# ---- conv_loop_sequencer ----
## config.mk

```make
export PLATFORM = sky130hd
export DESIGN_NAME = conv_loop_sequencer
export DESIGN_NICKNAME = d
export VERILOG_FILES = /design/src/rtl/conv_ctrl_pkg.sv /design/src/rtl/conv_loop_sequencer_loop_counter.sv /design/src/rtl/conv_loop_sequencer.sv
export SDC_FILE = /design/constraint.sdc
export NUM_CORES = 1
export LEC_CHECK = 0
export CORE_MARGIN = 2
export CORE_UTILIZATION = 28
export DETAILED_ROUTE_END_ITERATION = 16
export PLACE_DENSITY = 0.56
export SLEW_MARGIN = 40
export SYNTH_ARGS = -nofsm -noshare
export SYNTH_HDL_FRONTEND = slang
export SYNTH_SLANG_ARGS = --single-unit
```

## constraint.sdc

```tcl
create_clock -name clk -period 2.1 [get_ports clk]
set_input_delay 0.315 -clock clk [delete_from_list [all_inputs] [get_ports clk]]
set_output_delay 0.315 -clock clk [all_outputs]
set_load 0.005 [all_outputs]
```

## src/rtl/conv_ctrl_pkg.sv

```systemverilog
// Shared types and helpers for the convolution control path (loop sequencer, operand fetch).
package conv_ctrl_pkg;

  typedef enum logic [1:0] {IDLE, RUN, DRAIN} seq_state_t;

  // Width of an index counter covering 0..n-1; never zero, even for n == 1.
  function automatic int unsigned clog2_min1(input int unsigned n);
    return (n <= 1) ? 1 : unsigned'($clog2(n));
  endfunction

  localparam int unsigned CmdXWidth   = 6;
  localparam int unsigned CmdYWidth   = 6;
  localparam int unsigned CmdOchWidth = 5;
  localparam int unsigned CmdIchWidth = 2;
  localparam int unsigned CmdKyWidth  = 2;

  typedef struct packed {
    logic [CmdXWidth-1:0]   x;
    logic [CmdYWidth-1:0]   y;
    logic [CmdOchWidth-1:0] och;
    logic [CmdIchWidth-1:0] ich;
    logic [CmdKyWidth-1:0]  ky;
    logic                   first;
    logic                   last;
  } cmd_beat_t;

endpackage

```

## src/rtl/conv_loop_sequencer_loop_counter.sv

```systemverilog
// Wrapping index counter 0..MAX with increment enable and wrap carry-out for odometer chains.
module loop_counter
  import conv_ctrl_pkg::*;
#(
  parameter int unsigned MAX   = 1,
  parameter int unsigned WIDTH = clog2_min1(MAX + 1)
) (
  input  logic             clk,
  input  logic             rst,
  input  logic             clr,
  input  logic             inc,
  output logic [WIDTH-1:0] count,
  output logic             wrap
);

  localparam logic [WIDTH-1:0] MaxVal = WIDTH'(MAX);

  logic [WIDTH-1:0] count_d, count_q;

  always_comb begin
    wrap    = inc && (count_q == MaxVal);
    count_d = count_q;
    if (clr) begin
      count_d = '0;
    end else if (inc) begin
      count_d = wrap ? '0 : count_q + 1'b1;
    end
  end

  always_ff @(posedge clk) begin
    if (rst) begin
      count_q <= '0;
    end else begin
      count_q <= count_d;
    end
  end

  assign count = count_q;

endmodule

```

## src/rtl/conv_loop_sequencer.sv

```systemverilog
// Loop-nest command sequencer for the convolution datapath (y > x > och > ich > ky).
// Optional CONV_LOOP_SEQUENCER_PERF_EN adds stall/busy performance counters.
module conv_loop_sequencer
  import conv_ctrl_pkg::*;
#(
  parameter int unsigned FEATURE_MAP_WIDTH  = 64,
  parameter int unsigned FEATURE_MAP_HEIGHT = 64,
  parameter int unsigned INPUT_NB_CHANNELS  = 4,
  parameter int unsigned OUTPUT_NB_CHANNELS = 32,
  parameter int unsigned KERNEL_SIZE        = 3,
  parameter int unsigned PIPE_LATENCY       = 4
) (
  input  logic                                         clk,
  input  logic                                         rst,
  input  logic                                         start,
  output logic                                         running,
  output logic                                         done,
  output logic                                         cmd_valid,
  input  logic                                         cmd_ready,
  output logic [clog2_min1(FEATURE_MAP_WIDTH)-1:0]     cmd_x,
  output logic [clog2_min1(FEATURE_MAP_HEIGHT)-1:0]    cmd_y,
  output logic [clog2_min1(OUTPUT_NB_CHANNELS)-1:0]    cmd_och,
  output logic [clog2_min1(INPUT_NB_CHANNELS)-1:0]     cmd_ich,
  output logic [clog2_min1(KERNEL_SIZE)-1:0]           cmd_ky,
  output logic                                         cmd_first,
  output logic                                         cmd_last
`ifdef CONV_LOOP_SEQUENCER_PERF_EN
  ,
  output logic [31:0]                                  stall_cycles,
  output logic [31:0]                                  busy_cycles
`endif
);

  localparam int unsigned DrainWidth = clog2_min1(PIPE_LATENCY + 1);

  seq_state_t            state_d, state_q;
  logic [DrainWidth-1:0] drain_d, drain_q;
  logic                  done_d, done_q;
  logic                  accept, xfer;
  logic                  ky_wrap, ich_wrap, och_wrap, x_wrap, y_wrap;

  // A start coinciding with done is dropped so a layer always sees a quiet idle cycle.
  assign accept = (state_q == IDLE) && start && !done_q;
  assign xfer   = cmd_valid && cmd_ready;

  loop_counter #(.MAX(KERNEL_SIZE - 1), .WIDTH(clog2_min1(KERNEL_SIZE))) u_ky (
    .clk(clk), .rst(rst), .clr(accept), .inc(xfer), .count(cmd_ky), .wrap(ky_wrap)
  );
  loop_counter #(.MAX(INPUT_NB_CHANNELS - 1), .WIDTH(clog2_min1(INPUT_NB_CHANNELS))) u_ich (
    .clk(clk), .rst(rst), .clr(accept), .inc(ky_wrap), .count(cmd_ich), .wrap(ich_wrap)
  );
  loop_counter #(.MAX(OUTPUT_NB_CHANNELS - 1), .WIDTH(clog2_min1(OUTPUT_NB_CHANNELS))) u_och (
    .clk(clk), .rst(rst), .clr(accept), .inc(ich_wrap), .count(cmd_och), .wrap(och_wrap)
  );
  loop_counter #(.MAX(FEATURE_MAP_WIDTH - 1), .WIDTH(clog2_min1(FEATURE_MAP_WIDTH))) u_x (
    .clk(clk), .rst(rst), .clr(accept), .inc(och_wrap), .count(cmd_x), .wrap(x_wrap)
  );
  loop_counter #(.MAX(FEATURE_MAP_HEIGHT - 1), .WIDTH(clog2_min1(FEATURE_MAP_HEIGHT))) u_y (
    .clk(clk), .rst(rst), .clr(accept), .inc(x_wrap), .count(cmd_y), .wrap(y_wrap)
  );

  always_comb begin
    state_d = state_q;
    drain_d = drain_q;
    done_d  = 1'b0;
    unique case (state_q)
      IDLE: begin
        if (accept) state_d = RUN;
      end
      RUN: begin
        // y_wrap only fires on the transfer of the all-max beat.
        if (y_wrap) begin
          state_d = DRAIN;
          drain_d = DrainWidth'(PIPE_LATENCY);
        end
      end
      DRAIN: begin
        if (drain_q == '0) begin
          state_d = IDLE;
          done_d  = 1'b1;
        end else begin
          drain_d = drain_q - 1'b1;
        end
      end
      default: state_d = IDLE;
    endcase
  end

  always_ff @(posedge clk) begin
    if (rst) begin
      state_q <= IDLE;
      drain_q <= '0;
      done_q  <= 1'b0;
    end else begin
      state_q <= state_d;
      drain_q <= drain_d;
      done_q  <= done_d;
    end
  end

  assign running   = (state_q != IDLE);
  assign done      = done_q;
  assign cmd_valid = (state_q == RUN);
  assign cmd_first = cmd_valid && (cmd_ich == '0) && (cmd_ky == '0);
  assign cmd_last  = cmd_valid && (cmd_ich == (clog2_min1(INPUT_NB_CHANNELS))'(INPUT_NB_CHANNELS - 1))
                     && (cmd_ky == (clog2_min1(KERNEL_SIZE))'(KERNEL_SIZE - 1));

`ifdef CONV_LOOP_SEQUENCER_PERF_EN
  logic [31:0] stall_q, busy_q;

  always_ff @(posedge clk) begin
    if (rst || accept) begin
      stall_q <= '0;
      busy_q  <= '0;
    end else begin
      if (cmd_valid && !cmd_ready && (stall_q != '1)) stall_q <= stall_q + 1'b1;
      if (running && (busy_q != '1)) busy_q <= busy_q + 1'b1;
    end
  end

  assign stall_cycles = stall_q;
  assign busy_cycles  = busy_q;
`endif

endmodule

```

==> conv_loop_sequencer/placement_by_type.png <==
Scale: 4 px per um. Fill, decap, tap and diode cells in gray.
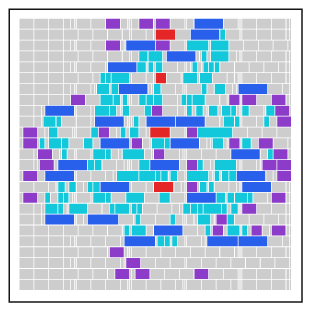
Red is clock drivers and dummy loads, cells 4. Blue is sequential cells, cells 27. Purple is remaining buffers and delay cells, cells 41. Cyan is combinational and other logic, cells 124.
flop share of the area: 29.9%
end-of-flow core utilization: 39.4%
row cnt: 25

==> conv_loop_sequencer/layer_met3.png <==
Scale: 6 px per um.
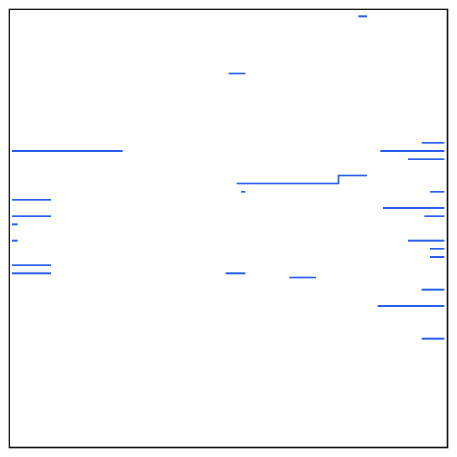
The wires run mostly horizontal. The longest straight run is 18.2 um. The layer carries 140 um of wire. The layer holds 4.9% of the routed length.
met3 GRT Util: 1.80%
WL final: 2890 um

==> flow_summary.yaml <==
# physical design summary
run_status:
  run_status: "finished clean"
setup_path:
  critPathMaxStageDelay_ns: 0.55
  cp.required_ns: 1.78
  worst-path-stages: 3
timing:
  slew_headroom_pct: 66.3
  timing.final.crit_period_ns: 2.01
  max_slew.worst_pin.slew_ns: 0.500
  clock-skew-final_ns: 0.0117
  worst_hold_slack_ns: 0.484
placement:
  dp_hpwl_um: 2150
pwr:
  intPower_w: 0.000680
cells_and_area:
  layout.cells.most_common_list: "clkdlybuf4s50_1, nor2_1, dfxtp_1"
  layout.cells.most_common: "clkdlybuf4s50_1"
  ff_count: 27
  logic_area_um2: 739
floorplanning:
  ios: 30
logic_synthesis:
  enable_flop_cells: 0
  synthArstFlopShare_pct: 0
  mappedNetlistArea_um2: 1330
  synth_nets: 167
  synthTopCellsByCount: "dfxtp_1, nor2_1, nand2_1"
worst_hold_path:
  worstHoldStart: "drain_q[2]$_SDFFE_PP0P_"
routing:
  post_drt_via_cell_ratio: 4.68
  route.detailed.drc: 0
flow_run:
  max_capacitance_violation_count: 0
clocking:
  cts.reportedPaths.clkPinSlew_ns: 0.09

# ---- upe_resign_64u ----
$ cat src/rtl/upe_pkg.sv
// Shared UPE definitions: re-sign mode encoding and binary64 field positions.
package upe_pkg;

  typedef enum logic [1:0] {
    UPE_RS_SET = 2'd0,
    UPE_RS_NEG = 2'd1,
    UPE_RS_ABS = 2'd2,
    UPE_RS_XOR = 2'd3
  } upe_rs_mode_e;

  localparam int unsigned FP64_SIGN_BIT = 63;
  localparam int unsigned FP64_EXP_MSB  = 62;
  localparam int unsigned FP64_EXP_LSB  = 52;
  localparam int unsigned FP64_MANT_MSB = 51;
  localparam logic [10:0] FP64_EXP_ALL1 = 11'h7FF;

endpackage

$ cat src/rtl/upe_fp64_classify.sv
// Combinational binary64 class decode (zero / inf / nan), sign ignored.
// Built only when UPE_RESIGN_CLASSIFY_EN is defined.
`ifdef UPE_RESIGN_CLASSIFY_EN
module upe_fp64_classify
  import upe_pkg::*;
(
  input  logic [63:0] value_i,
  output logic        is_zero_o,
  output logic        is_inf_o,
  output logic        is_nan_o
);

  logic [10:0] exp_field;
  logic        mant_nz;

  assign exp_field = value_i[FP64_EXP_MSB:FP64_EXP_LSB];
  assign mant_nz   = |value_i[FP64_MANT_MSB:0];

  assign is_zero_o = (exp_field == 11'h000) && !mant_nz;
  assign is_inf_o  = (exp_field == FP64_EXP_ALL1) && !mant_nz;
  assign is_nan_o  = (exp_field == FP64_EXP_ALL1) && mant_nz;

endmodule
`endif

$ cat src/rtl/upe_resign_64u.sv
// Registered binary64 sign replace/flip/clear/XOR stage, 1-cycle latency.
// Optional Out classification flags under UPE_RESIGN_CLASSIFY_EN.
module upe_resign_64u
  import upe_pkg::*;
(
  input  logic        clk,
  input  logic        rst_n,
  input  logic [63:0] In,
  input  logic        sign,
  input  logic [1:0]  mode,
  input  logic        in_valid,
  output logic [63:0] Out,
  output logic        out_valid
`ifdef UPE_RESIGN_CLASSIFY_EN
  ,
  output logic        is_zero,
  output logic        is_inf,
  output logic        is_nan
`endif
);

  logic        sign_res;
  logic [63:0] res;
  logic [63:0] out_d, out_q;
  logic        out_valid_q;

  // NOTE: combinational blocks assign a default first so no path leaves a latch.
  always_comb begin
    sign_res = sign;
    case (upe_rs_mode_e'(mode))
      UPE_RS_SET: sign_res = sign;
      UPE_RS_NEG: sign_res = ~In[FP64_SIGN_BIT];
      UPE_RS_ABS: sign_res = 1'b0;
      UPE_RS_XOR: sign_res = In[FP64_SIGN_BIT] ^ sign;
      default:    sign_res = sign;
    endcase
  end

  // Magnitude bits pass untouched, including NaN payloads and subnormals.
  assign res   = {sign_res, In[FP64_EXP_MSB:0]};
  assign out_d = in_valid ? res : out_q;

  // NOTE: state registers use non-blocking assignments so all flops update together.
  always_ff @(posedge clk or negedge rst_n) begin
    if (!rst_n) begin
      out_q       <= 64'h0;
      out_valid_q <= 1'b0;
    end else begin
      out_q       <= out_d;
      out_valid_q <= in_valid;
    end
  end

  assign Out       = out_q;
  assign out_valid = out_valid_q;

`ifdef UPE_RESIGN_CLASSIFY_EN
  logic cls_zero, cls_inf, cls_nan;
  logic is_zero_d, is_inf_d, is_nan_d;
  logic is_zero_q, is_inf_q, is_nan_q;

  // Classify the next-state word so the flags land in the same cycle as Out.
  upe_fp64_classify u_classify (
    .value_i   (res),
    .is_zero_o (cls_zero),
    .is_inf_o  (cls_inf),
    .is_nan_o  (cls_nan)
  );

  assign is_zero_d = in_valid ? cls_zero : is_zero_q;
  assign is_inf_d  = in_valid ? cls_inf  : is_inf_q;
  assign is_nan_d  = in_valid ? cls_nan  : is_nan_q;

  always_ff @(posedge clk or negedge rst_n) begin
    if (!rst_n) begin
      is_zero_q <= 1'b1;
      is_inf_q  <= 1'b0;
      is_nan_q  <= 1'b0;
    end else begin
      is_zero_q <= is_zero_d;
      is_inf_q  <= is_inf_d;
      is_nan_q  <= is_nan_d;
    end
  end

  assign is_zero = is_zero_q;
  assign is_inf  = is_inf_q;
  assign is_nan  = is_nan_q;
`endif

endmodule

$ cat config.mk
export PLATFORM = sky130hd
export DESIGN_NAME = upe_resign_64u
export DESIGN_NICKNAME = d
export VERILOG_FILES = /design/src/rtl/upe_pkg.sv /design/src/rtl/upe_fp64_classify.sv /design/src/rtl/upe_resign_64u.sv
export SDC_FILE = /design/constraint.sdc
export NUM_CORES = 1
export LEC_CHECK = 0
export CAP_MARGIN = 20
export CORE_MARGIN = 3
export CORE_UTILIZATION = 40
export DETAILED_ROUTE_END_ITERATION = 10
export PLACE_DENSITY = 0.81
export SYNTH_ARGS = -nofsm -noshare
export SYNTH_HDL_FRONTEND = slang
export SYNTH_HIERARCHICAL = 1
export SYNTH_SLANG_ARGS = --single-unit
$ cat constraint.sdc
create_clock -name clk -period 1 [get_ports clk]
set_clock_uncertainty 0.1 [all_clocks]
set_input_delay 0.15 -clock clk [delete_from_list [all_inputs] [get_ports clk]]
set_output_delay 0.15 -clock clk [all_outputs]
set_load 0.01 [all_outputs]
==> upe_resign_64u/wires.png <==
Scale: 3 px per um. Only two layers are drawn.
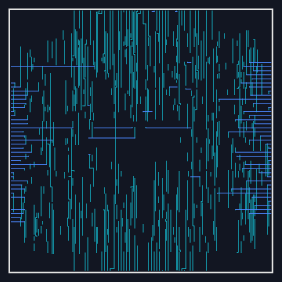
Blue is metal 3, wire length 519 um. Cyan is metal 2, wire length 3330 um.
combined global-route utilization of all metal layers: 17.3%
routed vias: 1866
drt wl/cell: 16.3 um
WL final: 6560 um

==> flow_summary.yaml <==
# physical design summary
setup_path:
  cp.required_ns: 0.75
  worst_setup_path_end_kind: "output port"
  largest_delay_contributor_family_on_the_critical_path: "flip-flops"
  worstPathCellList: "buf_6"
cells_and_area:
  logic_gate_count: 71
  post-route-cell-area_um2: 4340
  clk_tree_area_share_pct: 4.36
  ff_count: 65
worst_hold_path:
  hold-path-cell-count: 2
logic_synthesis:
  yosysTopAreaCell: "dfrtp_1"
  yosys.area_share.xor_xnor_pct: 0
  top_cell: "dfrtp_1"
grt:
  maximum_number_of_pins_on_one_net_before_global_route_repair: 66
  grt_use_met3_pct: 5.01
  grt_pass1_vias: 2035
timing:
  setup_viol: 68
  finalWorstSetupSlack_ns: -0.115
  worst_hold_slack_ns: 0.106
placement:
  detailedPlace.worstSlack_ns: -0.318
  dp_hpwl_um: 4480
  post_dp_cell_area_um2: 4130
run_status:
  violations: "negative setup slack"
  run_status: "complete, but fails checks"
routing:
  route.top_layer_used: "met4"
  ant_nets: 0
clocking:
  clock_sink_count: 65
  cts_buffers: 9
pwr:
  report.power.total_w: 0.00676
  switching_power_w: 0.00161
  max-vdd-ir-drop_uv: 1160
==> upe_resign_64u/sizes.png <==
Scale: 4 px per um.
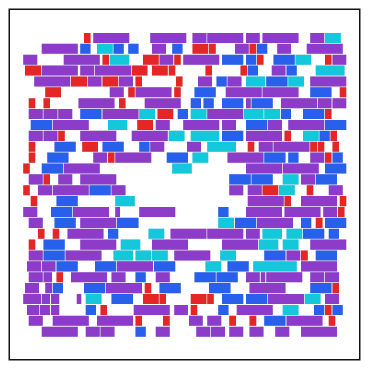
Purple is _0 and _1 cells, cells 144, share 44%. Cyan is _6 and larger, cells 37, share 11%. Red is _2 cells, cells 70, share 21%. Blue is _3 and _4 cells, cells 77, share 23%.


# ---- matmul_seq ----
==> matmul_seq/placement_by_type.png <==
Scale: 2 px per um. Fill, decap, tap and diode cells in gray.
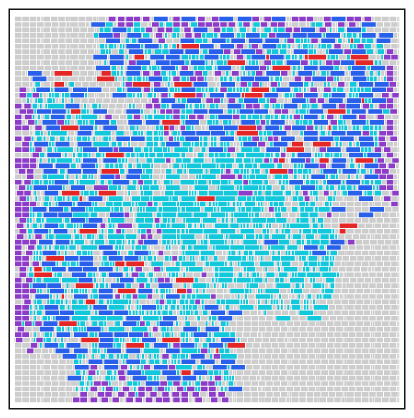
==> matmul_seq/logic_types.png <==
Scale: 2 px per um.
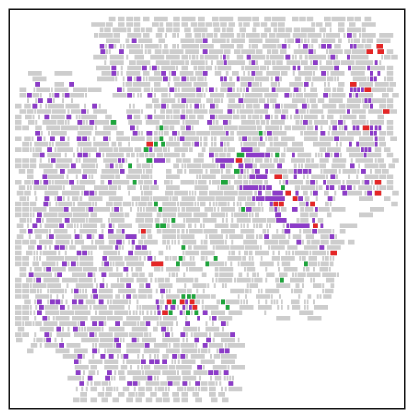
File: config.mk
export PLATFORM = sky130hd
export DESIGN_NAME = matmul_seq
export DESIGN_NICKNAME = d
export VERILOG_FILES = /design/src/rtl/matmul_pkg.sv /design/src/rtl/matmul_mac.sv /design/src/rtl/matmul_seq.sv
export SDC_FILE = /design/constraint.sdc
export NUM_CORES = 1
export LEC_CHECK = 0
export CORE_AREA = 2 2 195 197
export DETAILED_ROUTE_END_ITERATION = 10
export DIE_AREA = 0 0 197 199
export PLACE_DENSITY = 0.8
export SLEW_MARGIN = 20
export SYNTH_ARGS = -nofsm -noshare
export SYNTH_HDL_FRONTEND = slang
export SYNTH_SLANG_ARGS = --single-unit
File: constraint.sdc
create_clock -name clk -period 7.8 [get_ports clk]
set_clock_uncertainty 0.05 [all_clocks]
set_input_delay 0.78 -clock clk [delete_from_list [all_inputs] [get_ports clk]]
set_output_delay 0.78 -clock clk [all_outputs]
set_load 0.02 [all_outputs]
File: src/rtl/matmul_pkg.sv
// Shared types and helpers for the sequential N x N matrix multiplier.
package matmul_pkg;

  typedef enum logic [1:0] {
    IDLE,
    MAC,
    DONE
  } state_e;

  // Wide enough that an N-term sum of DW x DW products never wraps.
  function automatic int acc_w_default(input int dw, input int n);
    return 2 * dw + $clog2(n);
  endfunction

  // LSB of element (i,j) in a flattened row-major matrix of n columns and w-bit elements.
  function automatic int elem_lsb(input int i, input int j, input int n, input int w);
    return (i * n + j) * w;
  endfunction

endpackage

File: src/rtl/matmul_mac.sv
// Single multiply-accumulate unit: one extended DW x DW product added to the running sum per enabled cycle.
module matmul_mac #(
  parameter int DW    = 8,
  parameter int ACC_W = 19
) (
  input  logic             clk,
  input  logic             rst_n,
  input  logic [DW-1:0]    a_elem,
  input  logic [DW-1:0]    b_elem,
  input  logic             signed_mode,
  input  logic             clear,
  input  logic             en,
  output logic [ACC_W-1:0] acc_next
);

  logic [ACC_W-1:0] acc_q;
  logic [ACC_W-1:0] a_ext;
  logic [ACC_W-1:0] b_ext;

  // Sign- or zero-extend first so the ACC_W-bit product wraps correctly in both modes.
  always_comb begin
    a_ext    = {{(ACC_W-DW){signed_mode & a_elem[DW-1]}}, a_elem};
    b_ext    = {{(ACC_W-DW){signed_mode & b_elem[DW-1]}}, b_elem};
    acc_next = (clear ? '0 : acc_q) + a_ext * b_ext;
  end

  always_ff @(posedge clk) begin
    if (!rst_n) begin
      acc_q <= '0;
    end else if (en) begin
      acc_q <= acc_next;
    end
  end

endmodule

File: src/rtl/matmul_seq.sv
// Sequential N x N matrix multiplier: captures A and B, walks i/j/k through one shared MAC,
// and holds the product behind a valid/ready handshake.
module matmul_seq
  import matmul_pkg::*;
#(
  parameter int N     = 3,
  parameter int DW    = 8,
  parameter int ACC_W = acc_w_default(DW, N)
) (
  input  logic                 clk,
  input  logic                 rst_n,
  input  logic                 in_valid,
  output logic                 in_ready,
  input  logic                 signed_mode,
  input  logic [N*N*DW-1:0]    a_flat,
  input  logic [N*N*DW-1:0]    b_flat,
  output logic                 out_valid,
  input  logic                 out_ready,
  output logic [N*N*ACC_W-1:0] result,
  output logic                 busy
);

  localparam int            IW   = $clog2(N);
  localparam logic [IW-1:0] LAST = IW'(N - 1);

  state_e          state_q, state_d;
  logic [IW-1:0]   i_q, i_d, j_q, j_d, k_q, k_d;
  logic [N*N*DW-1:0] a_q, b_q;
  logic            sm_q;
  logic [DW-1:0]   a_elem, b_elem;
  logic [ACC_W-1:0] acc_next;
  logic            accept, mac_en, wr_en;
  int              wr_idx;

  assign accept = in_valid && (state_q == IDLE);
  assign mac_en = (state_q == MAC);
  assign wr_en  = mac_en && (k_q == LAST);
  assign wr_idx = elem_lsb(int'(i_q), int'(j_q), N, 1);
  assign a_elem = a_q[elem_lsb(int'(i_q), int'(k_q), N, DW) +: DW];
  assign b_elem = b_q[elem_lsb(int'(k_q), int'(j_q), N, DW) +: DW];

  assign in_ready  = (state_q == IDLE);
  assign out_valid = (state_q == DONE);
  assign busy      = mac_en;

  always_comb begin
    state_d = state_q;
    i_d     = i_q;
    j_d     = j_q;
    k_d     = k_q;
    case (state_q)
      IDLE: begin
        if (in_valid) begin
          state_d = MAC;
          i_d     = '0;
          j_d     = '0;
          k_d     = '0;
        end
      end
      MAC: begin
        k_d = k_q + 1'b1;
        if (k_q == LAST) begin
          k_d = '0;
          j_d = j_q + 1'b1;
          if (j_q == LAST) begin
            j_d = '0;
            i_d = i_q + 1'b1;
            if (i_q == LAST) begin
              i_d     = '0;
              state_d = DONE;
            end
          end
        end
      end
      DONE: begin
        if (out_ready) state_d = IDLE;
      end
      default: state_d = IDLE;
    endcase
  end

  always_ff @(posedge clk) begin
    if (!rst_n) begin
      state_q <= IDLE;
      i_q     <= '0;
      j_q     <= '0;
      k_q     <= '0;
      a_q     <= '0;
      b_q     <= '0;
      sm_q    <= 1'b0;
    end else begin
      state_q <= state_d;
      i_q     <= i_d;
      j_q     <= j_d;
      k_q     <= k_d;
      if (accept) begin
        a_q  <= a_flat;
        b_q  <= b_flat;
        sm_q <= signed_mode;
      end
    end
  end

  matmul_mac #(
    .DW   (DW),
    .ACC_W(ACC_W)
  ) u_mac (
    .clk        (clk),
    .rst_n      (rst_n),
    .a_elem     (a_elem),
    .b_elem     (b_elem),
    .signed_mode(sm_q),
    .clear      (k_q == '0),
    .en         (mac_en),
    .acc_next   (acc_next)
  );

  // Each product element keeps its value until its own slot is rewritten by the next run.
  genvar gi;
  generate
    for (gi = 0; gi < N * N; gi++) begin : g_c
      logic [ACC_W-1:0] c_q;
      always_ff @(posedge clk) begin
        if (!rst_n) begin
          c_q <= '0;
        end else if (wr_en && (wr_idx == gi)) begin
          c_q <= acc_next;
        end
      end
      assign result[gi*ACC_W +: ACC_W] = c_q;
    end
  endgenerate

endmodule

==> flow_summary.yaml <==
# physical design summary
run_status:
  run_status: "finished clean"
pwr:
  max-vdd-ir-drop_uv: 173
  pwr.group.clock_w: 0.00175
  power_frac_clock_pct: 42.5
timing:
  finalMaxSlewViolations: 0
  worst_hold_slack_ns: 0.406
floorplanning:
  die-area_um2: 39200
logic_synthesis:
  ys_chip_area_um2: 17900
  yosys.area_share.xor_xnor_pct: 1.19
  enable_flop_cells: 0
  logic_family: "simple AND/OR/NAND/NOR gates"
  synthDominantCellAreaShare_pct: 37.2
  area_leaders: "dfxtp_1, nand2_1, fa_1, a21boi_0, ha_1"
  synthArstFlopShare_pct: 0
cells_and_area:
  clk_tree_area_share_pct: 5.35
  seqAreaFraction_pct: 29.1
setup_path:
  critical-path-slowest-cell: "fa_2"
  worst_setup_path_endpoint: "g_c[0].c_q[14]$_SDFFE_PN0P_"
clocking:
  clock_tree.htree_level_count: 2
routing:
  routedWlPerCell_um: 18.1
Notes on matmul_seq/placement_by_type.png above:
Blue is sequential cells, cells 333. Cyan is combinational and other logic, cells 1542. Purple is remaining buffers and delay cells, cells 371. Red is clock drivers and dummy loads, cells 64.

Notes on matmul_seq/logic_types.png above:
Purple is aoi and oai cells, cells 365, where spread over the die. Green is and/or cells, cells 37, where center. Red is non-inverting ao/oa cells, cells 26.
multi-input combinational area share: 45.1%
final cell count without fillers: 2785


# ---- paddle_ai ----
==> paddle_ai/sizes.png <==
Scale: 4 px per um.
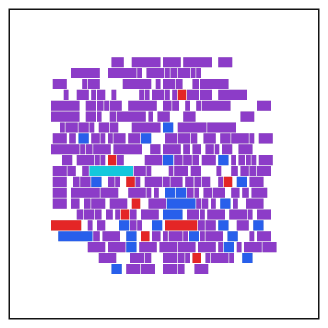
**src/rtl/paddle_ai.sv**
```systemverilog
// Paddle AI: rests the paddle near CENTER_X while the ball recedes, waits a
// reaction delay when the ball turns toward us, then tracks the ball. Move
// requests (up/down) are registered and rate-limited by a strobe counter.
//
// Handshake note: there is no valid/ready pair. up/down are single-cycle
// level requests sampled by the paddle mover on every rising clock edge;
// a request is "accepted" simply by being present in that cycle.
module paddle_ai #(
  parameter logic [7:0] HEIGTH      = 8'd40,
  parameter logic [7:0] MAX_X       = 8'd239,
  parameter logic [7:0] MIN_X       = 8'd0,
  parameter logic [7:0] CENTER_X    = 8'd119,
  parameter int         DEAD_ZONE   = 3,
  parameter int         REACT_DELAY = 15,
  parameter int         STEP_DIV    = 2
) (
  input  logic       clock,
  input  logic       reset,
  input  logic       enable,
  input  logic [7:0] ball_x,
  input  logic       ball_toward,
  input  logic [7:0] paddle_x,
  output logic       up,
  output logic       down,
  output logic [1:0] state
);

  typedef enum logic [1:0] {
    IDLE     = 2'd0,
    RECENTER = 2'd1,
    REACT    = 2'd2,
    TRACK    = 2'd3
  } state_t;

  localparam logic signed [9:0] DZ_POS     = 10'(DEAD_ZONE);
  localparam logic signed [9:0] DZ_NEG     = -DZ_POS;
  localparam logic [7:0]        STEP_MAX   = 8'(STEP_DIV - 1);
  localparam logic [7:0]        DELAY_LOAD = 8'(REACT_DELAY);

  state_t      state_q, state_d;
  logic [7:0]  delay_q, delay_d;
  logic [7:0]  strobe_cnt_q, strobe_cnt_d;
  logic        up_q, up_d;
  logic        down_q, down_d;

  logic              strobe;
  logic              active;
  logic [7:0]        target;
  logic [8:0]        center;
  logic [8:0]        top_edge;
  logic signed [9:0] err;
  logic              want_up;
  logic              want_down;

  assign up    = up_q;
  assign down  = down_q;
  assign state = state_q;

  // Next-state logic; enable=0 overrides every other transition.
  always_comb begin
    state_d = state_q;
    delay_d = delay_q;
    case (state_q)
      IDLE: begin
        state_d = RECENTER;
      end
      RECENTER: begin
        if (ball_toward) begin
          state_d = REACT;
          delay_d = DELAY_LOAD;
        end
      end
      REACT: begin
        // Ball turning away beats delay expiry.
        if (!ball_toward) begin
          state_d = RECENTER;
        end else if (delay_q == 8'd0) begin
          state_d = TRACK;
        end else begin
          delay_d = delay_q - 8'd1;
        end
      end
      TRACK: begin
        if (!ball_toward) begin
          state_d = RECENTER;
        end
      end
      default: begin
        state_d = IDLE;
      end
    endcase
    if (!enable) begin
      state_d = IDLE;
    end
  end

  // Strobe counter: wraps 0..STEP_DIV-1 while active, parked at 0 in IDLE.
  always_comb begin
    strobe = (strobe_cnt_q == STEP_MAX);
    if (state_q == IDLE) begin
      strobe_cnt_d = 8'd0;
    end else if (strobe) begin
      strobe_cnt_d = 8'd0;
    end else begin
      strobe_cnt_d = strobe_cnt_q + 8'd1;
    end
  end

  // Move decision: error against the target with dead zone and edge limits.
  always_comb begin
    target = 8'd0;
    active = 1'b0;
    case (state_q)
      RECENTER: begin
        target = CENTER_X;
        active = 1'b1;
      end
      TRACK: begin
        target = ball_x;
        active = 1'b1;
      end
      default: begin
        target = 8'd0;
        active = 1'b0;
      end
    endcase
    center    = {1'b0, paddle_x} + {1'b0, (HEIGTH >> 1)};
    top_edge  = {1'b0, paddle_x} + {1'b0, HEIGTH};
    err       = $signed({2'b00, target}) - $signed({1'b0, center});
    want_up   = active && (err > DZ_POS) && (top_edge < {1'b0, MAX_X});
    want_down = active && (err < DZ_NEG) && (paddle_x > MIN_X);
    // Gating with enable keeps outputs quiet in the same edge the FSM drops
    // to IDLE, so a disable never leaks a stale request.
    up_d      = enable && strobe && want_up;
    down_d    = enable && strobe && want_down;
  end

  // State, counters and registered move requests; synchronous reset wins.
  always_ff @(posedge clock) begin
    if (reset) begin
      state_q      <= IDLE;
      delay_q      <= 8'd0;
      strobe_cnt_q <= 8'd0;
      up_q         <= 1'b0;
      down_q       <= 1'b0;
    end else begin
      state_q      <= state_d;
      delay_q      <= delay_d;
      strobe_cnt_q <= strobe_cnt_d;
      up_q         <= up_d;
      down_q       <= down_d;
    end
  end

endmodule
```
**config.mk**
```make
export PLATFORM = sky130hd
export DESIGN_NAME = paddle_ai
export DESIGN_NICKNAME = d
export VERILOG_FILES = /design/src/rtl/paddle_ai.sv
export SDC_FILE = /design/constraint.sdc
export NUM_CORES = 1
export LEC_CHECK = 0
export CORE_MARGIN = 10
export CORE_UTILIZATION = 51
export CTS_BUF_LIST = sky130_fd_sc_hd__clkbuf_4
export DETAILED_ROUTE_END_ITERATION = 8
export HOLD_SLACK_MARGIN = 0.03
export MAX_ROUTING_LAYER = met4
export PLACE_DENSITY_LB_ADDON = 0.3
export SLEW_MARGIN = 20
export SYNTH_ARGS = -nofsm -noshare
export SYNTH_HDL_FRONTEND = slang
export SYNTH_SLANG_ARGS = --single-unit
```
**constraint.sdc**
```tcl
create_clock -name clock -period 3.4 [get_ports clock]
set_input_delay 0.68 -clock clock [delete_from_list [all_inputs] [get_ports clock]]
set_output_delay 0.68 -clock clock [all_outputs]
set_load 0.05 [all_outputs]
```
==> flow_summary.yaml <==
# physical design summary
logic_synthesis:
  synth_flops: 20
  synthArstFlopShare_pct: 0
  synth-cells-yosys: 207
  mappedNetlistArea_um2: 1660
  synth_nets: 255
  netlist_instances: 207
  per_instance_average_area_after_synthesis_um2: 8.00
clocking:
  post-cts-setup-buffers: 0
  cts.hold.buffers_added: 0
  clock_tree.htree_level_count: 1
timing:
  setup_tns_after_final_layout_ns: 0
  fmax_mhz: 307
  timing.final.crit_period_ns: 3.26
floorplanning:
  die-area_um2: 5920
  ios: 24
run_status:
  run_status: "finished clean"
setup_path:
  launching_point_of_the_worst_reg2reg_path: "state[1]$_SDFFE_PP0P_"
  register_to_register_setup_slack_ns: 0.19
  largest_delay_contributor_family_on_the_critical_path: "simple AND/OR/NAND/NOR gates"
pwr:
  report.power.total_w: 0.000625
  intPower_w: 0.000455
  max-vdd-ir-drop_uv: 381
  pg_seq_w: 0.000248
cells_and_area:
  ff_latch_area_um2: 405
worst_hold_path:
  holdPathEnd: "strobe_cnt_q[0]$_SDFF_PP0_"
grt:
  global_route.usage.total_pct: 12.9
  grt_pass1_vias: 1496
routing:
  routed_wirelength_um: 3690
placement:
  post_dp_cell_area_um2: 2050
## Picture notes: paddle_ai/sizes.png
Red is _2 cells, cells 10, share 4.0%. Cyan is _6 and larger, cells 1, share 0.40%. Purple is _0 and _1 cells, cells 214, share 86%. Blue is _3 and _4 cells, cells 24, share 9.6%.
number of non-clock buffers: 41
synthesis-to-finish area growth: 29.5%
final std cell area, no fill: 2140 um2


# ---- cpu_cmd_sequencer ----
==> cpu_cmd_sequencer/congestion.png <==
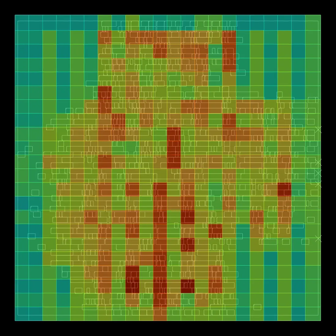
==> cpu_cmd_sequencer/placement_by_type.png <==
Scale: 2 px per um. Fill, decap, tap and diode cells in gray.
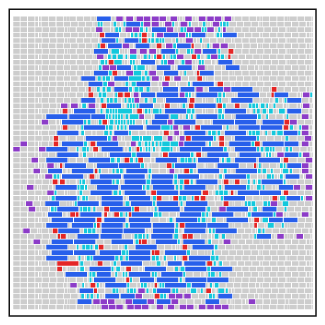
`src/rtl/cpu_seq_pkg.sv`:
```
// Shared types for the CPU command sequencer: FSM state, FIFO entry layout, NOP encoding.
package cpu_seq_pkg;

  localparam int unsigned SEQ_WIDTH = 8;
  localparam int unsigned CMD_W     = 7;

  localparam logic [CMD_W-1:0] CMD_NOP = 7'h00;

  typedef enum logic [2:0] {
    S_IDLE,
    S_ISSUE,
    S_WAIT_ACK,
    S_WAIT_DONE,
    S_RESULT
  } seq_state_t;

  typedef struct packed {
    logic [CMD_W-1:0]     cmd;
    logic [SEQ_WIDTH-1:0] d1;
    logic [SEQ_WIDTH-1:0] d2;
    logic [SEQ_WIDTH-1:0] d3;
    logic [SEQ_WIDTH-1:0] d4;
  } seq_entry_t;

endpackage

```
`src/rtl/cpu_seq_fifo.sv`:
```
// DEPTH-entry synchronous FIFO of seq_entry_t; full/empty are registered flags.
module cpu_seq_fifo
  import cpu_seq_pkg::*;
#(
  parameter int unsigned DEPTH = 4
) (
  input  logic       clk,
  input  logic       reset,
  input  logic       push,
  input  logic       pop,
  input  seq_entry_t wdata,
  output seq_entry_t rdata,
  output logic       full,
  output logic       empty
);

  localparam int unsigned AW = $clog2(DEPTH);
  localparam int unsigned CW = AW + 1;

  seq_entry_t    mem [DEPTH];
  logic [AW-1:0] wr_ptr;
  logic [AW-1:0] rd_ptr;
  logic [CW-1:0] count;
  logic [CW-1:0] count_nxt;
  logic          do_push;
  logic          do_pop;

  // A push into a full FIFO is only taken when a pop frees the slot in the same cycle.
  assign do_pop  = pop && !empty;
  assign do_push = push && (!full || do_pop);

  always_comb begin
    count_nxt = count;
    case ({do_push, do_pop})
      2'b10:   count_nxt = count + CW'(1);
      2'b01:   count_nxt = count - CW'(1);
      default: count_nxt = count;
    endcase
  end

  always_ff @(posedge clk) begin
    if (reset) begin
      wr_ptr <= '0;
      rd_ptr <= '0;
      count  <= '0;
      full   <= 1'b0;
      empty  <= 1'b1;
    end else begin
      if (do_push) wr_ptr <= wr_ptr + AW'(1);
      if (do_pop)  rd_ptr <= rd_ptr + AW'(1);
      count <= count_nxt;
      full  <= (count_nxt == CW'(DEPTH));
      empty <= (count_nxt == '0);
    end
  end

  always_ff @(posedge clk) begin
    if (do_push) mem[wr_ptr] <= wdata;
  end

  assign rdata = mem[rd_ptr];

endmodule

```
`src/rtl/cpu_cmd_sequencer.sv`:
```
// Issue stage in front of the CPU datapath: queues host commands, paces them by cpu_rdy,
// returns captured results. Optional watchdog abort enabled by `define CPU_SEQ_WATCHDOG_EN.
module cpu_cmd_sequencer
  import cpu_seq_pkg::*;
#(
  parameter int unsigned WIDTH   = SEQ_WIDTH,
  parameter int unsigned DEPTH   = 4,
  parameter int unsigned TIMEOUT = 16
) (
  input  logic               clk,
  input  logic               reset,
  input  logic               host_valid,
  output logic               host_ready,
  input  logic [6:0]         host_cmd,
  input  logic [WIDTH-1:0]   host_d1,
  input  logic [WIDTH-1:0]   host_d2,
  input  logic [WIDTH-1:0]   host_d3,
  input  logic [WIDTH-1:0]   host_d4,
  output logic [6:0]         cmd_out,
  output logic [WIDTH-1:0]   dout_1,
  output logic [WIDTH-1:0]   dout_2,
  output logic [WIDTH-1:0]   dout_3,
  output logic [WIDTH-1:0]   dout_4,
  input  logic               cpu_rdy,
  input  logic [2*WIDTH-1:0] cpu_result,
  input  logic               cpu_zero,
  input  logic               cpu_error,
  output logic               res_valid,
  input  logic               res_ready,
  output logic [2*WIDTH-1:0] res_data,
  output logic               res_zero,
  output logic               res_error,
  output logic               res_timeout,
  output logic               busy
);

  if (DEPTH < 2 || (DEPTH & (DEPTH - 1)) != 0) begin : g_bad_depth
    $error("cpu_cmd_sequencer: DEPTH must be a power of two >= 2");
  end
  if (TIMEOUT < 1) begin : g_bad_timeout
    $error("cpu_cmd_sequencer: TIMEOUT must be >= 1");
  end

  seq_state_t state;
  seq_state_t state_nxt;
  seq_entry_t wentry;
  seq_entry_t head;
  logic       fifo_full;
  logic       fifo_empty;
  logic       pop;
  logic       clr_cmd;
  logic       cap;
  logic       abort;
  logic       wd_expired;

  assign host_ready = !fifo_full;

  assign wentry = '{cmd: host_cmd,
                    d1:  SEQ_WIDTH'(host_d1),
                    d2:  SEQ_WIDTH'(host_d2),
                    d3:  SEQ_WIDTH'(host_d3),
                    d4:  SEQ_WIDTH'(host_d4)};

  cpu_seq_fifo #(.DEPTH(DEPTH)) u_fifo (
    .clk   (clk),
    .reset (reset),
    .push  (host_valid && host_ready),
    .pop   (pop),
    .wdata (wentry),
    .rdata (head),
    .full  (fifo_full),
    .empty (fifo_empty)
  );

  always_ff @(posedge clk) begin
    if (reset) state <= S_IDLE;
    else       state <= state_nxt;
  end

  // Ack (cpu_rdy low) wins over a watchdog expiry in the same cycle.
  always_comb begin
    state_nxt = state;
    case (state)
      S_IDLE:      if (!fifo_empty && cpu_rdy && !res_valid) state_nxt = S_ISSUE;
      S_ISSUE:     state_nxt = S_WAIT_ACK;
      S_WAIT_ACK:  if (!cpu_rdy) state_nxt = S_WAIT_DONE;
                   else if (wd_expired) state_nxt = S_IDLE;
      S_WAIT_DONE: if (cpu_rdy) state_nxt = S_RESULT;
                   else if (wd_expired) state_nxt = S_IDLE;
      S_RESULT:    state_nxt = S_IDLE;
      default:     state_nxt = S_IDLE;
    endcase
  end

  always_comb begin
    pop     = 1'b0;
    clr_cmd = 1'b0;
    cap     = 1'b0;
    abort   = 1'b0;
    case (state)
      S_IDLE:      pop = (state_nxt == S_ISSUE);
      S_WAIT_ACK: begin
        clr_cmd = !cpu_rdy || wd_expired;
        abort   = cpu_rdy && wd_expired;
      end
      S_WAIT_DONE: begin
        cap     = cpu_rdy;
        abort   = !cpu_rdy && wd_expired;
        clr_cmd = !cpu_rdy && wd_expired;
      end
      default: ;
    endcase
  end

`ifdef CPU_SEQ_WATCHDOG_EN
  localparam int unsigned WD_W = $clog2(TIMEOUT + 1);
  logic [WD_W-1:0] wd_cnt;

  // Restarts on every state change, so it measures time spent in the current wait state.
  always_ff @(posedge clk) begin
    if (reset)                                             wd_cnt <= '0;
    else if (state_nxt != state)                           wd_cnt <= '0;
    else if (state == S_WAIT_ACK || state == S_WAIT_DONE)  wd_cnt <= wd_cnt + WD_W'(1);
  end

  assign wd_expired = (wd_cnt == WD_W'(TIMEOUT - 1));
`else
  assign wd_expired = 1'b0;
`endif

  always_ff @(posedge clk) begin
    if (reset) begin
      cmd_out     <= CMD_NOP;
      dout_1      <= '0;
      dout_2      <= '0;
      dout_3      <= '0;
      dout_4      <= '0;
      res_valid   <= 1'b0;
      res_data    <= '0;
      res_zero    <= 1'b0;
      res_error   <= 1'b0;
      res_timeout <= 1'b0;
      busy        <= 1'b0;
    end else begin
      if (pop) begin
        cmd_out <= head.cmd;
        dout_1  <= WIDTH'(head.d1);
        dout_2  <= WIDTH'(head.d2);
        dout_3  <= WIDTH'(head.d3);
        dout_4  <= WIDTH'(head.d4);
      end else if (clr_cmd) begin
        cmd_out <= CMD_NOP;
      end

      if (cap) begin
        res_valid   <= 1'b1;
        res_data    <= cpu_result;
        res_zero    <= cpu_zero;
        res_error   <= cpu_error;
        res_timeout <= 1'b0;
      end else if (abort) begin
        res_valid   <= 1'b1;
        res_data    <= '0;
        res_zero    <= 1'b0;
        res_error   <= 1'b1;
        res_timeout <= 1'b1;
      end else if (res_valid && res_ready) begin
        res_valid <= 1'b0;
      end

      busy <= (state_nxt != S_IDLE);
    end
  end

endmodule

```
`config.mk`:
```
export PLATFORM = sky130hd
export DESIGN_NAME = cpu_cmd_sequencer
export DESIGN_NICKNAME = d
export VERILOG_FILES = /design/src/rtl/cpu_seq_pkg.sv /design/src/rtl/cpu_seq_fifo.sv /design/src/rtl/cpu_cmd_sequencer.sv
export SDC_FILE = /design/constraint.sdc
export NUM_CORES = 1
export LEC_CHECK = 0
export ABC_AREA = 1
export CAP_MARGIN = 20
export CORE_UTILIZATION = 38
export CTS_BUF_LIST = sky130_fd_sc_hd__clkbuf_4
export DETAILED_ROUTE_END_ITERATION = 10
export HOLD_SLACK_MARGIN = 0.02
export PLACE_DENSITY = 0.72
export REMOVE_ABC_BUFFERS = 1
export SYNTH_ARGS = -nofsm -noshare
export SYNTH_HDL_FRONTEND = slang
export SYNTH_HIERARCHICAL = 1
export SYNTH_SLANG_ARGS = --single-unit
export TNS_END_PERCENT = 50
```
`constraint.sdc`:
```
create_clock -name clk -period 3.6 [get_ports clk]
set_input_delay 0.72 -clock clk [delete_from_list [all_inputs] [get_ports clk]]
set_output_delay 0.72 -clock clk [all_outputs]
set_load 0.05 [all_outputs]
```
==> flow_summary.yaml <==
# physical design summary
cells_and_area:
  fill_cells: 1962
  inv_count: 28
  post-route-cell-area_um2: 10800
timing:
  fmax_mhz: 381
  worst_hold_slack_ns: 0.464
logic_synthesis:
  synthTopCellsByCount: "edfxtp_1, nor2_1, o21ai_0"
  yosys_warnings: 6
grt:
  groute.layer.met1.usage_pct: 21.0
  grt_pass1_vias: 5804
  grt_most_used_layer: "met2"
routing:
  ant_nets: 0
  post_drt_via_cell_ratio: 4.90
  routed_wirelength_um: 18800
  route.detailed.drc: 5
setup_path:
  worstPathCellList: "clkdlybuf4s50_1"
  worst_setup_path_endpoint: "res_valid"
  regToRegEndpoint: "u_fifo/empty$_SDFF_PP1_"
floorplanning:
  die-height_um: 153
clocking:
  cts_buffer_depth: 3
pwr:
  pg_seq_w: 0.00301
run_status:
  run_status: "complete, but fails checks"
  violations: "design-rule violations"
placement:
  place_congestion: 0.765
## Picture notes: cpu_cmd_sequencer/congestion.png
met3 GRT Util: 3.78%
met2 track demand over resource: 26.9%
drt wl/cell: 15.6 um

## Picture notes: cpu_cmd_sequencer/placement_by_type.png
Blue is sequential cells, cells 229. Red is clock drivers and dummy loads, cells 106. Cyan is combinational and other logic, cells 456. Purple is remaining buffers and delay cells, cells 134.


# ---- ex_muldiv_unit ----
--- config.mk ---
export PLATFORM = sky130hd
export DESIGN_NAME = ex_muldiv_unit
export DESIGN_NICKNAME = d
export VERILOG_FILES = /design/src/rtl/ex_muldiv_unit.sv
export SDC_FILE = /design/constraint.sdc
export NUM_CORES = 1
export LEC_CHECK = 0
export ABC_AREA = 1
export CAP_MARGIN = 20
export CORE_UTILIZATION = 35
export DETAILED_ROUTE_END_ITERATION = 7
export SLEW_MARGIN = 20
export SYNTH_ARGS = -nofsm -noshare
export SYNTH_HDL_FRONTEND = slang
export SYNTH_SLANG_ARGS = --single-unit
--- constraint.sdc ---
create_clock -name i_clk -period 3.4 [get_ports i_clk]
set_input_delay 0.85 -clock i_clk [delete_from_list [all_inputs] [get_ports i_clk]]
set_output_delay 0.85 -clock i_clk [all_outputs]
set_load 0.01 [all_outputs]
--- src/rtl/ex_muldiv_unit.sv ---
// Iterative multiply/divide unit with architectural HI/LO, sitting beside the EX-stage ALU.
// One bit per cycle (shift-add multiply, restoring divide), then a sign-fix cycle that writes HI/LO.
`timescale 1ns/1ps
module ex_muldiv_unit #(
  parameter int BITS_SIZE = 32,
  parameter int BITS_MDOP = 3
) (
  input  logic                 i_clk,
  input  logic                 i_reset,
  input  logic                 i_valid,
  input  logic [BITS_MDOP-1:0] i_md_op,
  input  logic [BITS_SIZE-1:0] i_data_a,
  input  logic [BITS_SIZE-1:0] i_data_b,
  output logic                 o_stall,
  output logic                 o_busy,
  output logic                 o_done,
  output logic [BITS_SIZE-1:0] o_result,
  output logic [BITS_SIZE-1:0] o_hi,
  output logic [BITS_SIZE-1:0] o_lo
);

  localparam int W  = BITS_SIZE;
  localparam int CW = $clog2(W) + 1;

  localparam logic [BITS_MDOP-1:0] OP_MULT  = BITS_MDOP'(0);
  localparam logic [BITS_MDOP-1:0] OP_MULTU = BITS_MDOP'(1);
  localparam logic [BITS_MDOP-1:0] OP_DIV   = BITS_MDOP'(2);
  localparam logic [BITS_MDOP-1:0] OP_DIVU  = BITS_MDOP'(3);
  localparam logic [BITS_MDOP-1:0] OP_MFHI  = BITS_MDOP'(4);
  localparam logic [BITS_MDOP-1:0] OP_MFLO  = BITS_MDOP'(5);
  localparam logic [BITS_MDOP-1:0] OP_MTHI  = BITS_MDOP'(6);
  localparam logic [BITS_MDOP-1:0] OP_MTLO  = BITS_MDOP'(7);

  typedef enum logic [1:0] {IDLE, RUN, FIX} state_t;

  state_t         state_q, state_d;
  logic [W-1:0]   hi_q, lo_q;
  logic [CW-1:0]  cnt_q;
  logic           done_q;

  // Datapath: acc holds {partial product | multiplier} or {remainder | quotient}.
  logic [2*W-1:0] acc_q;
  logic [W-1:0]   b_mag_q;
  logic           is_div_q, div_zero_q, neg_res_q, neg_rem_q;

  logic           idle, start, start_signed, start_div, a_neg, b_neg, b_zero;
  logic [W-1:0]   a_mag, b_mag;
  logic [W-1:0]   madd_term;
  logic [W:0]     madd;
  logic [2*W-1:0] mult_next, div_next;
  logic           div_ge;
  logic [W-1:0]   div_diff;
  logic [W-1:0]   fix_hi, fix_lo;

  assign idle         = (state_q == IDLE);
  assign start        = idle && i_valid && (i_md_op <= OP_DIVU);
  assign start_signed = (i_md_op == OP_MULT) || (i_md_op == OP_DIV);
  assign start_div    = (i_md_op == OP_DIV) || (i_md_op == OP_DIVU);
  assign a_neg        = start_signed && i_data_a[W-1];
  assign b_neg        = start_signed && i_data_b[W-1];
  assign a_mag        = a_neg ? -i_data_a : i_data_a;
  assign b_mag        = b_neg ? -i_data_b : i_data_b;
  assign b_zero       = (i_data_b == '0);

  // Shift-add step: conditionally add multiplicand to the upper half, then shift right.
  assign madd_term = acc_q[0] ? b_mag_q : '0;
  assign madd      = {1'b0, acc_q[2*W-1:W]} + {1'b0, madd_term};
  assign mult_next = {madd, acc_q[W-1:1]};

  // Restoring step: trial-subtract the divisor from the shifted remainder.
  assign div_ge   = (acc_q[2*W-1:W-1] >= {1'b0, b_mag_q});
  assign div_diff = acc_q[2*W-2:W-1] - b_mag_q;
  assign div_next = div_ge ? {div_diff, acc_q[W-2:0], 1'b1}
                           : {acc_q[2*W-2:0], 1'b0};

  always_comb begin
    fix_hi = acc_q[2*W-1:W];
    fix_lo = acc_q[W-1:0];
    if (div_zero_q) begin
      fix_hi = acc_q[W-1:0];
      fix_lo = '1;
    end else if (is_div_q) begin
      fix_lo = neg_res_q ? -acc_q[W-1:0]   : acc_q[W-1:0];
      fix_hi = neg_rem_q ? -acc_q[2*W-1:W] : acc_q[2*W-1:W];
    end else if (neg_res_q) begin
      {fix_hi, fix_lo} = -acc_q;
    end
  end

  always_comb begin
    state_d = state_q;
    case (state_q)
      IDLE:    if (start) state_d = (start_div && b_zero) ? FIX : RUN;
      RUN:     if (cnt_q == CW'(W - 1)) state_d = FIX;
      FIX:     state_d = IDLE;
      default: state_d = IDLE;
    endcase
  end

  always_ff @(posedge i_clk) begin
    if (i_reset) state_q <= IDLE;
    else         state_q <= state_d;
  end

  always_ff @(posedge i_clk) begin
    if (i_reset) begin
      hi_q   <= '0;
      lo_q   <= '0;
      cnt_q  <= '0;
      done_q <= 1'b0;
    end else begin
      done_q <= (state_q == FIX);
      if (start)               cnt_q <= '0;
      else if (state_q == RUN) cnt_q <= cnt_q + 1'b1;
      if (state_q == FIX) begin
        hi_q <= fix_hi;
        lo_q <= fix_lo;
      end else if (idle && i_valid && (i_md_op == OP_MTHI)) begin
        hi_q <= i_data_a;
      end else if (idle && i_valid && (i_md_op == OP_MTLO)) begin
        lo_q <= i_data_a;
      end
    end
  end

  // NOTE: pure datapath registers carry no reset; the FSM guarantees they are loaded before use.
  always_ff @(posedge i_clk) begin
    if (start) begin
      acc_q      <= {{W{1'b0}}, (start_div && b_zero) ? i_data_a : a_mag};
      b_mag_q    <= b_mag;
      is_div_q   <= start_div;
      div_zero_q <= start_div && b_zero;
      neg_res_q  <= a_neg ^ b_neg;
      neg_rem_q  <= a_neg;
    end else if (state_q == RUN) begin
      acc_q <= is_div_q ? div_next : mult_next;
    end
  end

  always_comb begin
    o_result = '0;
    if (idle && i_valid) begin
      if (i_md_op == OP_MFHI)      o_result = hi_q;
      else if (i_md_op == OP_MFLO) o_result = lo_q;
    end
  end

  assign o_busy  = !idle;
  assign o_stall = o_busy && i_valid;
  assign o_done  = done_q;
  assign o_hi    = hi_q;
  assign o_lo    = lo_q;

endmodule

==> ex_muldiv_unit/placement_by_type.png <==
Scale: 1.5 px per um. Fill, decap, tap and diode cells in gray.
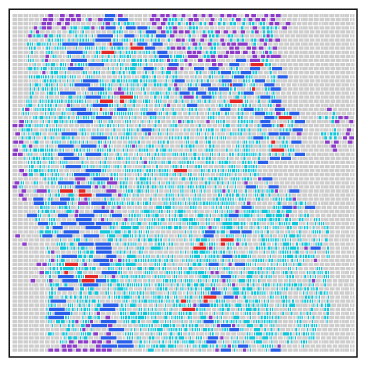
Purple is remaining buffers and delay cells, cells 273. Red is clock drivers and dummy loads, cells 32. Blue is sequential cells, cells 173. Cyan is combinational and other logic, cells 2901.

==> flow_summary.yaml <==
# physical design summary
timing:
  setup_tns_after_final_layout_ns: 0
  finalMaxSlewViolations: 0
clocking:
  cts.reportedPaths.clkPinSlew_ns: 0.07
  cts_tree: "done"
placement:
  place_congestion: 1.03
flow_run:
  stage_log_warnings: 26
  max_capacitance_violation_count: 0
pwr:
  report.power.total_w: 0.00935
  top_consumer: "combinational logic"
setup_path:
  cp-start-kind: "primary input"
  worst-path-stages: 8
  worstPathCellList: "clkdlybuf4s50_1 -> inv_1 -> nor2_1 -> buf_4 -> inv_2 -> buf_12 -> a21oi_1 -> dlygate4sd2_1"
cells_and_area:
  sh_comb_area_pct: 56.1
  ff_count: 173
floorplanning:
  placement_rows: 83
  die-height_um: 231
  n_tap_cell: 680
logic_synthesis:
  yosysTopAreaCell: "nand2_1"
  mappedNetlistArea_um2: 18300
worst_hold_path:
  timing.hold.worst.class: "reg2reg"
grt:
  maximum_number_of_pins_on_one_net_before_global_route_repair: 70
run_status:
  run_status: "finished clean"

# ---- gnrl_iq_boxcar_decim ----
===== src/rtl/gnrl_iq_boxcar_decim_pkg.sv =====
// Shared types and width helpers for the I/Q boxcar decimator.
package gnrl_iq_boxcar_decim_pkg;

    typedef enum logic [0:0] {
        ST_IDLE  = 1'b0,
        ST_ACCUM = 1'b1
    } state_t;

    localparam int unsigned OVR_CNT_W = 16;

    // Accumulator width: sample width plus enough headroom for 2^len_w-1 samples.
    function automatic int unsigned acc_width(input int unsigned adc_phys_w,
                                              input int unsigned len_w);
        return adc_phys_w + 1 + len_w;
    endfunction

endpackage


===== src/rtl/gnrl_iq_out_reg.sv =====
// Valid/ready holding register for a decimated I/Q pair; drops and flags
// a new sum that arrives while the previous one is still unconsumed.
module gnrl_iq_out_reg
    import gnrl_iq_boxcar_decim_pkg::*;
#(
    parameter int unsigned W = 25
) (
    input  logic                 CLK,
    input  logic                 RESET,
    input  logic                 load,
    input  logic signed [W-1:0]  sum_i,
    input  logic signed [W-1:0]  sum_q,
    input  logic                 out_ready,
    input  logic                 ovr_clr,
    output logic signed [W-1:0]  out_i,
    output logic signed [W-1:0]  out_q,
    output logic                 out_valid,
    output logic                 overrun,
    output logic [OVR_CNT_W-1:0] ovr_cnt
);

    logic handshake;
    logic drop;

    assign handshake = out_valid && out_ready;
    assign drop      = load && out_valid && !out_ready;

    always_ff @(posedge CLK or posedge RESET) begin
        if (RESET) begin
            out_i     <= '0;
            out_q     <= '0;
            out_valid <= 1'b0;
            overrun   <= 1'b0;
            ovr_cnt   <= '0;
        end else begin
            if (load && !drop) begin
                out_i     <= sum_i;
                out_q     <= sum_q;
                out_valid <= 1'b1;
            end else if (handshake) begin
                out_valid <= 1'b0;
            end

            // A drop in the same cycle as a clear restarts the count at one.
            if (drop) begin
                overrun <= 1'b1;
                if (ovr_clr)
                    ovr_cnt <= OVR_CNT_W'(1);
                else if (ovr_cnt != {OVR_CNT_W{1'b1}})
                    ovr_cnt <= ovr_cnt + OVR_CNT_W'(1);
            end else if (ovr_clr) begin
                overrun <= 1'b0;
                ovr_cnt <= '0;
            end
        end
    end

endmodule


===== src/rtl/gnrl_iq_boxcar_decim.sv =====
// Boxcar integrate-and-dump decimator for the signed I/Q stream from the
// dconv stage; one summed pair per decim_len accepted samples.
module gnrl_iq_boxcar_decim
    import gnrl_iq_boxcar_decim_pkg::*;
#(
    parameter int unsigned ADC_PHYS_WIDTH = 14,
    parameter int unsigned LEN_W          = 10,
    parameter int unsigned EN_DELAY       = 2
) (
    input  logic                                       CLK,
    input  logic                                       RESET,
    input  logic signed [ADC_PHYS_WIDTH:0]             data_i,
    input  logic signed [ADC_PHYS_WIDTH:0]             data_q,
    input  logic                                       conv_en,
    input  logic [LEN_W-1:0]                           decim_len,
    output logic signed [acc_width(ADC_PHYS_WIDTH, LEN_W)-1:0] out_i,
    output logic signed [acc_width(ADC_PHYS_WIDTH, LEN_W)-1:0] out_q,
    output logic                                       out_valid,
    input  logic                                       out_ready,
    input  logic                                       ovr_clr,
    output logic                                       overrun,
    output logic [OVR_CNT_W-1:0]                       ovr_cnt
);

    localparam int unsigned ACC_W = acc_width(ADC_PHYS_WIDTH, LEN_W);

    logic [EN_DELAY-1:0]      en_pipe;
    logic                     en_d;

    state_t                   state, state_nxt;
    logic [LEN_W-1:0]         len, len_nxt;
    logic [LEN_W-1:0]         cnt, cnt_nxt;
    logic signed [ACC_W-1:0]  acc_i, acc_i_nxt;
    logic signed [ACC_W-1:0]  acc_q, acc_q_nxt;

    logic [LEN_W-1:0]         len_eff;
    logic [LEN_W-1:0]         cnt_inc;
    logic signed [ACC_W-1:0]  samp_i, samp_q;
    logic signed [ACC_W-1:0]  sum_i, sum_q;
    logic                     win_done;

    // Align conv_en with the samples leaving the dconv pipeline.
    generate
        if (EN_DELAY == 1) begin : g_en_one
            always_ff @(posedge CLK or posedge RESET) begin
                if (RESET) en_pipe <= '0;
                else       en_pipe <= conv_en;
            end
        end else begin : g_en_multi
            always_ff @(posedge CLK or posedge RESET) begin
                if (RESET) en_pipe <= '0;
                else       en_pipe <= {en_pipe[EN_DELAY-2:0], conv_en};
            end
        end
    endgenerate

    assign en_d    = en_pipe[EN_DELAY-1];
    assign len_eff = (decim_len == '0) ? LEN_W'(1) : decim_len;
    assign cnt_inc = LEN_W'(cnt + LEN_W'(1));
    assign samp_i  = ACC_W'(data_i);
    assign samp_q  = ACC_W'(data_q);

    always_ff @(posedge CLK or posedge RESET) begin
        if (RESET) begin
            state <= ST_IDLE;
            len   <= '0;
            cnt   <= '0;
            acc_i <= '0;
            acc_q <= '0;
        end else begin
            state <= state_nxt;
            len   <= len_nxt;
            cnt   <= cnt_nxt;
            acc_i <= acc_i_nxt;
            acc_q <= acc_q_nxt;
        end
    end

    // Window sequencing; a completing window returns to IDLE so the very next
    // accepted sample opens a fresh window without a gap.
    always_comb begin
        state_nxt = state;
        len_nxt   = len;
        cnt_nxt   = cnt;
        acc_i_nxt = acc_i;
        acc_q_nxt = acc_q;
        sum_i     = acc_i + samp_i;
        sum_q     = acc_q + samp_q;
        win_done  = 1'b0;

        case (state)
            ST_IDLE: begin
                sum_i = samp_i;
                sum_q = samp_q;
                if (en_d) begin
                    len_nxt   = len_eff;
                    cnt_nxt   = LEN_W'(1);
                    acc_i_nxt = samp_i;
                    acc_q_nxt = samp_q;
                    if (len_eff == LEN_W'(1))
                        win_done = 1'b1;
                    else
                        state_nxt = ST_ACCUM;
                end
            end
            ST_ACCUM: begin
                if (en_d) begin
                    acc_i_nxt = sum_i;
                    acc_q_nxt = sum_q;
                    cnt_nxt   = cnt_inc;
                    if (cnt_inc == len) begin
                        win_done  = 1'b1;
                        state_nxt = ST_IDLE;
                    end
                end else begin
                    state_nxt = ST_IDLE;
                end
            end
            default: state_nxt = ST_IDLE;
        endcase
    end

    gnrl_iq_out_reg #(
        .W (ACC_W)
    ) u_out_reg (
        .CLK       (CLK),
        .RESET     (RESET),
        .load      (win_done),
        .sum_i     (sum_i),
        .sum_q     (sum_q),
        .out_ready (out_ready),
        .ovr_clr   (ovr_clr),
        .out_i     (out_i),
        .out_q     (out_q),
        .out_valid (out_valid),
        .overrun   (overrun),
        .ovr_cnt   (ovr_cnt)
    );

endmodule


===== config.mk =====
export PLATFORM = sky130hd
export DESIGN_NAME = gnrl_iq_boxcar_decim
export DESIGN_NICKNAME = d
export VERILOG_FILES = /design/src/rtl/gnrl_iq_boxcar_decim_pkg.sv /design/src/rtl/gnrl_iq_out_reg.sv /design/src/rtl/gnrl_iq_boxcar_decim.sv
export SDC_FILE = /design/constraint.sdc
export NUM_CORES = 1
export LEC_CHECK = 0
export ABC_AREA = 1
export CORE_MARGIN = 1.5
export CORE_UTILIZATION = 45
export DETAILED_ROUTE_END_ITERATION = 8
export PLACE_DENSITY = 0.65
export SYNTH_ARGS = -nofsm -noshare
export SYNTH_HDL_FRONTEND = slang
export SYNTH_SLANG_ARGS = --single-unit

===== constraint.sdc =====
create_clock -name CLK -period 4.6 [get_ports CLK]
set_input_delay 0.92 -clock CLK [delete_from_list [all_inputs] [get_ports CLK]]
set_output_delay 0.92 -clock CLK [all_outputs]
set_load 0.05 [all_outputs]

==> flow_summary.yaml <==
# physical design summary
run_status:
  run_status: "finished clean"
worst_hold_path:
  worstHoldStart: "en_pipe[0]$_DFF_PP0_"
  holdPathEnd: "en_pipe[1]$_DFF_PP0_"
timing:
  finalHoldViolations: 0
  clock-skew-final_ns: 0.00766
grt:
  maximum_number_of_pins_on_one_net_before_global_route_repair: 112
floorplanning:
  die_w_um: 146
logic_synthesis:
  yosys.area_share.adder_pct: 7.25
  mux_share_pct: 1.20
pwr:
  max-vdd-ir-drop_uv: 259
  leakagePower_nw: 5.32
  switching_power_w: 0.00187
  powerDensity_nw_per_um2: 437
clocking:
  cts.reportedPaths.clkPinSlew_ns: 0.06
  cts_buffer_depth: 2
  clock_tree.htree_level_count: 4
routing:
  ant_nets: 0
setup_path:
  r2r.worst_path.cells: 13
  critical-path-slowest-cell: "clkdlybuf4s50_1"
  crit_buf_inv: 1
  cp.required_ns: 4.91
  crit_path_frequent_cell: "nand2_1"
cells_and_area:
  largest_class: "logic gates"
  layout.nonclk_buf_share_pct: 10.7
  fin_cells: 1643
  clock_buffer_count: 22
==> gnrl_iq_boxcar_decim/sizes.png <==
Scale: 2 px per um.
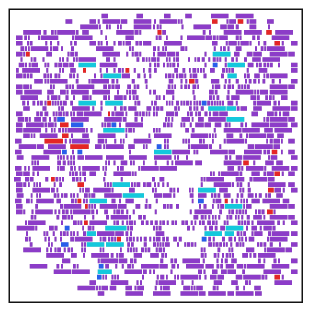
Purple is _0 and _1 cells, cells 1306, share 95%. Cyan is _6 and larger, cells 25, share 1.8%. Blue is _3 and _4 cells, cells 14, share 1.0%. Red is _2 cells, cells 28, share 2.0%.


# ---- bit_scan_flat ----
`src/rtl/bit_scan_if.sv`:
```
// ---------------------------------------------------------------------------
// bit_scan_if
// Bundles the two valid/ready channels of the set-bit enumerator.
//   Input channel : in_valid / in_ready / in        (word to enumerate)
//   Output channel: out_valid / out_ready / out_index / out_count /
//                   out_last / out_none             (one beat per set bit)
// Modports:
//   master : the producer/consumer side (drives in_valid, in, out_ready)
//   slave  : the bit_scan block itself
// ---------------------------------------------------------------------------
interface bit_scan_if #(
  parameter int ORDER = 3
);
  localparam int W = 2 ** ORDER;

  logic             in_valid;
  logic             in_ready;
  logic [W-1:0]     in;
  logic             out_valid;
  logic             out_ready;
  logic [ORDER-1:0] out_index;
  logic [ORDER:0]   out_count;
  logic             out_last;
  logic             out_none;

  modport master (
    output in_valid, in, out_ready,
    input  in_ready, out_valid, out_index, out_count, out_last, out_none
  );

  modport slave (
    input  in_valid, in, out_ready,
    output in_ready, out_valid, out_index, out_count, out_last, out_none
  );
endinterface

```
`src/rtl/bit_scan.sv`:
```
// ---------------------------------------------------------------------------
// bit_scan
// Sequential set-bit enumerator. Accepts a W-bit word (W = 2**ORDER) and then
// emits the index of every set bit, lowest first, one beat per cycle, along
// with a 1-based running ordinal and a last-beat flag. An all-zero word
// produces a single beat flagged out_none.
// Ports:
//   clock : system clock, rising edge
//   reset : asynchronous, active-high reset
//   bus   : bit_scan_if.slave (input and output valid/ready channels)
// ---------------------------------------------------------------------------
module bit_scan #(
  parameter int ORDER = 3
) (
  input  logic       clock,
  input  logic       reset,
  bit_scan_if.slave  bus
);
  localparam int W = 2 ** ORDER;

  typedef enum logic {
    IDLE = 1'b0,
    BUSY = 1'b1
  } state_t;

  state_t           r_state;
  logic [W-1:0]     r_word;
  logic [ORDER:0]   r_count;

  state_t           w_state_next;
  logic [W-1:0]     w_word_next;
  logic [ORDER:0]   w_count_next;

  logic [ORDER-1:0] w_index;
  logic [W-1:0]     w_word_cleared;
  logic             w_none;
  logic             w_last;

  // Clearing the lowest set bit also tells us whether this is the final beat:
  // if nothing remains after clearing it, there is no further set bit.
  assign w_word_cleared = r_word & (r_word - 1'b1);
  assign w_none         = (r_word == '0);
  assign w_last         = (w_word_cleared == '0);

  // Trailing-zero count: scan from the top so the lowest set bit wins.
  always_comb begin
    w_index = '0;
    for (int i = W - 1; i >= 0; i--) begin
      if (r_word[i]) begin
        w_index = ORDER'(i);
      end
    end
  end

  assign bus.out_index = w_index;
  assign bus.out_count = r_count;
  assign bus.out_last  = w_last;
  assign bus.out_none  = w_none;

  always_ff @(posedge clock or posedge reset) begin
    if (reset) begin
      r_state <= IDLE;
      r_word  <= '0;
      r_count <= '0;
    end else begin
      r_state <= w_state_next;
      r_word  <= w_word_next;
      r_count <= w_count_next;
    end
  end

  always_comb begin
    w_state_next  = r_state;
    w_word_next   = r_word;
    w_count_next  = r_count;
    bus.in_ready  = 1'b0;
    bus.out_valid = 1'b0;

    case (r_state)
      IDLE: begin
        bus.in_ready = 1'b1;
        if (bus.in_valid) begin
          w_word_next  = bus.in;
          // An empty word reports ordinal 0 on its single beat.
          w_count_next = (bus.in != '0) ? {{ORDER{1'b0}}, 1'b1} : '0;
          w_state_next = BUSY;
        end
      end

      BUSY: begin
        bus.out_valid = 1'b1;
        if (bus.out_ready) begin
          if (w_last) begin
            // word/count are left as-is; they are reloaded on the next accept.
            w_state_next = IDLE;
          end else begin
            w_word_next  = w_word_cleared;
            w_count_next = r_count + 1'b1;
          end
        end
      end

      default: begin
        w_state_next = IDLE;
      end
    endcase
  end
endmodule

```
`src/flat_wrapper.sv`:
```
// flat-port wrapper written by rule: the top's interface ports become plain ports
module bit_scan_flat 
#(
  parameter int ORDER = 3
)
  (clock, reset, bus_in_valid, bus_in, bus_out_ready, bus_in_ready, bus_out_valid, bus_out_index, bus_out_count, bus_out_last, bus_out_none);
  bit_scan_if #(.ORDER(ORDER)) bus_i ();
  input  logic clock;
  input  logic reset;
  input wire logic [$bits(bus_i.in_valid)-1:0] bus_in_valid;
  input wire logic [$bits(bus_i.in)-1:0] bus_in;
  input wire logic [$bits(bus_i.out_ready)-1:0] bus_out_ready;
  output wire logic [$bits(bus_i.in_ready)-1:0] bus_in_ready;
  output wire logic [$bits(bus_i.out_valid)-1:0] bus_out_valid;
  output wire logic [$bits(bus_i.out_index)-1:0] bus_out_index;
  output wire logic [$bits(bus_i.out_count)-1:0] bus_out_count;
  output wire logic [$bits(bus_i.out_last)-1:0] bus_out_last;
  output wire logic [$bits(bus_i.out_none)-1:0] bus_out_none;
  assign bus_i.in_valid = bus_in_valid;
  assign bus_i.in = bus_in;
  assign bus_i.out_ready = bus_out_ready;
  assign bus_in_ready = bus_i.in_ready;
  assign bus_out_valid = bus_i.out_valid;
  assign bus_out_index = bus_i.out_index;
  assign bus_out_count = bus_i.out_count;
  assign bus_out_last = bus_i.out_last;
  assign bus_out_none = bus_i.out_none;
  bit_scan #(.ORDER(ORDER)) u_core (.clock(clock), .reset(reset), .bus(bus_i));
endmodule
```
`config.mk`:
```
export PLATFORM = sky130hd
export DESIGN_NAME = bit_scan_flat
export DESIGN_NICKNAME = d
export VERILOG_FILES = /design/src/rtl/bit_scan_if.sv /design/src/rtl/bit_scan.sv /design/src/flat_wrapper.sv
export SDC_FILE = /design/constraint.sdc
export NUM_CORES = 1
export LEC_CHECK = 0
export CAP_MARGIN = 10
export CORE_MARGIN = 2
export CORE_UTILIZATION = 50
export CTS_BUF_LIST = sky130_fd_sc_hd__clkbuf_8
export CTS_CLUSTER_SIZE = 24
export DETAILED_ROUTE_END_ITERATION = 10
export DONT_BUFFER_PORTS = 1
export GPL_TIMING_DRIVEN = 0
export MAX_ROUTING_LAYER = met4
export PLACE_DENSITY = 0.72
export SLEW_MARGIN = 10
export SYNTH_ARGS = -nofsm -noshare
export SYNTH_HDL_FRONTEND = slang
export SYNTH_SLANG_ARGS = --single-unit
export TNS_END_PERCENT = 100
```
`constraint.sdc`:
```
create_clock -name clock -period 1.9 [get_ports clock]
set_input_delay 0.285 -clock clock [delete_from_list [all_inputs] [get_ports clock]]
set_output_delay 0.285 -clock clock [all_outputs]
set_load 0.01 [all_outputs]
```
==> flow_summary.yaml <==
# physical design summary
cells_and_area:
  clk_tree_area_share_pct: 4.56
  clock_buffer_count: 3
  largest_register_ffs: 8
  finish.net_count: 113
setup_path:
  worst-path-stages: 4
  cp-start-kind: "register"
  worst_setup_path_end_kind: "output port"
placement:
  port-buffer-count: 0
floorplanning:
  die-area_um2: 2090
  placeableCoreArea_um2: 1690
run_status:
  violations: "negative setup slack"
  run_status: "complete, but fails checks"
timing:
  worst_hold_slack_ns: 0.143
  finalWorstSetupSlack_ns: -0.289
  setup_viol: 11
routing:
  route.detailed.drc: 0
  routedWlPerCell_um: 17.7
  route.met2.wl_um: 982
worst_hold_path:
  hold-path-cell-count: 2
  holdPathEnd: "u_core.r_word[7]$_DFFE_PP0P_"
pwr:
  report.power.total_w: 0.00203
  power_frac_clock_pct: 12.6
logic_synthesis:
  synthDistinctLibCells: 34
  synth_flops: 13
grt:
  grt_pass1_wl_um: 3190
==> bit_scan_flat/layer_met3.png <==
Scale: 10 px per um.
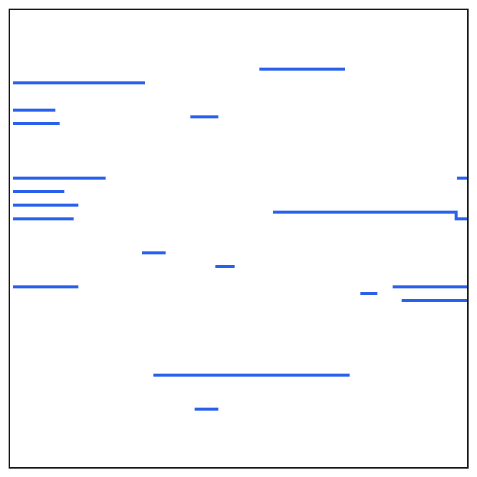
The longest straight run is 19.3 um. 15 nets have wire on it. The wires run mostly horizontal. The layer holds 6.1% of the routed length. The layer carries 124 um of wire.
routed vias: 739
WL final: 2050 um
met3 GRT Util: 3.17%

==> bit_scan_flat/logic_types.png <==
Scale: 8 px per um.
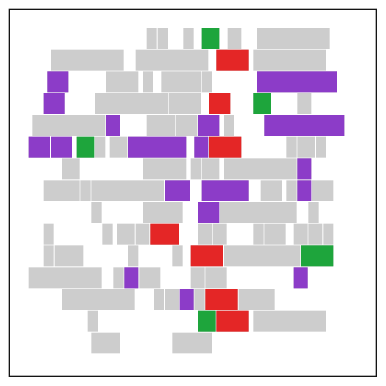
Green is and/or cells, cells 5. Purple is aoi and oai cells, cells 18. Red is non-inverting ao/oa cells, cells 7.
multi-input combinational area share: 49.5%
final cell count without fillers: 116


# ---- adder_stream_stage ----
File: src/rtl/adder_stream_stage.sv
// adder_stream_stage: valid/ready wrapper around a 64-bit Brent-Kung adder with an output FIFO
module brent_kung64b (
    input  logic [63:0] a,
    input  logic [63:0] b,
    output logic [64:0] s
);
    logic [63:0] x, g, p;
    always_comb begin
        x = a ^ b;
        g = a & b;
        p = x;
        for (int l = 0; l < 6; l++)
            for (int i = 0; i < 64; i++)
                if ((i + 1) % (2 << l) == 0) begin
                    g[i] = g[i] | (p[i] & g[(i - (1 << l)) & 63]);
                    p[i] = p[i] & p[(i - (1 << l)) & 63];
                end
        // down-sweep fills in the prefixes the up-sweep tree skipped
        for (int l = 4; l >= 0; l--)
            for (int i = 0; i < 64; i++)
                if ((i + 1) % (2 << l) == (1 << l) && i >= (2 << l)) begin
                    g[i] = g[i] | (p[i] & g[(i - (1 << l)) & 63]);
                    p[i] = p[i] & p[(i - (1 << l)) & 63];
                end
        s = {g[63], x ^ {g[62:0], 1'b0}};
    end
endmodule

module adder_stream_stage #(
    parameter int WIDTH     = 64,
    parameter int OUT_DEPTH = 2,
    parameter int CNT_W     = 32
) (
    input  logic             clk,
    input  logic             rst,
    input  logic             in_valid,
    output logic             in_ready,
    input  logic [WIDTH-1:0] in_a,
    input  logic [WIDTH-1:0] in_b,
    output logic             out_valid,
    input  logic             out_ready,
    output logic [WIDTH:0]   out_sum,
    output logic [CNT_W-1:0] txn_count
);
    localparam int AW = $clog2(OUT_DEPTH);
    logic             s1_vld;
    logic [WIDTH-1:0] a_q, b_q;
    logic [WIDTH:0]   sum;
    logic [WIDTH:0]   mem [OUT_DEPTH];
    logic [AW-1:0]    rd_ptr, wr_ptr;
    logic [AW:0]      count;
    logic             push, pop, accept;

    brent_kung64b u_add (.a(a_q), .b(b_q), .s(sum));

    // count never exceeds OUT_DEPTH (a power of two), so its top bit alone means full
    assign out_valid = count != '0;
    assign out_sum   = mem[rd_ptr];
    assign pop       = out_valid & out_ready;
    assign push      = s1_vld & (~count[AW] | pop);
    assign in_ready  = ~s1_vld | push;
    assign accept    = in_valid & in_ready;

    always_ff @(posedge clk or posedge rst) begin
        if (rst) begin
            s1_vld    <= 1'b0;
            a_q       <= '0;
            b_q       <= '0;
            rd_ptr    <= '0;
            wr_ptr    <= '0;
            count     <= '0;
            txn_count <= '0;
            for (int i = 0; i < OUT_DEPTH; i++) mem[i] <= '0;
        end else begin
            if (accept) begin
                a_q    <= in_a;
                b_q    <= in_b;
                s1_vld <= 1'b1;
            end else if (push) begin
                s1_vld <= 1'b0;
            end
            if (push) begin
                mem[wr_ptr] <= sum;
                wr_ptr      <= wr_ptr + 1'b1;
            end
            if (pop) begin
                rd_ptr    <= rd_ptr + 1'b1;
                txn_count <= txn_count + 1'b1;
            end
            count <= count + {{AW{1'b0}}, push} - {{AW{1'b0}}, pop};
        end
    end
endmodule

File: config.mk
export PLATFORM = sky130hd
export DESIGN_NAME = adder_stream_stage
export DESIGN_NICKNAME = d
export VERILOG_FILES = /design/src/rtl/adder_stream_stage.sv
export SDC_FILE = /design/constraint.sdc
export NUM_CORES = 1
export LEC_CHECK = 0
export CAP_MARGIN = 20
export CORE_ASPECT_RATIO = 1.25
export CORE_MARGIN = 1.5
export CORE_UTILIZATION = 54
export CTS_CLUSTER_DIAMETER = 80
export DETAILED_ROUTE_END_ITERATION = 10
export GPL_TIMING_DRIVEN = 0
export HOLD_SLACK_MARGIN = 0.1
export PLACE_DENSITY = 0.8
export SYNTH_ARGS = -nofsm -noshare
export SYNTH_HDL_FRONTEND = slang
export SYNTH_HIERARCHICAL = 1
export SYNTH_SLANG_ARGS = --single-unit
export TNS_END_PERCENT = 5
File: constraint.sdc
create_clock -name clk -period 10.65 [get_ports clk]
set_input_delay 1.065 -clock clk [delete_from_list [all_inputs] [get_ports clk]]
set_output_delay 1.065 -clock clk [all_outputs]
set_load 0.1 [all_outputs]
==> adder_stream_stage/logic_types.png <==
Scale: 2 px per um.
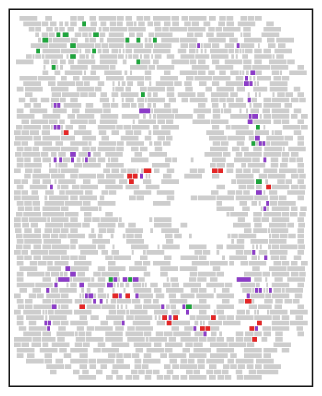
Purple is aoi and oai cells, cells 65. Red is non-inverting ao/oa cells, cells 21. Green is and/or cells, cells 21, where spread over the die.
highest-count logic cell in the final layout: mux2_2
multi-input combinational area share: 37.5%
final cell count without fillers: 1716

==> adder_stream_stage/congestion.png <==
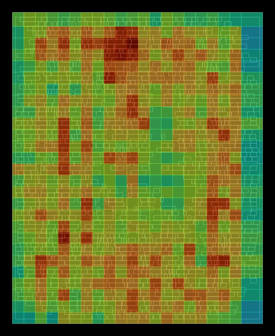
end-of-flow core utilization: 69.2%
met2 track demand over resource: 40.5%
drt wl/cell: 18.2 um
GR met1 Demand/Resource: 28.7%
Most Used Layer, Global Route: met2

==> adder_stream_stage/placement_by_type.png <==
Scale: 2 px per um. Fill, decap, tap and diode cells in gray.
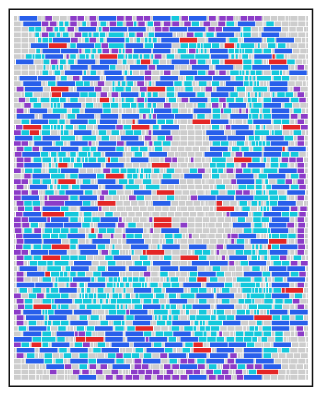
Red is clock drivers and dummy loads, cells 53. Purple is remaining buffers and delay cells, cells 269. Cyan is combinational and other logic, cells 754. Blue is sequential cells, cells 295.

==> flow_summary.yaml <==
# physical design summary
grt:
  global_route.usage.total_pct: 22.8
  grt_pass1_vias: 10118
setup_path:
  launching_point_of_the_worst_reg2reg_path: "a_q[0]$_DFFE_PP0P_"
  worstPathMaxFanout: 10
placement:
  post-place-cells: 1663
  dp_hpwl_um: 23000
logic_synthesis:
  synthTopCellsByCount: "mux2_2, dfrtp_1, ha_1"
  synth_flops: 295
cells_and_area:
  seqAreaFraction_pct: 39.7
  largest_register_ffs: 130
  syn2layout_area_growth_pct: 25.9
run_status:
  run_status: "finished clean"
worst_hold_path:
  timing.hold.worst.class: "reg2reg"
routing:
  drt_iter0_drcs: 238
flow_run:
  stage_log_warnings: 30
timing:
  final_cycle_share_pct: 41.4

# ---- boot_loader_flat ----
===== config.mk =====
export PLATFORM = sky130hd
export DESIGN_NAME = boot_loader_flat
export DESIGN_NICKNAME = d
export VERILOG_FILES = /design/src/rtl/boot_loader_pkg.sv /design/src/rtl/boot_loader_if.sv /design/src/rtl/boot_loader_byte_assembler.sv /design/src/rtl/boot_loader.sv /design/src/flat_wrapper.sv
export SDC_FILE = /design/constraint.sdc
export NUM_CORES = 1
export LEC_CHECK = 0
export ABC_AREA = 0
export CAP_MARGIN = 20
export CORE_ASPECT_RATIO = 0.6
export CORE_UTILIZATION = 35
export DETAILED_ROUTE_END_ITERATION = 16
export HOLD_SLACK_MARGIN = 0.08
export PLACE_DENSITY_LB_ADDON = 0.25
export SLEW_MARGIN = 20
export SYNTH_ARGS = -nofsm -noshare
export SYNTH_HDL_FRONTEND = slang
export SYNTH_HIERARCHICAL = 1
export SYNTH_SLANG_ARGS = --single-unit
export TNS_END_PERCENT = 5

===== constraint.sdc =====
create_clock -name clk -period 2.4 [get_ports clk]
set_input_delay 0.48 -clock clk [delete_from_list [all_inputs] [get_ports clk]]
set_output_delay 0.48 -clock clk [all_outputs]
set_load 0.01 [all_outputs]

===== src/rtl/boot_loader_pkg.sv =====
// Shared types and constants for the boot loader and the top-level memory mux.
package boot_loader_pkg;

    localparam int WORD_W = 16;

    localparam logic [WORD_W-1:0] DEF_BASE_ADDR = 16'h0000;
    localparam logic [WORD_W-1:0] DEF_MAX_WORDS = 16'd4096;

    typedef enum logic [3:0] {
        ST_IDLE   = 4'd0,
        ST_HDR_LO = 4'd1,
        ST_HDR_HI = 4'd2,
        ST_DAT_LO = 4'd3,
        ST_DAT_HI = 4'd4,
        ST_WRITE  = 4'd5,
        ST_CSUM   = 4'd6,
        ST_DONE   = 4'd7,
        ST_ERR    = 4'd8
    } state_t;

    // One step of the stream checksum: every byte folds in by XOR.
    function automatic logic [7:0] csum_step(input logic [7:0] acc, input logic [7:0] b);
        return acc ^ b;
    endfunction

endpackage


===== src/rtl/boot_loader_if.sv =====
// Byte stream, memory write port and status bundle of the boot loader.
interface boot_loader_if;
    import boot_loader_pkg::*;

    logic [7:0]        s_data;
    logic              s_valid;
    logic              s_ready;
    logic [WORD_W-1:0] mem_adr;
    logic [WORD_W-1:0] mem_wd;
    logic              mem_we;
    logic              mem_own;
    logic              cpu_rst;
    logic              done;
    logic              err;
    logic [WORD_W-1:0] words_loaded;

    // The loader is the slave of the byte stream and drives everything else.
    modport slave (
        input  s_data, s_valid,
        output s_ready, mem_adr, mem_wd, mem_we, mem_own, cpu_rst, done, err, words_loaded
    );

    modport master (
        output s_data, s_valid,
        input  s_ready, mem_adr, mem_wd, mem_we, mem_own, cpu_rst, done, err, words_loaded
    );

endinterface


===== src/rtl/boot_loader_byte_assembler.sv =====
// Collects payload low/high bytes into a word, keeps the running XOR checksum
// and flags the cycle in which a freshly completed word is available.
module byte_assembler
    import boot_loader_pkg::*;
(
    input  logic              clk,
    input  logic              rst_n,
    input  logic [7:0]        i_byte,
    input  logic              i_lo_we,
    input  logic              i_hi_we,
    input  logic              i_acc,
    output logic [WORD_W-1:0] o_word,
    output logic [7:0]        o_xor,
    output logic              o_word_rdy
);

    logic [7:0] r_lo;
    logic [7:0] r_hi;
    logic [7:0] r_xor;
    logic       r_word_rdy;

    // Byte capture, checksum accumulation and word-ready pulse
    always_ff @(posedge clk or negedge rst_n) begin
        if (!rst_n) begin
            r_lo       <= 8'h00;
            r_hi       <= 8'h00;
            r_xor      <= 8'h00;
            r_word_rdy <= 1'b0;
        end else begin
            if (i_lo_we) r_lo <= i_byte;
            if (i_hi_we) r_hi <= i_byte;
            if (i_acc)   r_xor <= csum_step(r_xor, i_byte);
            r_word_rdy <= i_hi_we;
        end
    end

    assign o_word     = {r_hi, r_lo};
    assign o_xor      = r_xor;
    assign o_word_rdy = r_word_rdy;

endmodule


===== src/rtl/boot_loader.sv =====
// Loads a checksummed byte stream into the unified memory while holding the
// processor in reset, then hands the memory port back and releases the CPU.
module boot_loader
    import boot_loader_pkg::*;
#(
    parameter logic [WORD_W-1:0] BASE_ADDR = DEF_BASE_ADDR,
    parameter logic [WORD_W-1:0] MAX_WORDS = DEF_MAX_WORDS
)(
    input  logic          clk,
    input  logic          rst,
    boot_loader_if.slave  bus
);

    state_t            r_state;
    state_t            w_next;
    logic [7:0]        r_hdr_lo;
    logic [WORD_W-1:0] r_count_n;
    logic [WORD_W-1:0] r_words;
    logic [WORD_W-1:0] r_mem_adr;

    logic              w_s_ready;
    logic              w_mem_we;
    logic              w_mem_own;
    logic              w_cpu_rst;
    logic              w_done;
    logic              w_err;
    logic              w_xfer;
    logic [WORD_W-1:0] w_hdr_n;
    logic              w_lo_we;
    logic              w_hi_we;
    logic              w_acc;
    logic [WORD_W-1:0] w_word;
    logic [7:0]        w_xor;
    logic              w_word_rdy;

    assign w_xfer  = bus.s_valid && w_s_ready;
    assign w_hdr_n = {bus.s_data, r_hdr_lo};
    assign w_lo_we = w_xfer && (r_state == ST_DAT_LO);
    assign w_hi_we = w_xfer && (r_state == ST_DAT_HI);
    assign w_acc   = w_xfer && (r_state != ST_CSUM);

    byte_assembler u_asm (
        .clk        (clk),
        .rst_n      (rst),
        .i_byte     (bus.s_data),
        .i_lo_we    (w_lo_we),
        .i_hi_we    (w_hi_we),
        .i_acc      (w_acc),
        .o_word     (w_word),
        .o_xor      (w_xor),
        .o_word_rdy (w_word_rdy)
    );

    // State register
    always_ff @(posedge clk or negedge rst) begin
        if (!rst) r_state <= ST_IDLE;
        else      r_state <= w_next;
    end

    // Next-state logic
    always_comb begin
        w_next = r_state;
        case (r_state)
            ST_IDLE:   w_next = ST_HDR_LO;
            ST_HDR_LO: if (w_xfer) w_next = ST_HDR_HI; else w_next = r_state;
            ST_HDR_HI: begin
                if (!w_xfer)                    w_next = r_state;
                else if (w_hdr_n > MAX_WORDS)   w_next = ST_ERR;
                else if (w_hdr_n == 16'd0)      w_next = ST_CSUM;
                else                            w_next = ST_DAT_LO;
            end
            ST_DAT_LO: if (w_xfer) w_next = ST_DAT_HI; else w_next = r_state;
            ST_DAT_HI: if (w_xfer) w_next = ST_WRITE;  else w_next = r_state;
            ST_WRITE:  if ((r_words + 16'd1) == r_count_n) w_next = ST_CSUM; else w_next = ST_DAT_LO;
            ST_CSUM: begin
                if (!w_xfer)                 w_next = r_state;
                else if (bus.s_data == w_xor) w_next = ST_DONE;
                else                         w_next = ST_ERR;
            end
            ST_DONE:   w_next = ST_DONE;
            ST_ERR:    w_next = ST_ERR;
            default:   w_next = ST_ERR;
        endcase
    end

    // Outputs decoded from the registered state only
    always_comb begin
        w_s_ready = 1'b0;
        w_mem_we  = 1'b0;
        w_mem_own = 1'b1;
        w_cpu_rst = 1'b1;
        w_done    = 1'b0;
        w_err     = 1'b0;
        case (r_state)
            ST_HDR_LO, ST_HDR_HI, ST_DAT_LO, ST_DAT_HI, ST_CSUM: w_s_ready = 1'b1;
            ST_WRITE: w_mem_we = 1'b1;
            ST_DONE: begin
                w_mem_own = 1'b0;
                w_cpu_rst = 1'b0;
                w_done    = 1'b1;
            end
            ST_ERR:  w_err = 1'b1;
            default: w_s_ready = 1'b0;
        endcase
    end

    // Header capture, write address and word counter; address is set up while
    // the high byte lands so it is stable throughout WRITE.
    always_ff @(posedge clk or negedge rst) begin
        if (!rst) begin
            r_hdr_lo  <= 8'h00;
            r_count_n <= 16'd0;
            r_words   <= 16'd0;
            r_mem_adr <= 16'd0;
        end else begin
            if (w_xfer && (r_state == ST_HDR_LO)) r_hdr_lo  <= bus.s_data;
            if (w_xfer && (r_state == ST_HDR_HI)) r_count_n <= w_hdr_n;
            if (w_hi_we)                          r_mem_adr <= BASE_ADDR + r_words;
            if (w_word_rdy)                       r_words   <= r_words + 16'd1;
        end
    end

    assign bus.s_ready      = w_s_ready;
    assign bus.mem_adr      = r_mem_adr;
    assign bus.mem_wd       = w_word;
    assign bus.mem_we       = w_mem_we;
    assign bus.mem_own      = w_mem_own;
    assign bus.cpu_rst      = w_cpu_rst;
    assign bus.done         = w_done;
    assign bus.err          = w_err;
    assign bus.words_loaded = r_words;

endmodule


===== src/flat_wrapper.sv =====
// flat-port wrapper written by rule: the top's interface ports become plain ports
module boot_loader_flat import boot_loader_pkg::*;
#(
    parameter logic [WORD_W-1:0] BASE_ADDR = DEF_BASE_ADDR,
    parameter logic [WORD_W-1:0] MAX_WORDS = DEF_MAX_WORDS
)
  (clk, rst, bus_s_data, bus_s_valid, bus_s_ready, bus_mem_adr, bus_mem_wd, bus_mem_we, bus_mem_own, bus_cpu_rst, bus_done, bus_err, bus_words_loaded);
  boot_loader_if bus_i ();
  input  logic clk;
  input  logic rst;
  input wire logic [$bits(bus_i.s_data)-1:0] bus_s_data;
  input wire logic [$bits(bus_i.s_valid)-1:0] bus_s_valid;
  output wire logic [$bits(bus_i.s_ready)-1:0] bus_s_ready;
  output wire logic [$bits(bus_i.mem_adr)-1:0] bus_mem_adr;
  output wire logic [$bits(bus_i.mem_wd)-1:0] bus_mem_wd;
  output wire logic [$bits(bus_i.mem_we)-1:0] bus_mem_we;
  output wire logic [$bits(bus_i.mem_own)-1:0] bus_mem_own;
  output wire logic [$bits(bus_i.cpu_rst)-1:0] bus_cpu_rst;
  output wire logic [$bits(bus_i.done)-1:0] bus_done;
  output wire logic [$bits(bus_i.err)-1:0] bus_err;
  output wire logic [$bits(bus_i.words_loaded)-1:0] bus_words_loaded;
  assign bus_i.s_data = bus_s_data;
  assign bus_i.s_valid = bus_s_valid;
  assign bus_s_ready = bus_i.s_ready;
  assign bus_mem_adr = bus_i.mem_adr;
  assign bus_mem_wd = bus_i.mem_wd;
  assign bus_mem_we = bus_i.mem_we;
  assign bus_mem_own = bus_i.mem_own;
  assign bus_cpu_rst = bus_i.cpu_rst;
  assign bus_done = bus_i.done;
  assign bus_err = bus_i.err;
  assign bus_words_loaded = bus_i.words_loaded;
  boot_loader #(.BASE_ADDR(BASE_ADDR), .MAX_WORDS(MAX_WORDS)) u_core (.clk(clk), .rst(rst), .bus(bus_i));
endmodule

==> flow_summary.yaml <==
# physical design summary
run_status:
  run_status: "finished clean"
grt:
  maximum_number_of_pins_on_one_net_before_global_route_repair: 42
  grt_pass1_vias: 3152
  grt_pass1_wl_um: 17000
placement:
  post-place-cells: 614
  port-buffer-count: 64
  place_congestion: 0.932
logic_synthesis:
  yosysTopAreaCell: "dfrtp_1"
  ys_chip_area_um2: 4230
  ys_sh_aoi_pct: 6.00
  area_leaders: "dfrtp_1, xnor2_1, mux2_2, nand2_1, mux2_4"
clocking:
  cts_tree: "done"
  clock_sink_count: 85
cells_and_area:
  layout.cells.most_common_list: "dfrtp_1, nand2_1, clkdlybuf4s50_1"
  logic_area_um2: 1930
  largest_class: "flip-flops and latches"
  fin_cells: 629
setup_path:
  r2r.worst_path.cells: 7
floorplanning:
  n_tap_cell: 160
routing:
  route.top_layer_used: "met4"
  route.met3.wl_um: 765
timing:
  final_cycle_share_pct: 97.3
  max_slew.worst_pin.slew_ns: 0.557
worst_hold_path:
  timing.hold.worst.class: "in2async"
pwr:
  power_frac_clock_pct: 31.0
==> boot_loader_flat/placement_by_type.png <==
Scale: 3 px per um. Fill, decap, tap and diode cells in gray.
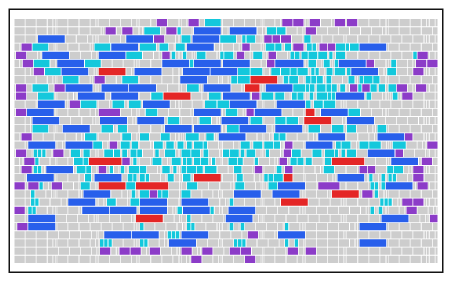
Purple is remaining buffers and delay cells, cells 93. Cyan is combinational and other logic, cells 276. Blue is sequential cells, cells 85. Red is clock drivers and dummy loads, cells 15.
flop share of the area: 38.6%
core footprint: 11500 um2

==> boot_loader_flat/congestion.png <==
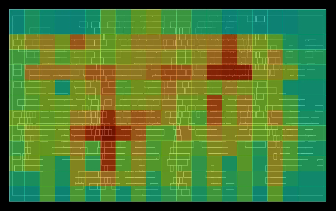
combined global-route utilization of all metal layers: 18.2%
GR met1 Demand/Resource: 27.8%
met3 GRT Util: 5.44%
Most Used Layer, Global Route: met1
end-of-flow core utilization: 47.9%

==> boot_loader_flat/sizes.png <==
Scale: 3 px per um.
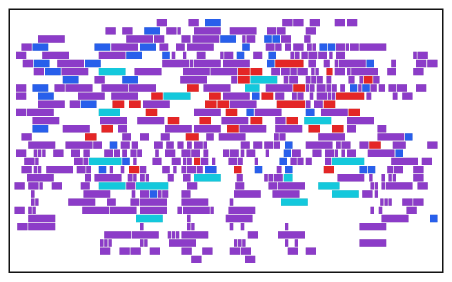
Purple is _0 and _1 cells, cells 371, share 79%. Red is _2 cells, cells 36, share 7.7%. Blue is _3 and _4 cells, cells 46, share 9.8%. Cyan is _6 and larger, cells 16, share 3.4%.


# ---- stack_uc_sequencer ----
==> stack_uc_sequencer/placement_by_type.png <==
Scale: 4 px per um. Fill, decap, tap and diode cells in gray.
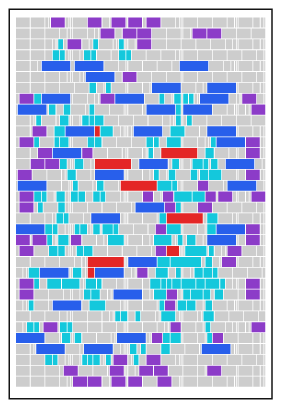
==> stack_uc_sequencer/logic_types.png <==
Scale: 4 px per um.
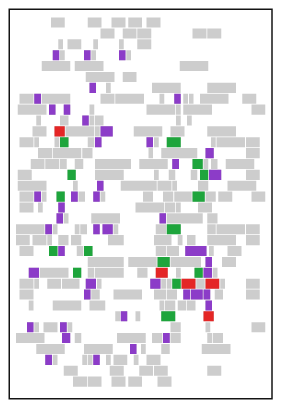
===== src/rtl/stack_uc_sequencer.sv =====
// ---------------------------------------------------------------------------
// stack_uc_sequencer
//
// This is the control unit of the stack processor. It fetches 16-bit
// instructions from a synchronous program ROM and decodes them. It then drives
// the datapath stack (pilha), the temp1/temp2 operand registers and the ULA
// through push, pop and binary-operation micro-sequences.
//
// Optional feature: define UC_SINGLE_STEP_EN to add the `step` input. With it
// defined, FETCH waits for step=1 before each instruction runs.
//
// Ports:
//   clock          in   system clock, rising edge
//   reset_UC       in   synchronous active-high reset
//   step           in   (UC_SINGLE_STEP_EN only) release one instruction
//   rom_data       in   ROM word, valid the cycle after a_rom
//   stack_full     in   pilha full flag
//   stack_empty    in   pilha empty flag
//   tos_zero       in   top of stack equals zero
//   a_rom          out  ROM address (the pc)
//   controle_pilha out  00 hold, 01 push din_UC, 10 push din_ULA, 11 pop
//   din_UC         out  immediate, sign-extended from ir[11:0]
//   sel_ula        out  ULA operation select (ir[14:12] in PUSHRES)
//   load_temp1     out  temp1 captures pilha dout
//   load_temp2     out  temp2 captures pilha dout
//   halted         out  in HALT
//   error          out  in ERROR
//   estado_atual   out  current state encoding
//
// The outputs come from flops. They are loaded from the next state and the
// next ir, so their values always match estado_atual. The stack flags are
// sampled at each edge. Those samples already include the push or pop that
// the same edge commits. An underflow or overflow is therefore known when the
// strobing state is entered. The unit enters that state with its strobes at 0
// and marks it faulted. The faulted state then moves to ERROR.
// ---------------------------------------------------------------------------
module stack_uc_sequencer #(
  parameter int ADDR_W   = 8,
  parameter int DATA_W   = 16,
  parameter int RESET_PC = 0
) (
  input  logic              clock,
  input  logic              reset_UC,
`ifdef UC_SINGLE_STEP_EN
  input  logic              step,
`endif
  input  logic [15:0]       rom_data,
  input  logic              stack_full,
  input  logic              stack_empty,
  input  logic              tos_zero,
  output logic [ADDR_W-1:0] a_rom,
  output logic [1:0]        controle_pilha,
  output logic [DATA_W-1:0] din_UC,
  output logic [2:0]        sel_ula,
  output logic              load_temp1,
  output logic              load_temp2,
  output logic              halted,
  output logic              error,
  output logic [2:0]        estado_atual
);

  typedef enum logic [2:0] {
    S_FETCH   = 3'd0,
    S_DECODE  = 3'd1,
    S_EXEC    = 3'd2,
    S_POP1    = 3'd3,
    S_POP2    = 3'd4,
    S_PUSHRES = 3'd5,
    S_HALT    = 3'd6,
    S_ERROR   = 3'd7
  } state_t;

  localparam logic [ADDR_W-1:0] RESET_PC_C = ADDR_W'(RESET_PC);

  state_t            state_r, state_s;
  logic [ADDR_W-1:0] pc_r, pc_s;
  logic [15:0]       ir_r, ir_s;
  // fault_r: the current strobing state found an underflow/overflow on entry
  logic              fault_r, fault_s;

  logic [1:0]        ctl_s;
  logic              ld1_s;
  logic              ld2_s;
  logic [2:0]        sel_s;
  logic [DATA_W-1:0] din_s;

  assign a_rom = pc_r;

  // Next-state, pc and ir logic
  always_comb begin
    state_s = state_r;
    pc_s    = pc_r;
    ir_s    = ir_r;
    fault_s = 1'b0;
    case (state_r)
      S_FETCH: begin
`ifdef UC_SINGLE_STEP_EN
        if (step) begin
          state_s = S_DECODE;
        end else begin
          state_s = S_FETCH;
        end
`else
        state_s = S_DECODE;
`endif
      end
      S_DECODE: begin
        ir_s = rom_data;
        pc_s = pc_r + {{(ADDR_W-1){1'b0}}, 1'b1};
        case (rom_data[15:12])
          4'h0: state_s = S_FETCH;
          4'h1: begin
            state_s = S_EXEC;
            fault_s = stack_full;
          end
          4'h2: begin
            state_s = S_EXEC;
            fault_s = stack_empty;
          end
          4'h8, 4'h9, 4'hA, 4'hB, 4'hC: begin
            state_s = S_POP1;
            fault_s = stack_empty;
          end
          4'hD: begin
            pc_s    = rom_data[ADDR_W-1:0];
            state_s = S_FETCH;
          end
          4'hE: begin
            if (tos_zero) begin
              pc_s = rom_data[ADDR_W-1:0];
            end else begin
              pc_s = pc_r + {{(ADDR_W-1){1'b0}}, 1'b1};
            end
            state_s = S_FETCH;
          end
          4'hF:    state_s = S_HALT;
          default: state_s = S_ERROR;
        endcase
      end
      S_EXEC: begin
        if (fault_r) begin
          state_s = S_ERROR;
        end else begin
          state_s = S_FETCH;
        end
      end
      S_POP1: begin
        if (fault_r) begin
          state_s = S_ERROR;
        end else begin
          // The flag sampled here already includes this pop, so it shows
          // whether a second operand is left for POP2.
          state_s = S_POP2;
          fault_s = stack_empty;
        end
      end
      S_POP2: begin
        if (fault_r) begin
          state_s = S_ERROR;
        end else begin
          state_s = S_PUSHRES;
        end
      end
      S_PUSHRES: state_s = S_FETCH;
      S_HALT:    state_s = S_HALT;
      S_ERROR:   state_s = S_ERROR;
      default:   state_s = S_ERROR;
    endcase
  end

  // Output decode for the state being entered; the result is registered below
  always_comb begin
    ctl_s = 2'b00;
    ld1_s = 1'b0;
    ld2_s = 1'b0;
    sel_s = 3'd0;
    din_s = {{(DATA_W-12){ir_s[11]}}, ir_s[11:0]};
    case (state_s)
      S_EXEC: begin
        if (fault_s) begin
          ctl_s = 2'b00;
        end else if (ir_s[15:12] == 4'h1) begin
          ctl_s = 2'b01;
        end else begin
          ctl_s = 2'b11;
        end
      end
      S_POP1: begin
        if (fault_s) begin
          ctl_s = 2'b00;
        end else begin
          ctl_s = 2'b11;
          ld1_s = 1'b1;
        end
      end
      S_POP2: begin
        if (fault_s) begin
          ctl_s = 2'b00;
        end else begin
          ctl_s = 2'b11;
          ld2_s = 1'b1;
        end
      end
      S_PUSHRES: begin
        ctl_s = 2'b10;
        sel_s = ir_s[14:12];
      end
      default: begin
        ctl_s = 2'b00;
      end
    endcase
  end

  // State, pc, ir and registered outputs
  always_ff @(posedge clock) begin
    if (reset_UC) begin
      state_r        <= S_FETCH;
      pc_r           <= RESET_PC_C;
      ir_r           <= 16'h0000;
      fault_r        <= 1'b0;
      controle_pilha <= 2'b00;
      din_UC         <= {DATA_W{1'b0}};
      sel_ula        <= 3'd0;
      load_temp1     <= 1'b0;
      load_temp2     <= 1'b0;
      halted         <= 1'b0;
      error          <= 1'b0;
      estado_atual   <= 3'd0;
    end else begin
      state_r        <= state_s;
      pc_r           <= pc_s;
      ir_r           <= ir_s;
      fault_r        <= fault_s;
      controle_pilha <= ctl_s;
      din_UC         <= din_s;
      sel_ula        <= sel_s;
      load_temp1     <= ld1_s;
      load_temp2     <= ld2_s;
      halted         <= (state_s == S_HALT);
      error          <= (state_s == S_ERROR);
      estado_atual   <= state_s;
    end
  end

endmodule


===== config.mk =====
export PLATFORM = sky130hd
export DESIGN_NAME = stack_uc_sequencer
export DESIGN_NICKNAME = d
export VERILOG_FILES = /design/src/rtl/stack_uc_sequencer.sv
export SDC_FILE = /design/constraint.sdc
export NUM_CORES = 1
export LEC_CHECK = 0
export CORE_ASPECT_RATIO = 1.5
export CORE_MARGIN = 1
export CORE_UTILIZATION = 30
export CTS_BUF_LIST = sky130_fd_sc_hd__clkbuf_16
export DETAILED_ROUTE_END_ITERATION = 12
export PLACE_DENSITY = 0.52
export SYNTH_ARGS = -nofsm -noshare
export SYNTH_HDL_FRONTEND = slang
export SYNTH_SLANG_ARGS = --single-unit

===== constraint.sdc =====
create_clock -name clock -period 2.2 [get_ports clock]
set_input_delay 0.22 -clock clock [delete_from_list [all_inputs] [get_ports clock]]
set_output_delay 0.22 -clock clock [all_outputs]
set_load 0.02 [all_outputs]

==> flow_summary.yaml <==
# physical design summary
run_status:
  run_status: "finished clean"
grt:
  overflow: 0
  grt_use_met3_pct: 3.42
pwr:
  top_consumer: "registers"
  power_frac_clock_pct: 35.6
setup_path:
  register_to_register_setup_slack_ns: 0.29
  cp-start-kind: "primary input"
  worstPathCellList: "clkdlybuf4s50_1 -> a21oi_1 -> o311ai_1 -> nand2_1 -> a221oi_1"
  launching_point_of_the_worst_reg2reg_path: "state_r[2]$_SDFF_PP0_"
routing:
  drt_iter0_drcs: 54
  route.detailed.drc: 0
cells_and_area:
  num_antenna_cells: 0
  n_all_buffers: 71
  largest_register: "din_UC"
clocking:
  clock.latency.late_pin_ns: 0.27
logic_synthesis:
  yosys.area_share.adder_pct: 0.693
worst_hold_path:
  worstHoldStart: "ir_r[15]$_SDFF_PP0_"
timing:
  worst_hold_slack_ns: 0.452
  grt_setup_unrepaired: "no"
floorplanning:
  placement_rows: 34
About stack_uc_sequencer/placement_by_type.png:
Red is clock drivers and dummy loads, cells 8. Cyan is combinational and other logic, cells 155. Blue is sequential cells, cells 37. Purple is remaining buffers and delay cells, cells 71.

About stack_uc_sequencer/logic_types.png:
Purple is aoi and oai cells, cells 45, where spread over the die. Green is and/or cells, cells 15. Red is non-inverting ao/oa cells, cells 5.
final cell count without fillers: 343
multi-input combinational area share: 34.5%
highest-count logic cell in the final layout: clkdlybuf4s50_1


# ---- uart_debug_loader ----
==> uart_debug_loader/sizes.png <==
Scale: 2 px per um.
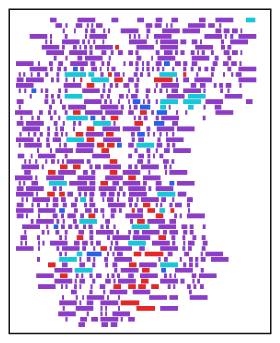
==> uart_debug_loader/logic_types.png <==
Scale: 2 px per um.
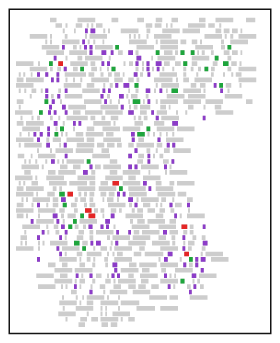
==> uart_debug_loader/layer_met3.png <==
Scale: 3 px per um.
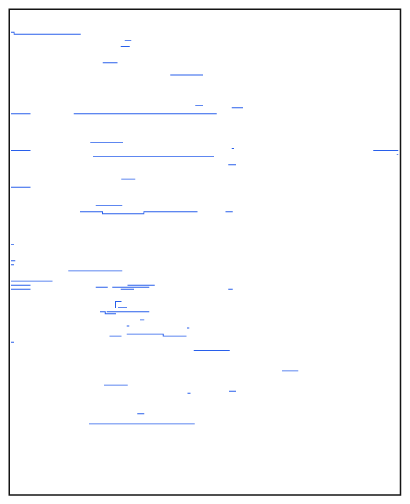
<file path="src/rtl/uart_debug_loader.sv">
// UART programming port: 8N1 byte receiver feeding a framed-command parser that
// streams payload bytes into imem/dmem over the debug write port and owns core reset.
module uart_debug_loader #(
  parameter int ClksPerBit  = 104,
  parameter int AddrWidth   = 13,
  parameter int TimeoutClks = 100000
) (
  input  logic                 clk,
  input  logic                 reset,
  input  logic                 rx,
  output logic                 debug_o,
  output logic [AddrWidth-1:0] debug_addr_o,
  output logic [7:0]           debug_data_o,
  output logic                 debug_imem_o,
  output logic                 mem_clear_o,
  output logic                 core_reset_o,
  output logic                 busy_o,
  output logic                 done_o,
  output logic                 err_o,
  output logic [1:0]           err_code_o
);

  localparam int CW = $clog2(ClksPerBit + 1);
  localparam int TW = $clog2(TimeoutClks + 1);
  localparam logic [CW-1:0] HALF = CW'(ClksPerBit / 2 - 1);
  localparam logic [CW-1:0] FULL = CW'(ClksPerBit - 1);
  localparam logic [TW-1:0] TLIM = TW'(TimeoutClks - 1);

  typedef enum logic [1:0] {RX_IDLE, RX_START, RX_DATA, RX_STOP} rx_st_e;
  typedef enum logic [2:0] {
    S_SYNC, S_CMD, S_ADDR_L, S_ADDR_H, S_LEN_L, S_LEN_H, S_DATA, S_CSUM
  } fsm_e;

  logic          rx_s1_q, rx_s2_q, rx_prev_q;
  rx_st_e        rx_st_q;
  logic [CW-1:0] rx_cnt_q;
  logic [2:0]    rx_bit_q;
  logic [7:0]    rx_sh_q;
  logic          byte_vld_q, frm_err_q;

  always_ff @(posedge clk or negedge reset) begin
    if (!reset) begin
      rx_s1_q    <= 1'b1;
      rx_s2_q    <= 1'b1;
      rx_prev_q  <= 1'b1;
      rx_st_q    <= RX_IDLE;
      rx_cnt_q   <= '0;
      rx_bit_q   <= '0;
      rx_sh_q    <= '0;
      byte_vld_q <= 1'b0;
      frm_err_q  <= 1'b0;
    end else begin
      rx_s1_q    <= rx;
      rx_s2_q    <= rx_s1_q;
      rx_prev_q  <= rx_s2_q;
      byte_vld_q <= 1'b0;
      frm_err_q  <= 1'b0;
      case (rx_st_q)
        RX_IDLE: if (rx_prev_q && !rx_s2_q) begin
          rx_st_q  <= RX_START;
          rx_cnt_q <= '0;
        end
        RX_START: if (rx_cnt_q == HALF) begin
          rx_cnt_q <= '0;
          rx_bit_q <= '0;
          rx_st_q  <= rx_s2_q ? RX_IDLE : RX_DATA;
        end else rx_cnt_q <= rx_cnt_q + CW'(1);
        RX_DATA: if (rx_cnt_q == FULL) begin
          rx_cnt_q <= '0;
          rx_sh_q  <= {rx_s2_q, rx_sh_q[7:1]};
          rx_bit_q <= rx_bit_q + 3'd1;
          if (rx_bit_q == 3'd7) rx_st_q <= RX_STOP;
        end else rx_cnt_q <= rx_cnt_q + CW'(1);
        RX_STOP: if (rx_cnt_q == FULL) begin
          rx_cnt_q <= '0;
          rx_st_q  <= RX_IDLE;
          if (rx_s2_q) byte_vld_q <= 1'b1;
          else         frm_err_q  <= 1'b1;
        end else rx_cnt_q <= rx_cnt_q + CW'(1);
        default: rx_st_q <= RX_IDLE;
      endcase
    end
  end

  fsm_e                 st_q;
  logic [2:0]           cmd_q;
  logic [7:0]           lo_q, csum_q;
  logic [AddrWidth-1:0] wr_addr_q;
  logic [15:0]          len_q, idx_q;
  logic [TW-1:0]        idle_q;
  logic                 debug_q, imem_q, clr_q, core_q, done_q, err_q;
  logic [AddrWidth-1:0] addr_q;
  logic [7:0]           data_q;
  logic [1:0]           code_q;

  logic [15:0] word16;
  logic        timeout;
  // A byte arriving on the expiry cycle takes precedence over the timeout.
  assign word16  = {rx_sh_q, lo_q};
  assign timeout = (st_q != S_SYNC) && (idle_q == TLIM) && !byte_vld_q;

  always_ff @(posedge clk or negedge reset) begin
    if (!reset) begin
      st_q      <= S_SYNC;
      cmd_q     <= '0;
      lo_q      <= '0;
      csum_q    <= '0;
      wr_addr_q <= '0;
      len_q     <= '0;
      idx_q     <= '0;
      idle_q    <= '0;
      debug_q   <= 1'b0;
      imem_q    <= 1'b0;
      clr_q     <= 1'b0;
      core_q    <= 1'b1;
      done_q    <= 1'b0;
      err_q     <= 1'b0;
      addr_q    <= '0;
      data_q    <= '0;
      code_q    <= '0;
    end else begin
      debug_q <= 1'b0;
      done_q  <= 1'b0;
      err_q   <= 1'b0;
      clr_q   <= 1'b0;
      idle_q  <= (byte_vld_q || st_q == S_SYNC) ? '0 : idle_q + TW'(1);
      if (frm_err_q) begin
        err_q  <= 1'b1;
        code_q <= 2'd0;
      end
      if (timeout) begin
        err_q  <= 1'b1;
        code_q <= 2'd2;
        st_q   <= S_SYNC;
      end else if (byte_vld_q) begin
        csum_q <= csum_q ^ rx_sh_q;
        case (st_q)
          S_SYNC: if (rx_sh_q == 8'hA5) begin
            st_q   <= S_CMD;
            csum_q <= '0;
          end
          S_CMD: if (rx_sh_q >= 8'd1 && rx_sh_q <= 8'd5) begin
            cmd_q <= rx_sh_q[2:0];
            st_q  <= S_ADDR_L;
            if (rx_sh_q <= 8'd2) core_q <= 1'b1;
          end else begin
            err_q  <= 1'b1;
            code_q <= 2'd3;
            st_q   <= S_SYNC;
          end
          S_ADDR_L: begin
            lo_q <= rx_sh_q;
            st_q <= S_ADDR_H;
          end
          S_ADDR_H: begin
            wr_addr_q <= word16[AddrWidth-1:0];
            st_q      <= S_LEN_L;
          end
          S_LEN_L: begin
            lo_q <= rx_sh_q;
            st_q <= S_LEN_H;
          end
          S_LEN_H: begin
            len_q <= word16;
            idx_q <= '0;
            if (cmd_q >= 3'd3 && word16 != 16'd0) begin
              err_q  <= 1'b1;
              code_q <= 2'd3;
              st_q   <= S_SYNC;
            end else st_q <= (word16 == 16'd0) ? S_CSUM : S_DATA;
          end
          S_DATA: begin
            debug_q   <= 1'b1;
            addr_q    <= wr_addr_q;
            data_q    <= rx_sh_q;
            imem_q    <= (cmd_q == 3'd1);
            wr_addr_q <= wr_addr_q + AddrWidth'(1);
            idx_q     <= idx_q + 16'd1;
            if (idx_q + 16'd1 == len_q) st_q <= S_CSUM;
          end
          S_CSUM: begin
            st_q <= S_SYNC;
            if (rx_sh_q == csum_q) begin
              done_q <= 1'b1;
              case (cmd_q)
                3'd3:    core_q <= 1'b0;
                3'd4:    core_q <= 1'b1;
                3'd5:    clr_q  <= 1'b1;
                default: ;
              endcase
            end else begin
              err_q  <= 1'b1;
              code_q <= 2'd1;
            end
          end
          default: st_q <= S_SYNC;
        endcase
      end
    end
  end

  assign debug_o      = debug_q;
  assign debug_addr_o = addr_q;
  assign debug_data_o = data_q;
  assign debug_imem_o = imem_q;
  assign mem_clear_o  = clr_q;
  assign core_reset_o = core_q;
  assign busy_o       = (st_q != S_SYNC);
  assign done_o       = done_q;
  assign err_o        = err_q;
  assign err_code_o   = code_q;

endmodule

</file>
<file path="config.mk">
export PLATFORM = sky130hd
export DESIGN_NAME = uart_debug_loader
export DESIGN_NICKNAME = d
export VERILOG_FILES = /design/src/rtl/uart_debug_loader.sv
export SDC_FILE = /design/constraint.sdc
export NUM_CORES = 1
export LEC_CHECK = 0
export CAP_MARGIN = 20
export CELL_PAD_IN_SITES_DETAIL_PLACEMENT = 1
export CELL_PAD_IN_SITES_GLOBAL_PLACEMENT = 1
export CORE_ASPECT_RATIO = 1.25
export CORE_MARGIN = 2
export CORE_UTILIZATION = 35
export CTS_CLUSTER_DIAMETER = 200
export DETAILED_ROUTE_END_ITERATION = 10
export PLACE_DENSITY = 0.74
export SLEW_MARGIN = 25
export SYNTH_ARGS = -nofsm -noshare
export SYNTH_HDL_FRONTEND = slang
export SYNTH_SLANG_ARGS = --single-unit
</file>
<file path="constraint.sdc">
create_clock -name clk -period 6.29 [get_ports clk]
set_clock_uncertainty 0.1 [all_clocks]
set_input_delay 1.887 -clock clk [delete_from_list [all_inputs] [get_ports clk]]
set_output_delay 1.887 -clock clk [all_outputs]
set_load 0.05 [all_outputs]
</file>
==> flow_summary.yaml <==
# physical design summary
run_status:
  run_status: "finished clean"
routing:
  firstDrtPassIters: 4
  ant_nets: 0
floorplanning:
  die-area_um2: 21000
logic_synthesis:
  yosys.area_share.xor_xnor_pct: 6.18
  ys_chip_area_um2: 6940
  synthDominantCellAreaShare_pct: 48.3
  yosys.stat.seqShare_pct: 49.8
setup_path:
  register_to_register_setup_slack_ns: 3.01
  worst_setup_path_end_kind: "output port"
  worst-path-stages: 3
clocking:
  cts_buffers: 17
  clock_tree.htree_level_count: 4
  cts_buffer_depth: 2
  post_cts_resized: 0
cells_and_area:
  largest_register_ffs: 17
  clock_buffer_count: 17
  fill_cells: 2189
  final_core_utilization_pct: 41.2
worst_hold_path:
  timing.hold.worst.class: "reg2reg"
pwr:
  report.power.total_w: 0.00204
placement:
  dp_hpwl_um: 11600
## Picture notes: uart_debug_loader/sizes.png
Blue is _3 and _4 cells, cells 15, share 2.0%. Red is _2 cells, cells 50, share 6.6%. Purple is _0 and _1 cells, cells 664, share 88%. Cyan is _6 and larger, cells 26, share 3.4%.

## Picture notes: uart_debug_loader/logic_types.png
Red is non-inverting ao/oa cells, cells 7. Purple is aoi and oai cells, cells 139. Green is and/or cells, cells 33.
final cell count without fillers: 1020
highest-count logic cell in the final layout: dfrtp_1
multi-input combinational area share: 40.5%

## Picture notes: uart_debug_loader/layer_met3.png
The wires run mostly horizontal. The longest straight run is 47.4 um. 34 nets have wire on it. The layer carries 424 um of wire.
met3 GRT Util: 2.75%
WL final: 17800 um
routed vias: 5437


# ---- color_num_select ----
==> color_num_select/layer_met3.png <==
Scale: 6 px per um.
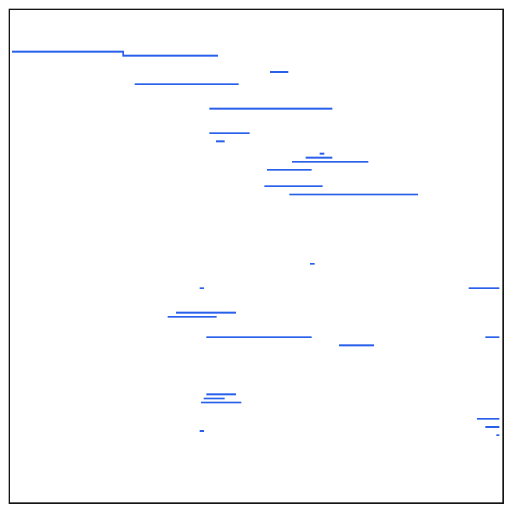
File: config.mk
export PLATFORM = sky130hd
export DESIGN_NAME = color_num_select
export DESIGN_NICKNAME = d
export VERILOG_FILES = /design/src/rtl/flood_pkg.sv /design/src/rtl/btn_debounce.sv /design/src/rtl/color_num_select.sv
export SDC_FILE = /design/constraint.sdc
export NUM_CORES = 1
export LEC_CHECK = 0
export CELL_PAD_IN_SITES_DETAIL_PLACEMENT = 1
export CELL_PAD_IN_SITES_GLOBAL_PLACEMENT = 1
export CORE_MARGIN = 2
export CORE_UTILIZATION = 50
export CTS_CLUSTER_DIAMETER = 150
export DETAILED_ROUTE_END_ITERATION = 10
export PLACE_DENSITY_LB_ADDON = 0.12
export SLEW_MARGIN = 20
export SYNTH_ARGS = -nofsm -noshare
export SYNTH_HDL_FRONTEND = slang
export SYNTH_SLANG_ARGS = --single-unit
File: constraint.sdc
create_clock -name clk -period 5.25 [get_ports clk]
set_clock_uncertainty 0.15 [all_clocks]
set_input_delay 1.575 -clock clk [delete_from_list [all_inputs] [get_ports clk]]
set_output_delay 1.575 -clock clk [all_outputs]
set_load 0.005 [all_outputs]
File: src/rtl/flood_pkg.sv
// Shared constants and debouncer state type for the Flood-It colour selector.
// Pure declarations, no logic, no flow control.
package flood_pkg;

  localparam logic [3:0] MIN_COLORS = 4'd3;
  localparam logic [3:0] MAX_COLORS = 4'd8;

  typedef enum logic [2:0] {
    DB_IDLE,
    DB_ARM,
    DB_PRESSED,
    DB_HELD,
    DB_RELEASE
  } db_state_t;

endpackage

File: src/rtl/btn_debounce.sv
// Synchronises and debounces one raw pushbutton; emits a one-cycle press strobe.
// Latency pin edge to strobe 2 + DEBOUNCE_CYCLES + 1 cycles; no backpressure, strobes are never held.
module btn_debounce
  import flood_pkg::*;
#(
  parameter int DEBOUNCE_CYCLES = 500000
) (
  input  logic clk,
  input  logic rst,
  input  logic btn,
  output logic press
);

  localparam int CW = $clog2(DEBOUNCE_CYCLES);
  localparam logic [CW-1:0] CNT_LAST = CW'(DEBOUNCE_CYCLES - 1);

  logic           sync_q1;
  logic           sync_q2;
  db_state_t      state;
  db_state_t      state_nxt;
  logic [CW-1:0]  cnt;
  logic [CW-1:0]  cnt_nxt;
  logic [CW-1:0]  cnt_inc;

  always_ff @(posedge clk) begin
    if (rst) begin
      sync_q1 <= 1'b0;
      sync_q2 <= 1'b0;
      state   <= DB_IDLE;
      cnt     <= '0;
    end else begin
      sync_q1 <= btn;
      sync_q2 <= sync_q1;
      state   <= state_nxt;
      cnt     <= cnt_nxt;
    end
  end

  // Saturate rather than wrap so a stalled compare can never alias back to zero.
  assign cnt_inc = (cnt == '1) ? cnt : cnt + CW'(1);

  always_comb begin
    state_nxt = state;
    cnt_nxt   = cnt;
    press     = 1'b0;
    case (state)
      DB_IDLE: begin
        if (sync_q2) begin
          state_nxt = DB_ARM;
          cnt_nxt   = '0;
        end
      end
      DB_ARM: begin
        if (!sync_q2)             state_nxt = DB_IDLE;
        else if (cnt == CNT_LAST) state_nxt = DB_PRESSED;
        else                      cnt_nxt   = cnt_inc;
      end
      DB_PRESSED: begin
        press     = 1'b1;
        state_nxt = DB_HELD;
      end
      DB_HELD: begin
        if (!sync_q2) begin
          state_nxt = DB_RELEASE;
          cnt_nxt   = '0;
        end
      end
      DB_RELEASE: begin
        if (sync_q2)              state_nxt = DB_HELD;
        else if (cnt == CNT_LAST) state_nxt = DB_IDLE;
        else                      cnt_nxt   = cnt_inc;
      end
      default: state_nxt = DB_IDLE;
    endcase
  end

endmodule

File: src/rtl/color_num_select.sv
// Flood-It colour-count selector (3..8) stepped by debounced up/down buttons, locked while a game runs.
// COLOR_NUM updates 1 cycle after a press strobe; no backpressure. COLOR_WRAP_EN: wrap 8<->3 instead of saturating.
module color_num_select
  import flood_pkg::*;
#(
  parameter int DEBOUNCE_CYCLES = 500000,
  parameter int RESET_COLORS    = 8
) (
  input  logic       clk,
  input  logic       rst,
  input  logic       btn_up,
  input  logic       btn_down,
  input  logic       game_active,
  output logic [3:0] COLOR_NUM,
  output logic       num_changed
);

  localparam logic [3:0] RESET_VAL = 4'(RESET_COLORS);

  logic       up_press;
  logic       down_press;
  logic [3:0] color_nxt;
  logic       changed_nxt;

  btn_debounce #(.DEBOUNCE_CYCLES(DEBOUNCE_CYCLES)) u_deb_up (
    .clk   (clk),
    .rst   (rst),
    .btn   (btn_up),
    .press (up_press)
  );

  btn_debounce #(.DEBOUNCE_CYCLES(DEBOUNCE_CYCLES)) u_deb_down (
    .clk   (clk),
    .rst   (rst),
    .btn   (btn_down),
    .press (down_press)
  );

  // Coincident strobes cancel; strobes during a game are dropped, not queued.
  always_comb begin
    color_nxt   = COLOR_NUM;
    changed_nxt = 1'b0;
    if (!game_active && (up_press ^ down_press)) begin
      if (up_press) begin
        if (COLOR_NUM < MAX_COLORS) begin
          color_nxt   = COLOR_NUM + 4'd1;
          changed_nxt = 1'b1;
        end
`ifdef COLOR_WRAP_EN
        else begin
          color_nxt   = MIN_COLORS;
          changed_nxt = 1'b1;
        end
`endif
      end else begin
        if (COLOR_NUM > MIN_COLORS) begin
          color_nxt   = COLOR_NUM - 4'd1;
          changed_nxt = 1'b1;
        end
`ifdef COLOR_WRAP_EN
        else begin
          color_nxt   = MAX_COLORS;
          changed_nxt = 1'b1;
        end
`endif
      end
    end
  end

  always_ff @(posedge clk) begin
    if (rst) begin
      COLOR_NUM   <= RESET_VAL;
      num_changed <= 1'b0;
    end else begin
      COLOR_NUM   <= color_nxt;
      num_changed <= changed_nxt;
    end
  end

endmodule
==> flow_summary.yaml <==
# physical design summary
timing:
  fmax_mhz: 313
  finalHoldViolations: 0
setup_path:
  worst_setup_path_end_kind: "register"
  r2r.worst_path.cells: 6
  worstPathCellList: "clkdlybuf4s50_1 -> inv_1 -> nand2_1 -> nor3_1 -> mux2_2"
  crit_buf_inv: 2
  cp-start-kind: "primary input"
  cp.required_ns: 5.37
  worst-path-stages: 5
pwr:
  powerDensity_nw_per_um2: 226
  pg_seq_w: 0.000407
grt:
  global_route.usage.total_pct: 25.1
cells_and_area:
  num_antenna_cells: 0
  layout-drive-gt1-share_pct: 6.89
  finish.net_count: 372
  layout.cells.most_common: "dfxtp_1"
  post-route-cell-area_um2: 3260
  logic_gate_count: 281
floorplanning:
  die-height_um: 82.1
  ios: 10
routing:
  route.top_layer_used: "met4"
  routedWlPerCell_um: 18.3
clocking:
  clock.latency.late_pin_ns: 0.32
  cts_buffers: 5
logic_synthesis:
  logic_family: "simple AND/OR/NAND/NOR gates"
  yosys.stat.seqShare_pct: 34.8
run_status:
  run_status: "finished clean"
About color_num_select/layer_met3.png:
The wires run mostly horizontal. 21 nets have wire on it.
met3 GRT Util: 3.96%
WL final: 8000 um
routed vias: 2926



==> screenshots <==
Selected gate families.
shot_01.png
Scale: 2 px per um.
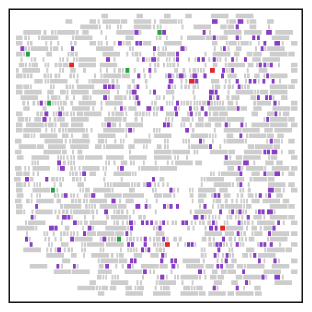
shot_02.png
Scale: 1.5 px per um.
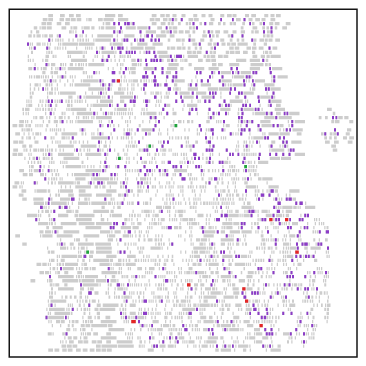
shot_03.png
Scale: 4 px per um.
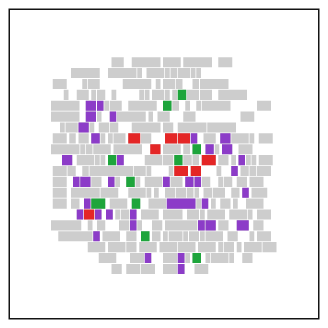
shot_04.png
Scale: 4 px per um.
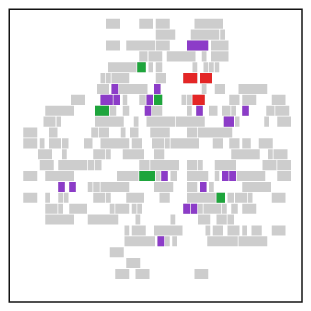
shot_05.png
Scale: 4 px per um.
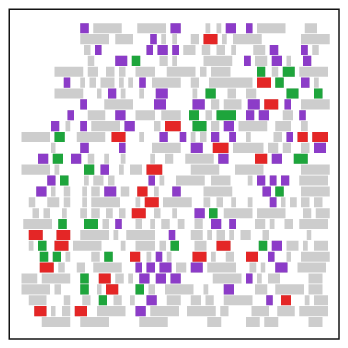
shot_06.png
Scale: 2 px per um.
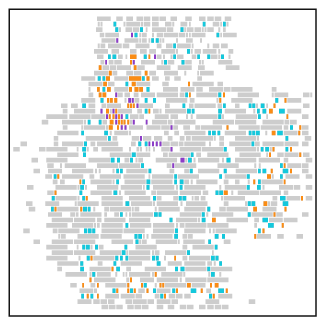
- ex_muldiv_unit = shot_02.png
- gnrl_iq_boxcar_decim = shot_01.png
- paddle_ai = shot_03.png
- cpu_cmd_sequencer = shot_06.png
- color_num_select = shot_05.png
- conv_loop_sequencer = shot_04.png

Key to shot_06.png:
Purple is inv cells, cells 28. Cyan is aoi and oai cells, cells 183. Orange is nand cells, cells 102, where spread over the die.


==> screenshots <==
Drive-strength map.
Plate I
Scale: 8 px per um.
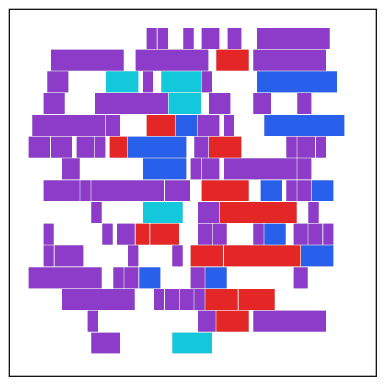
Plate II
Scale: 4 px per um.
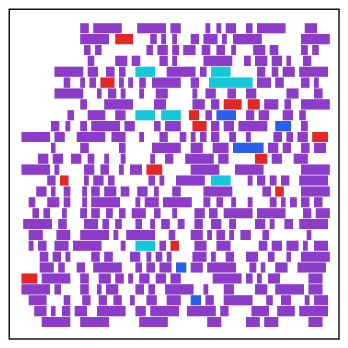
Plate III
Scale: 4 px per um.
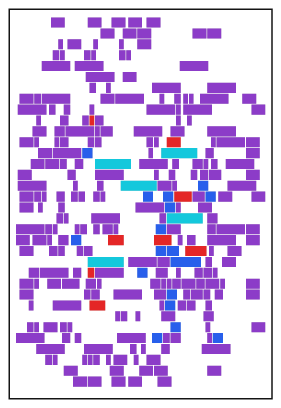
Plate IV
Scale: 2 px per um.
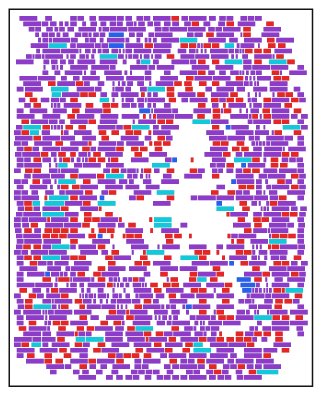
Plate V
Scale: 4 px per um.
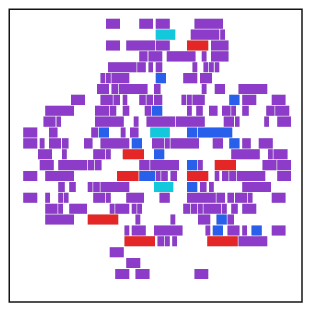
Plate VI
Scale: 2 px per um.
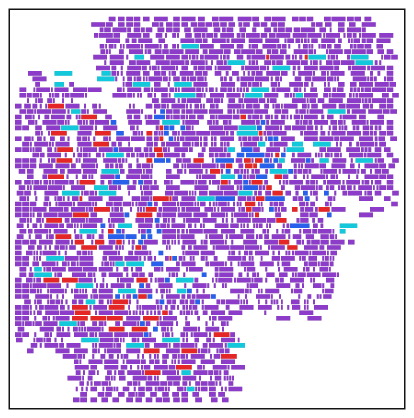
- Plate VI = matmul_seq
- Plate I = bit_scan_flat
- Plate II = color_num_select
- Plate V = conv_loop_sequencer
- Plate IV = adder_stream_stage
- Plate III = stack_uc_sequencer

Power figures rest on the tool's default switching activity, not on a simulated workload.
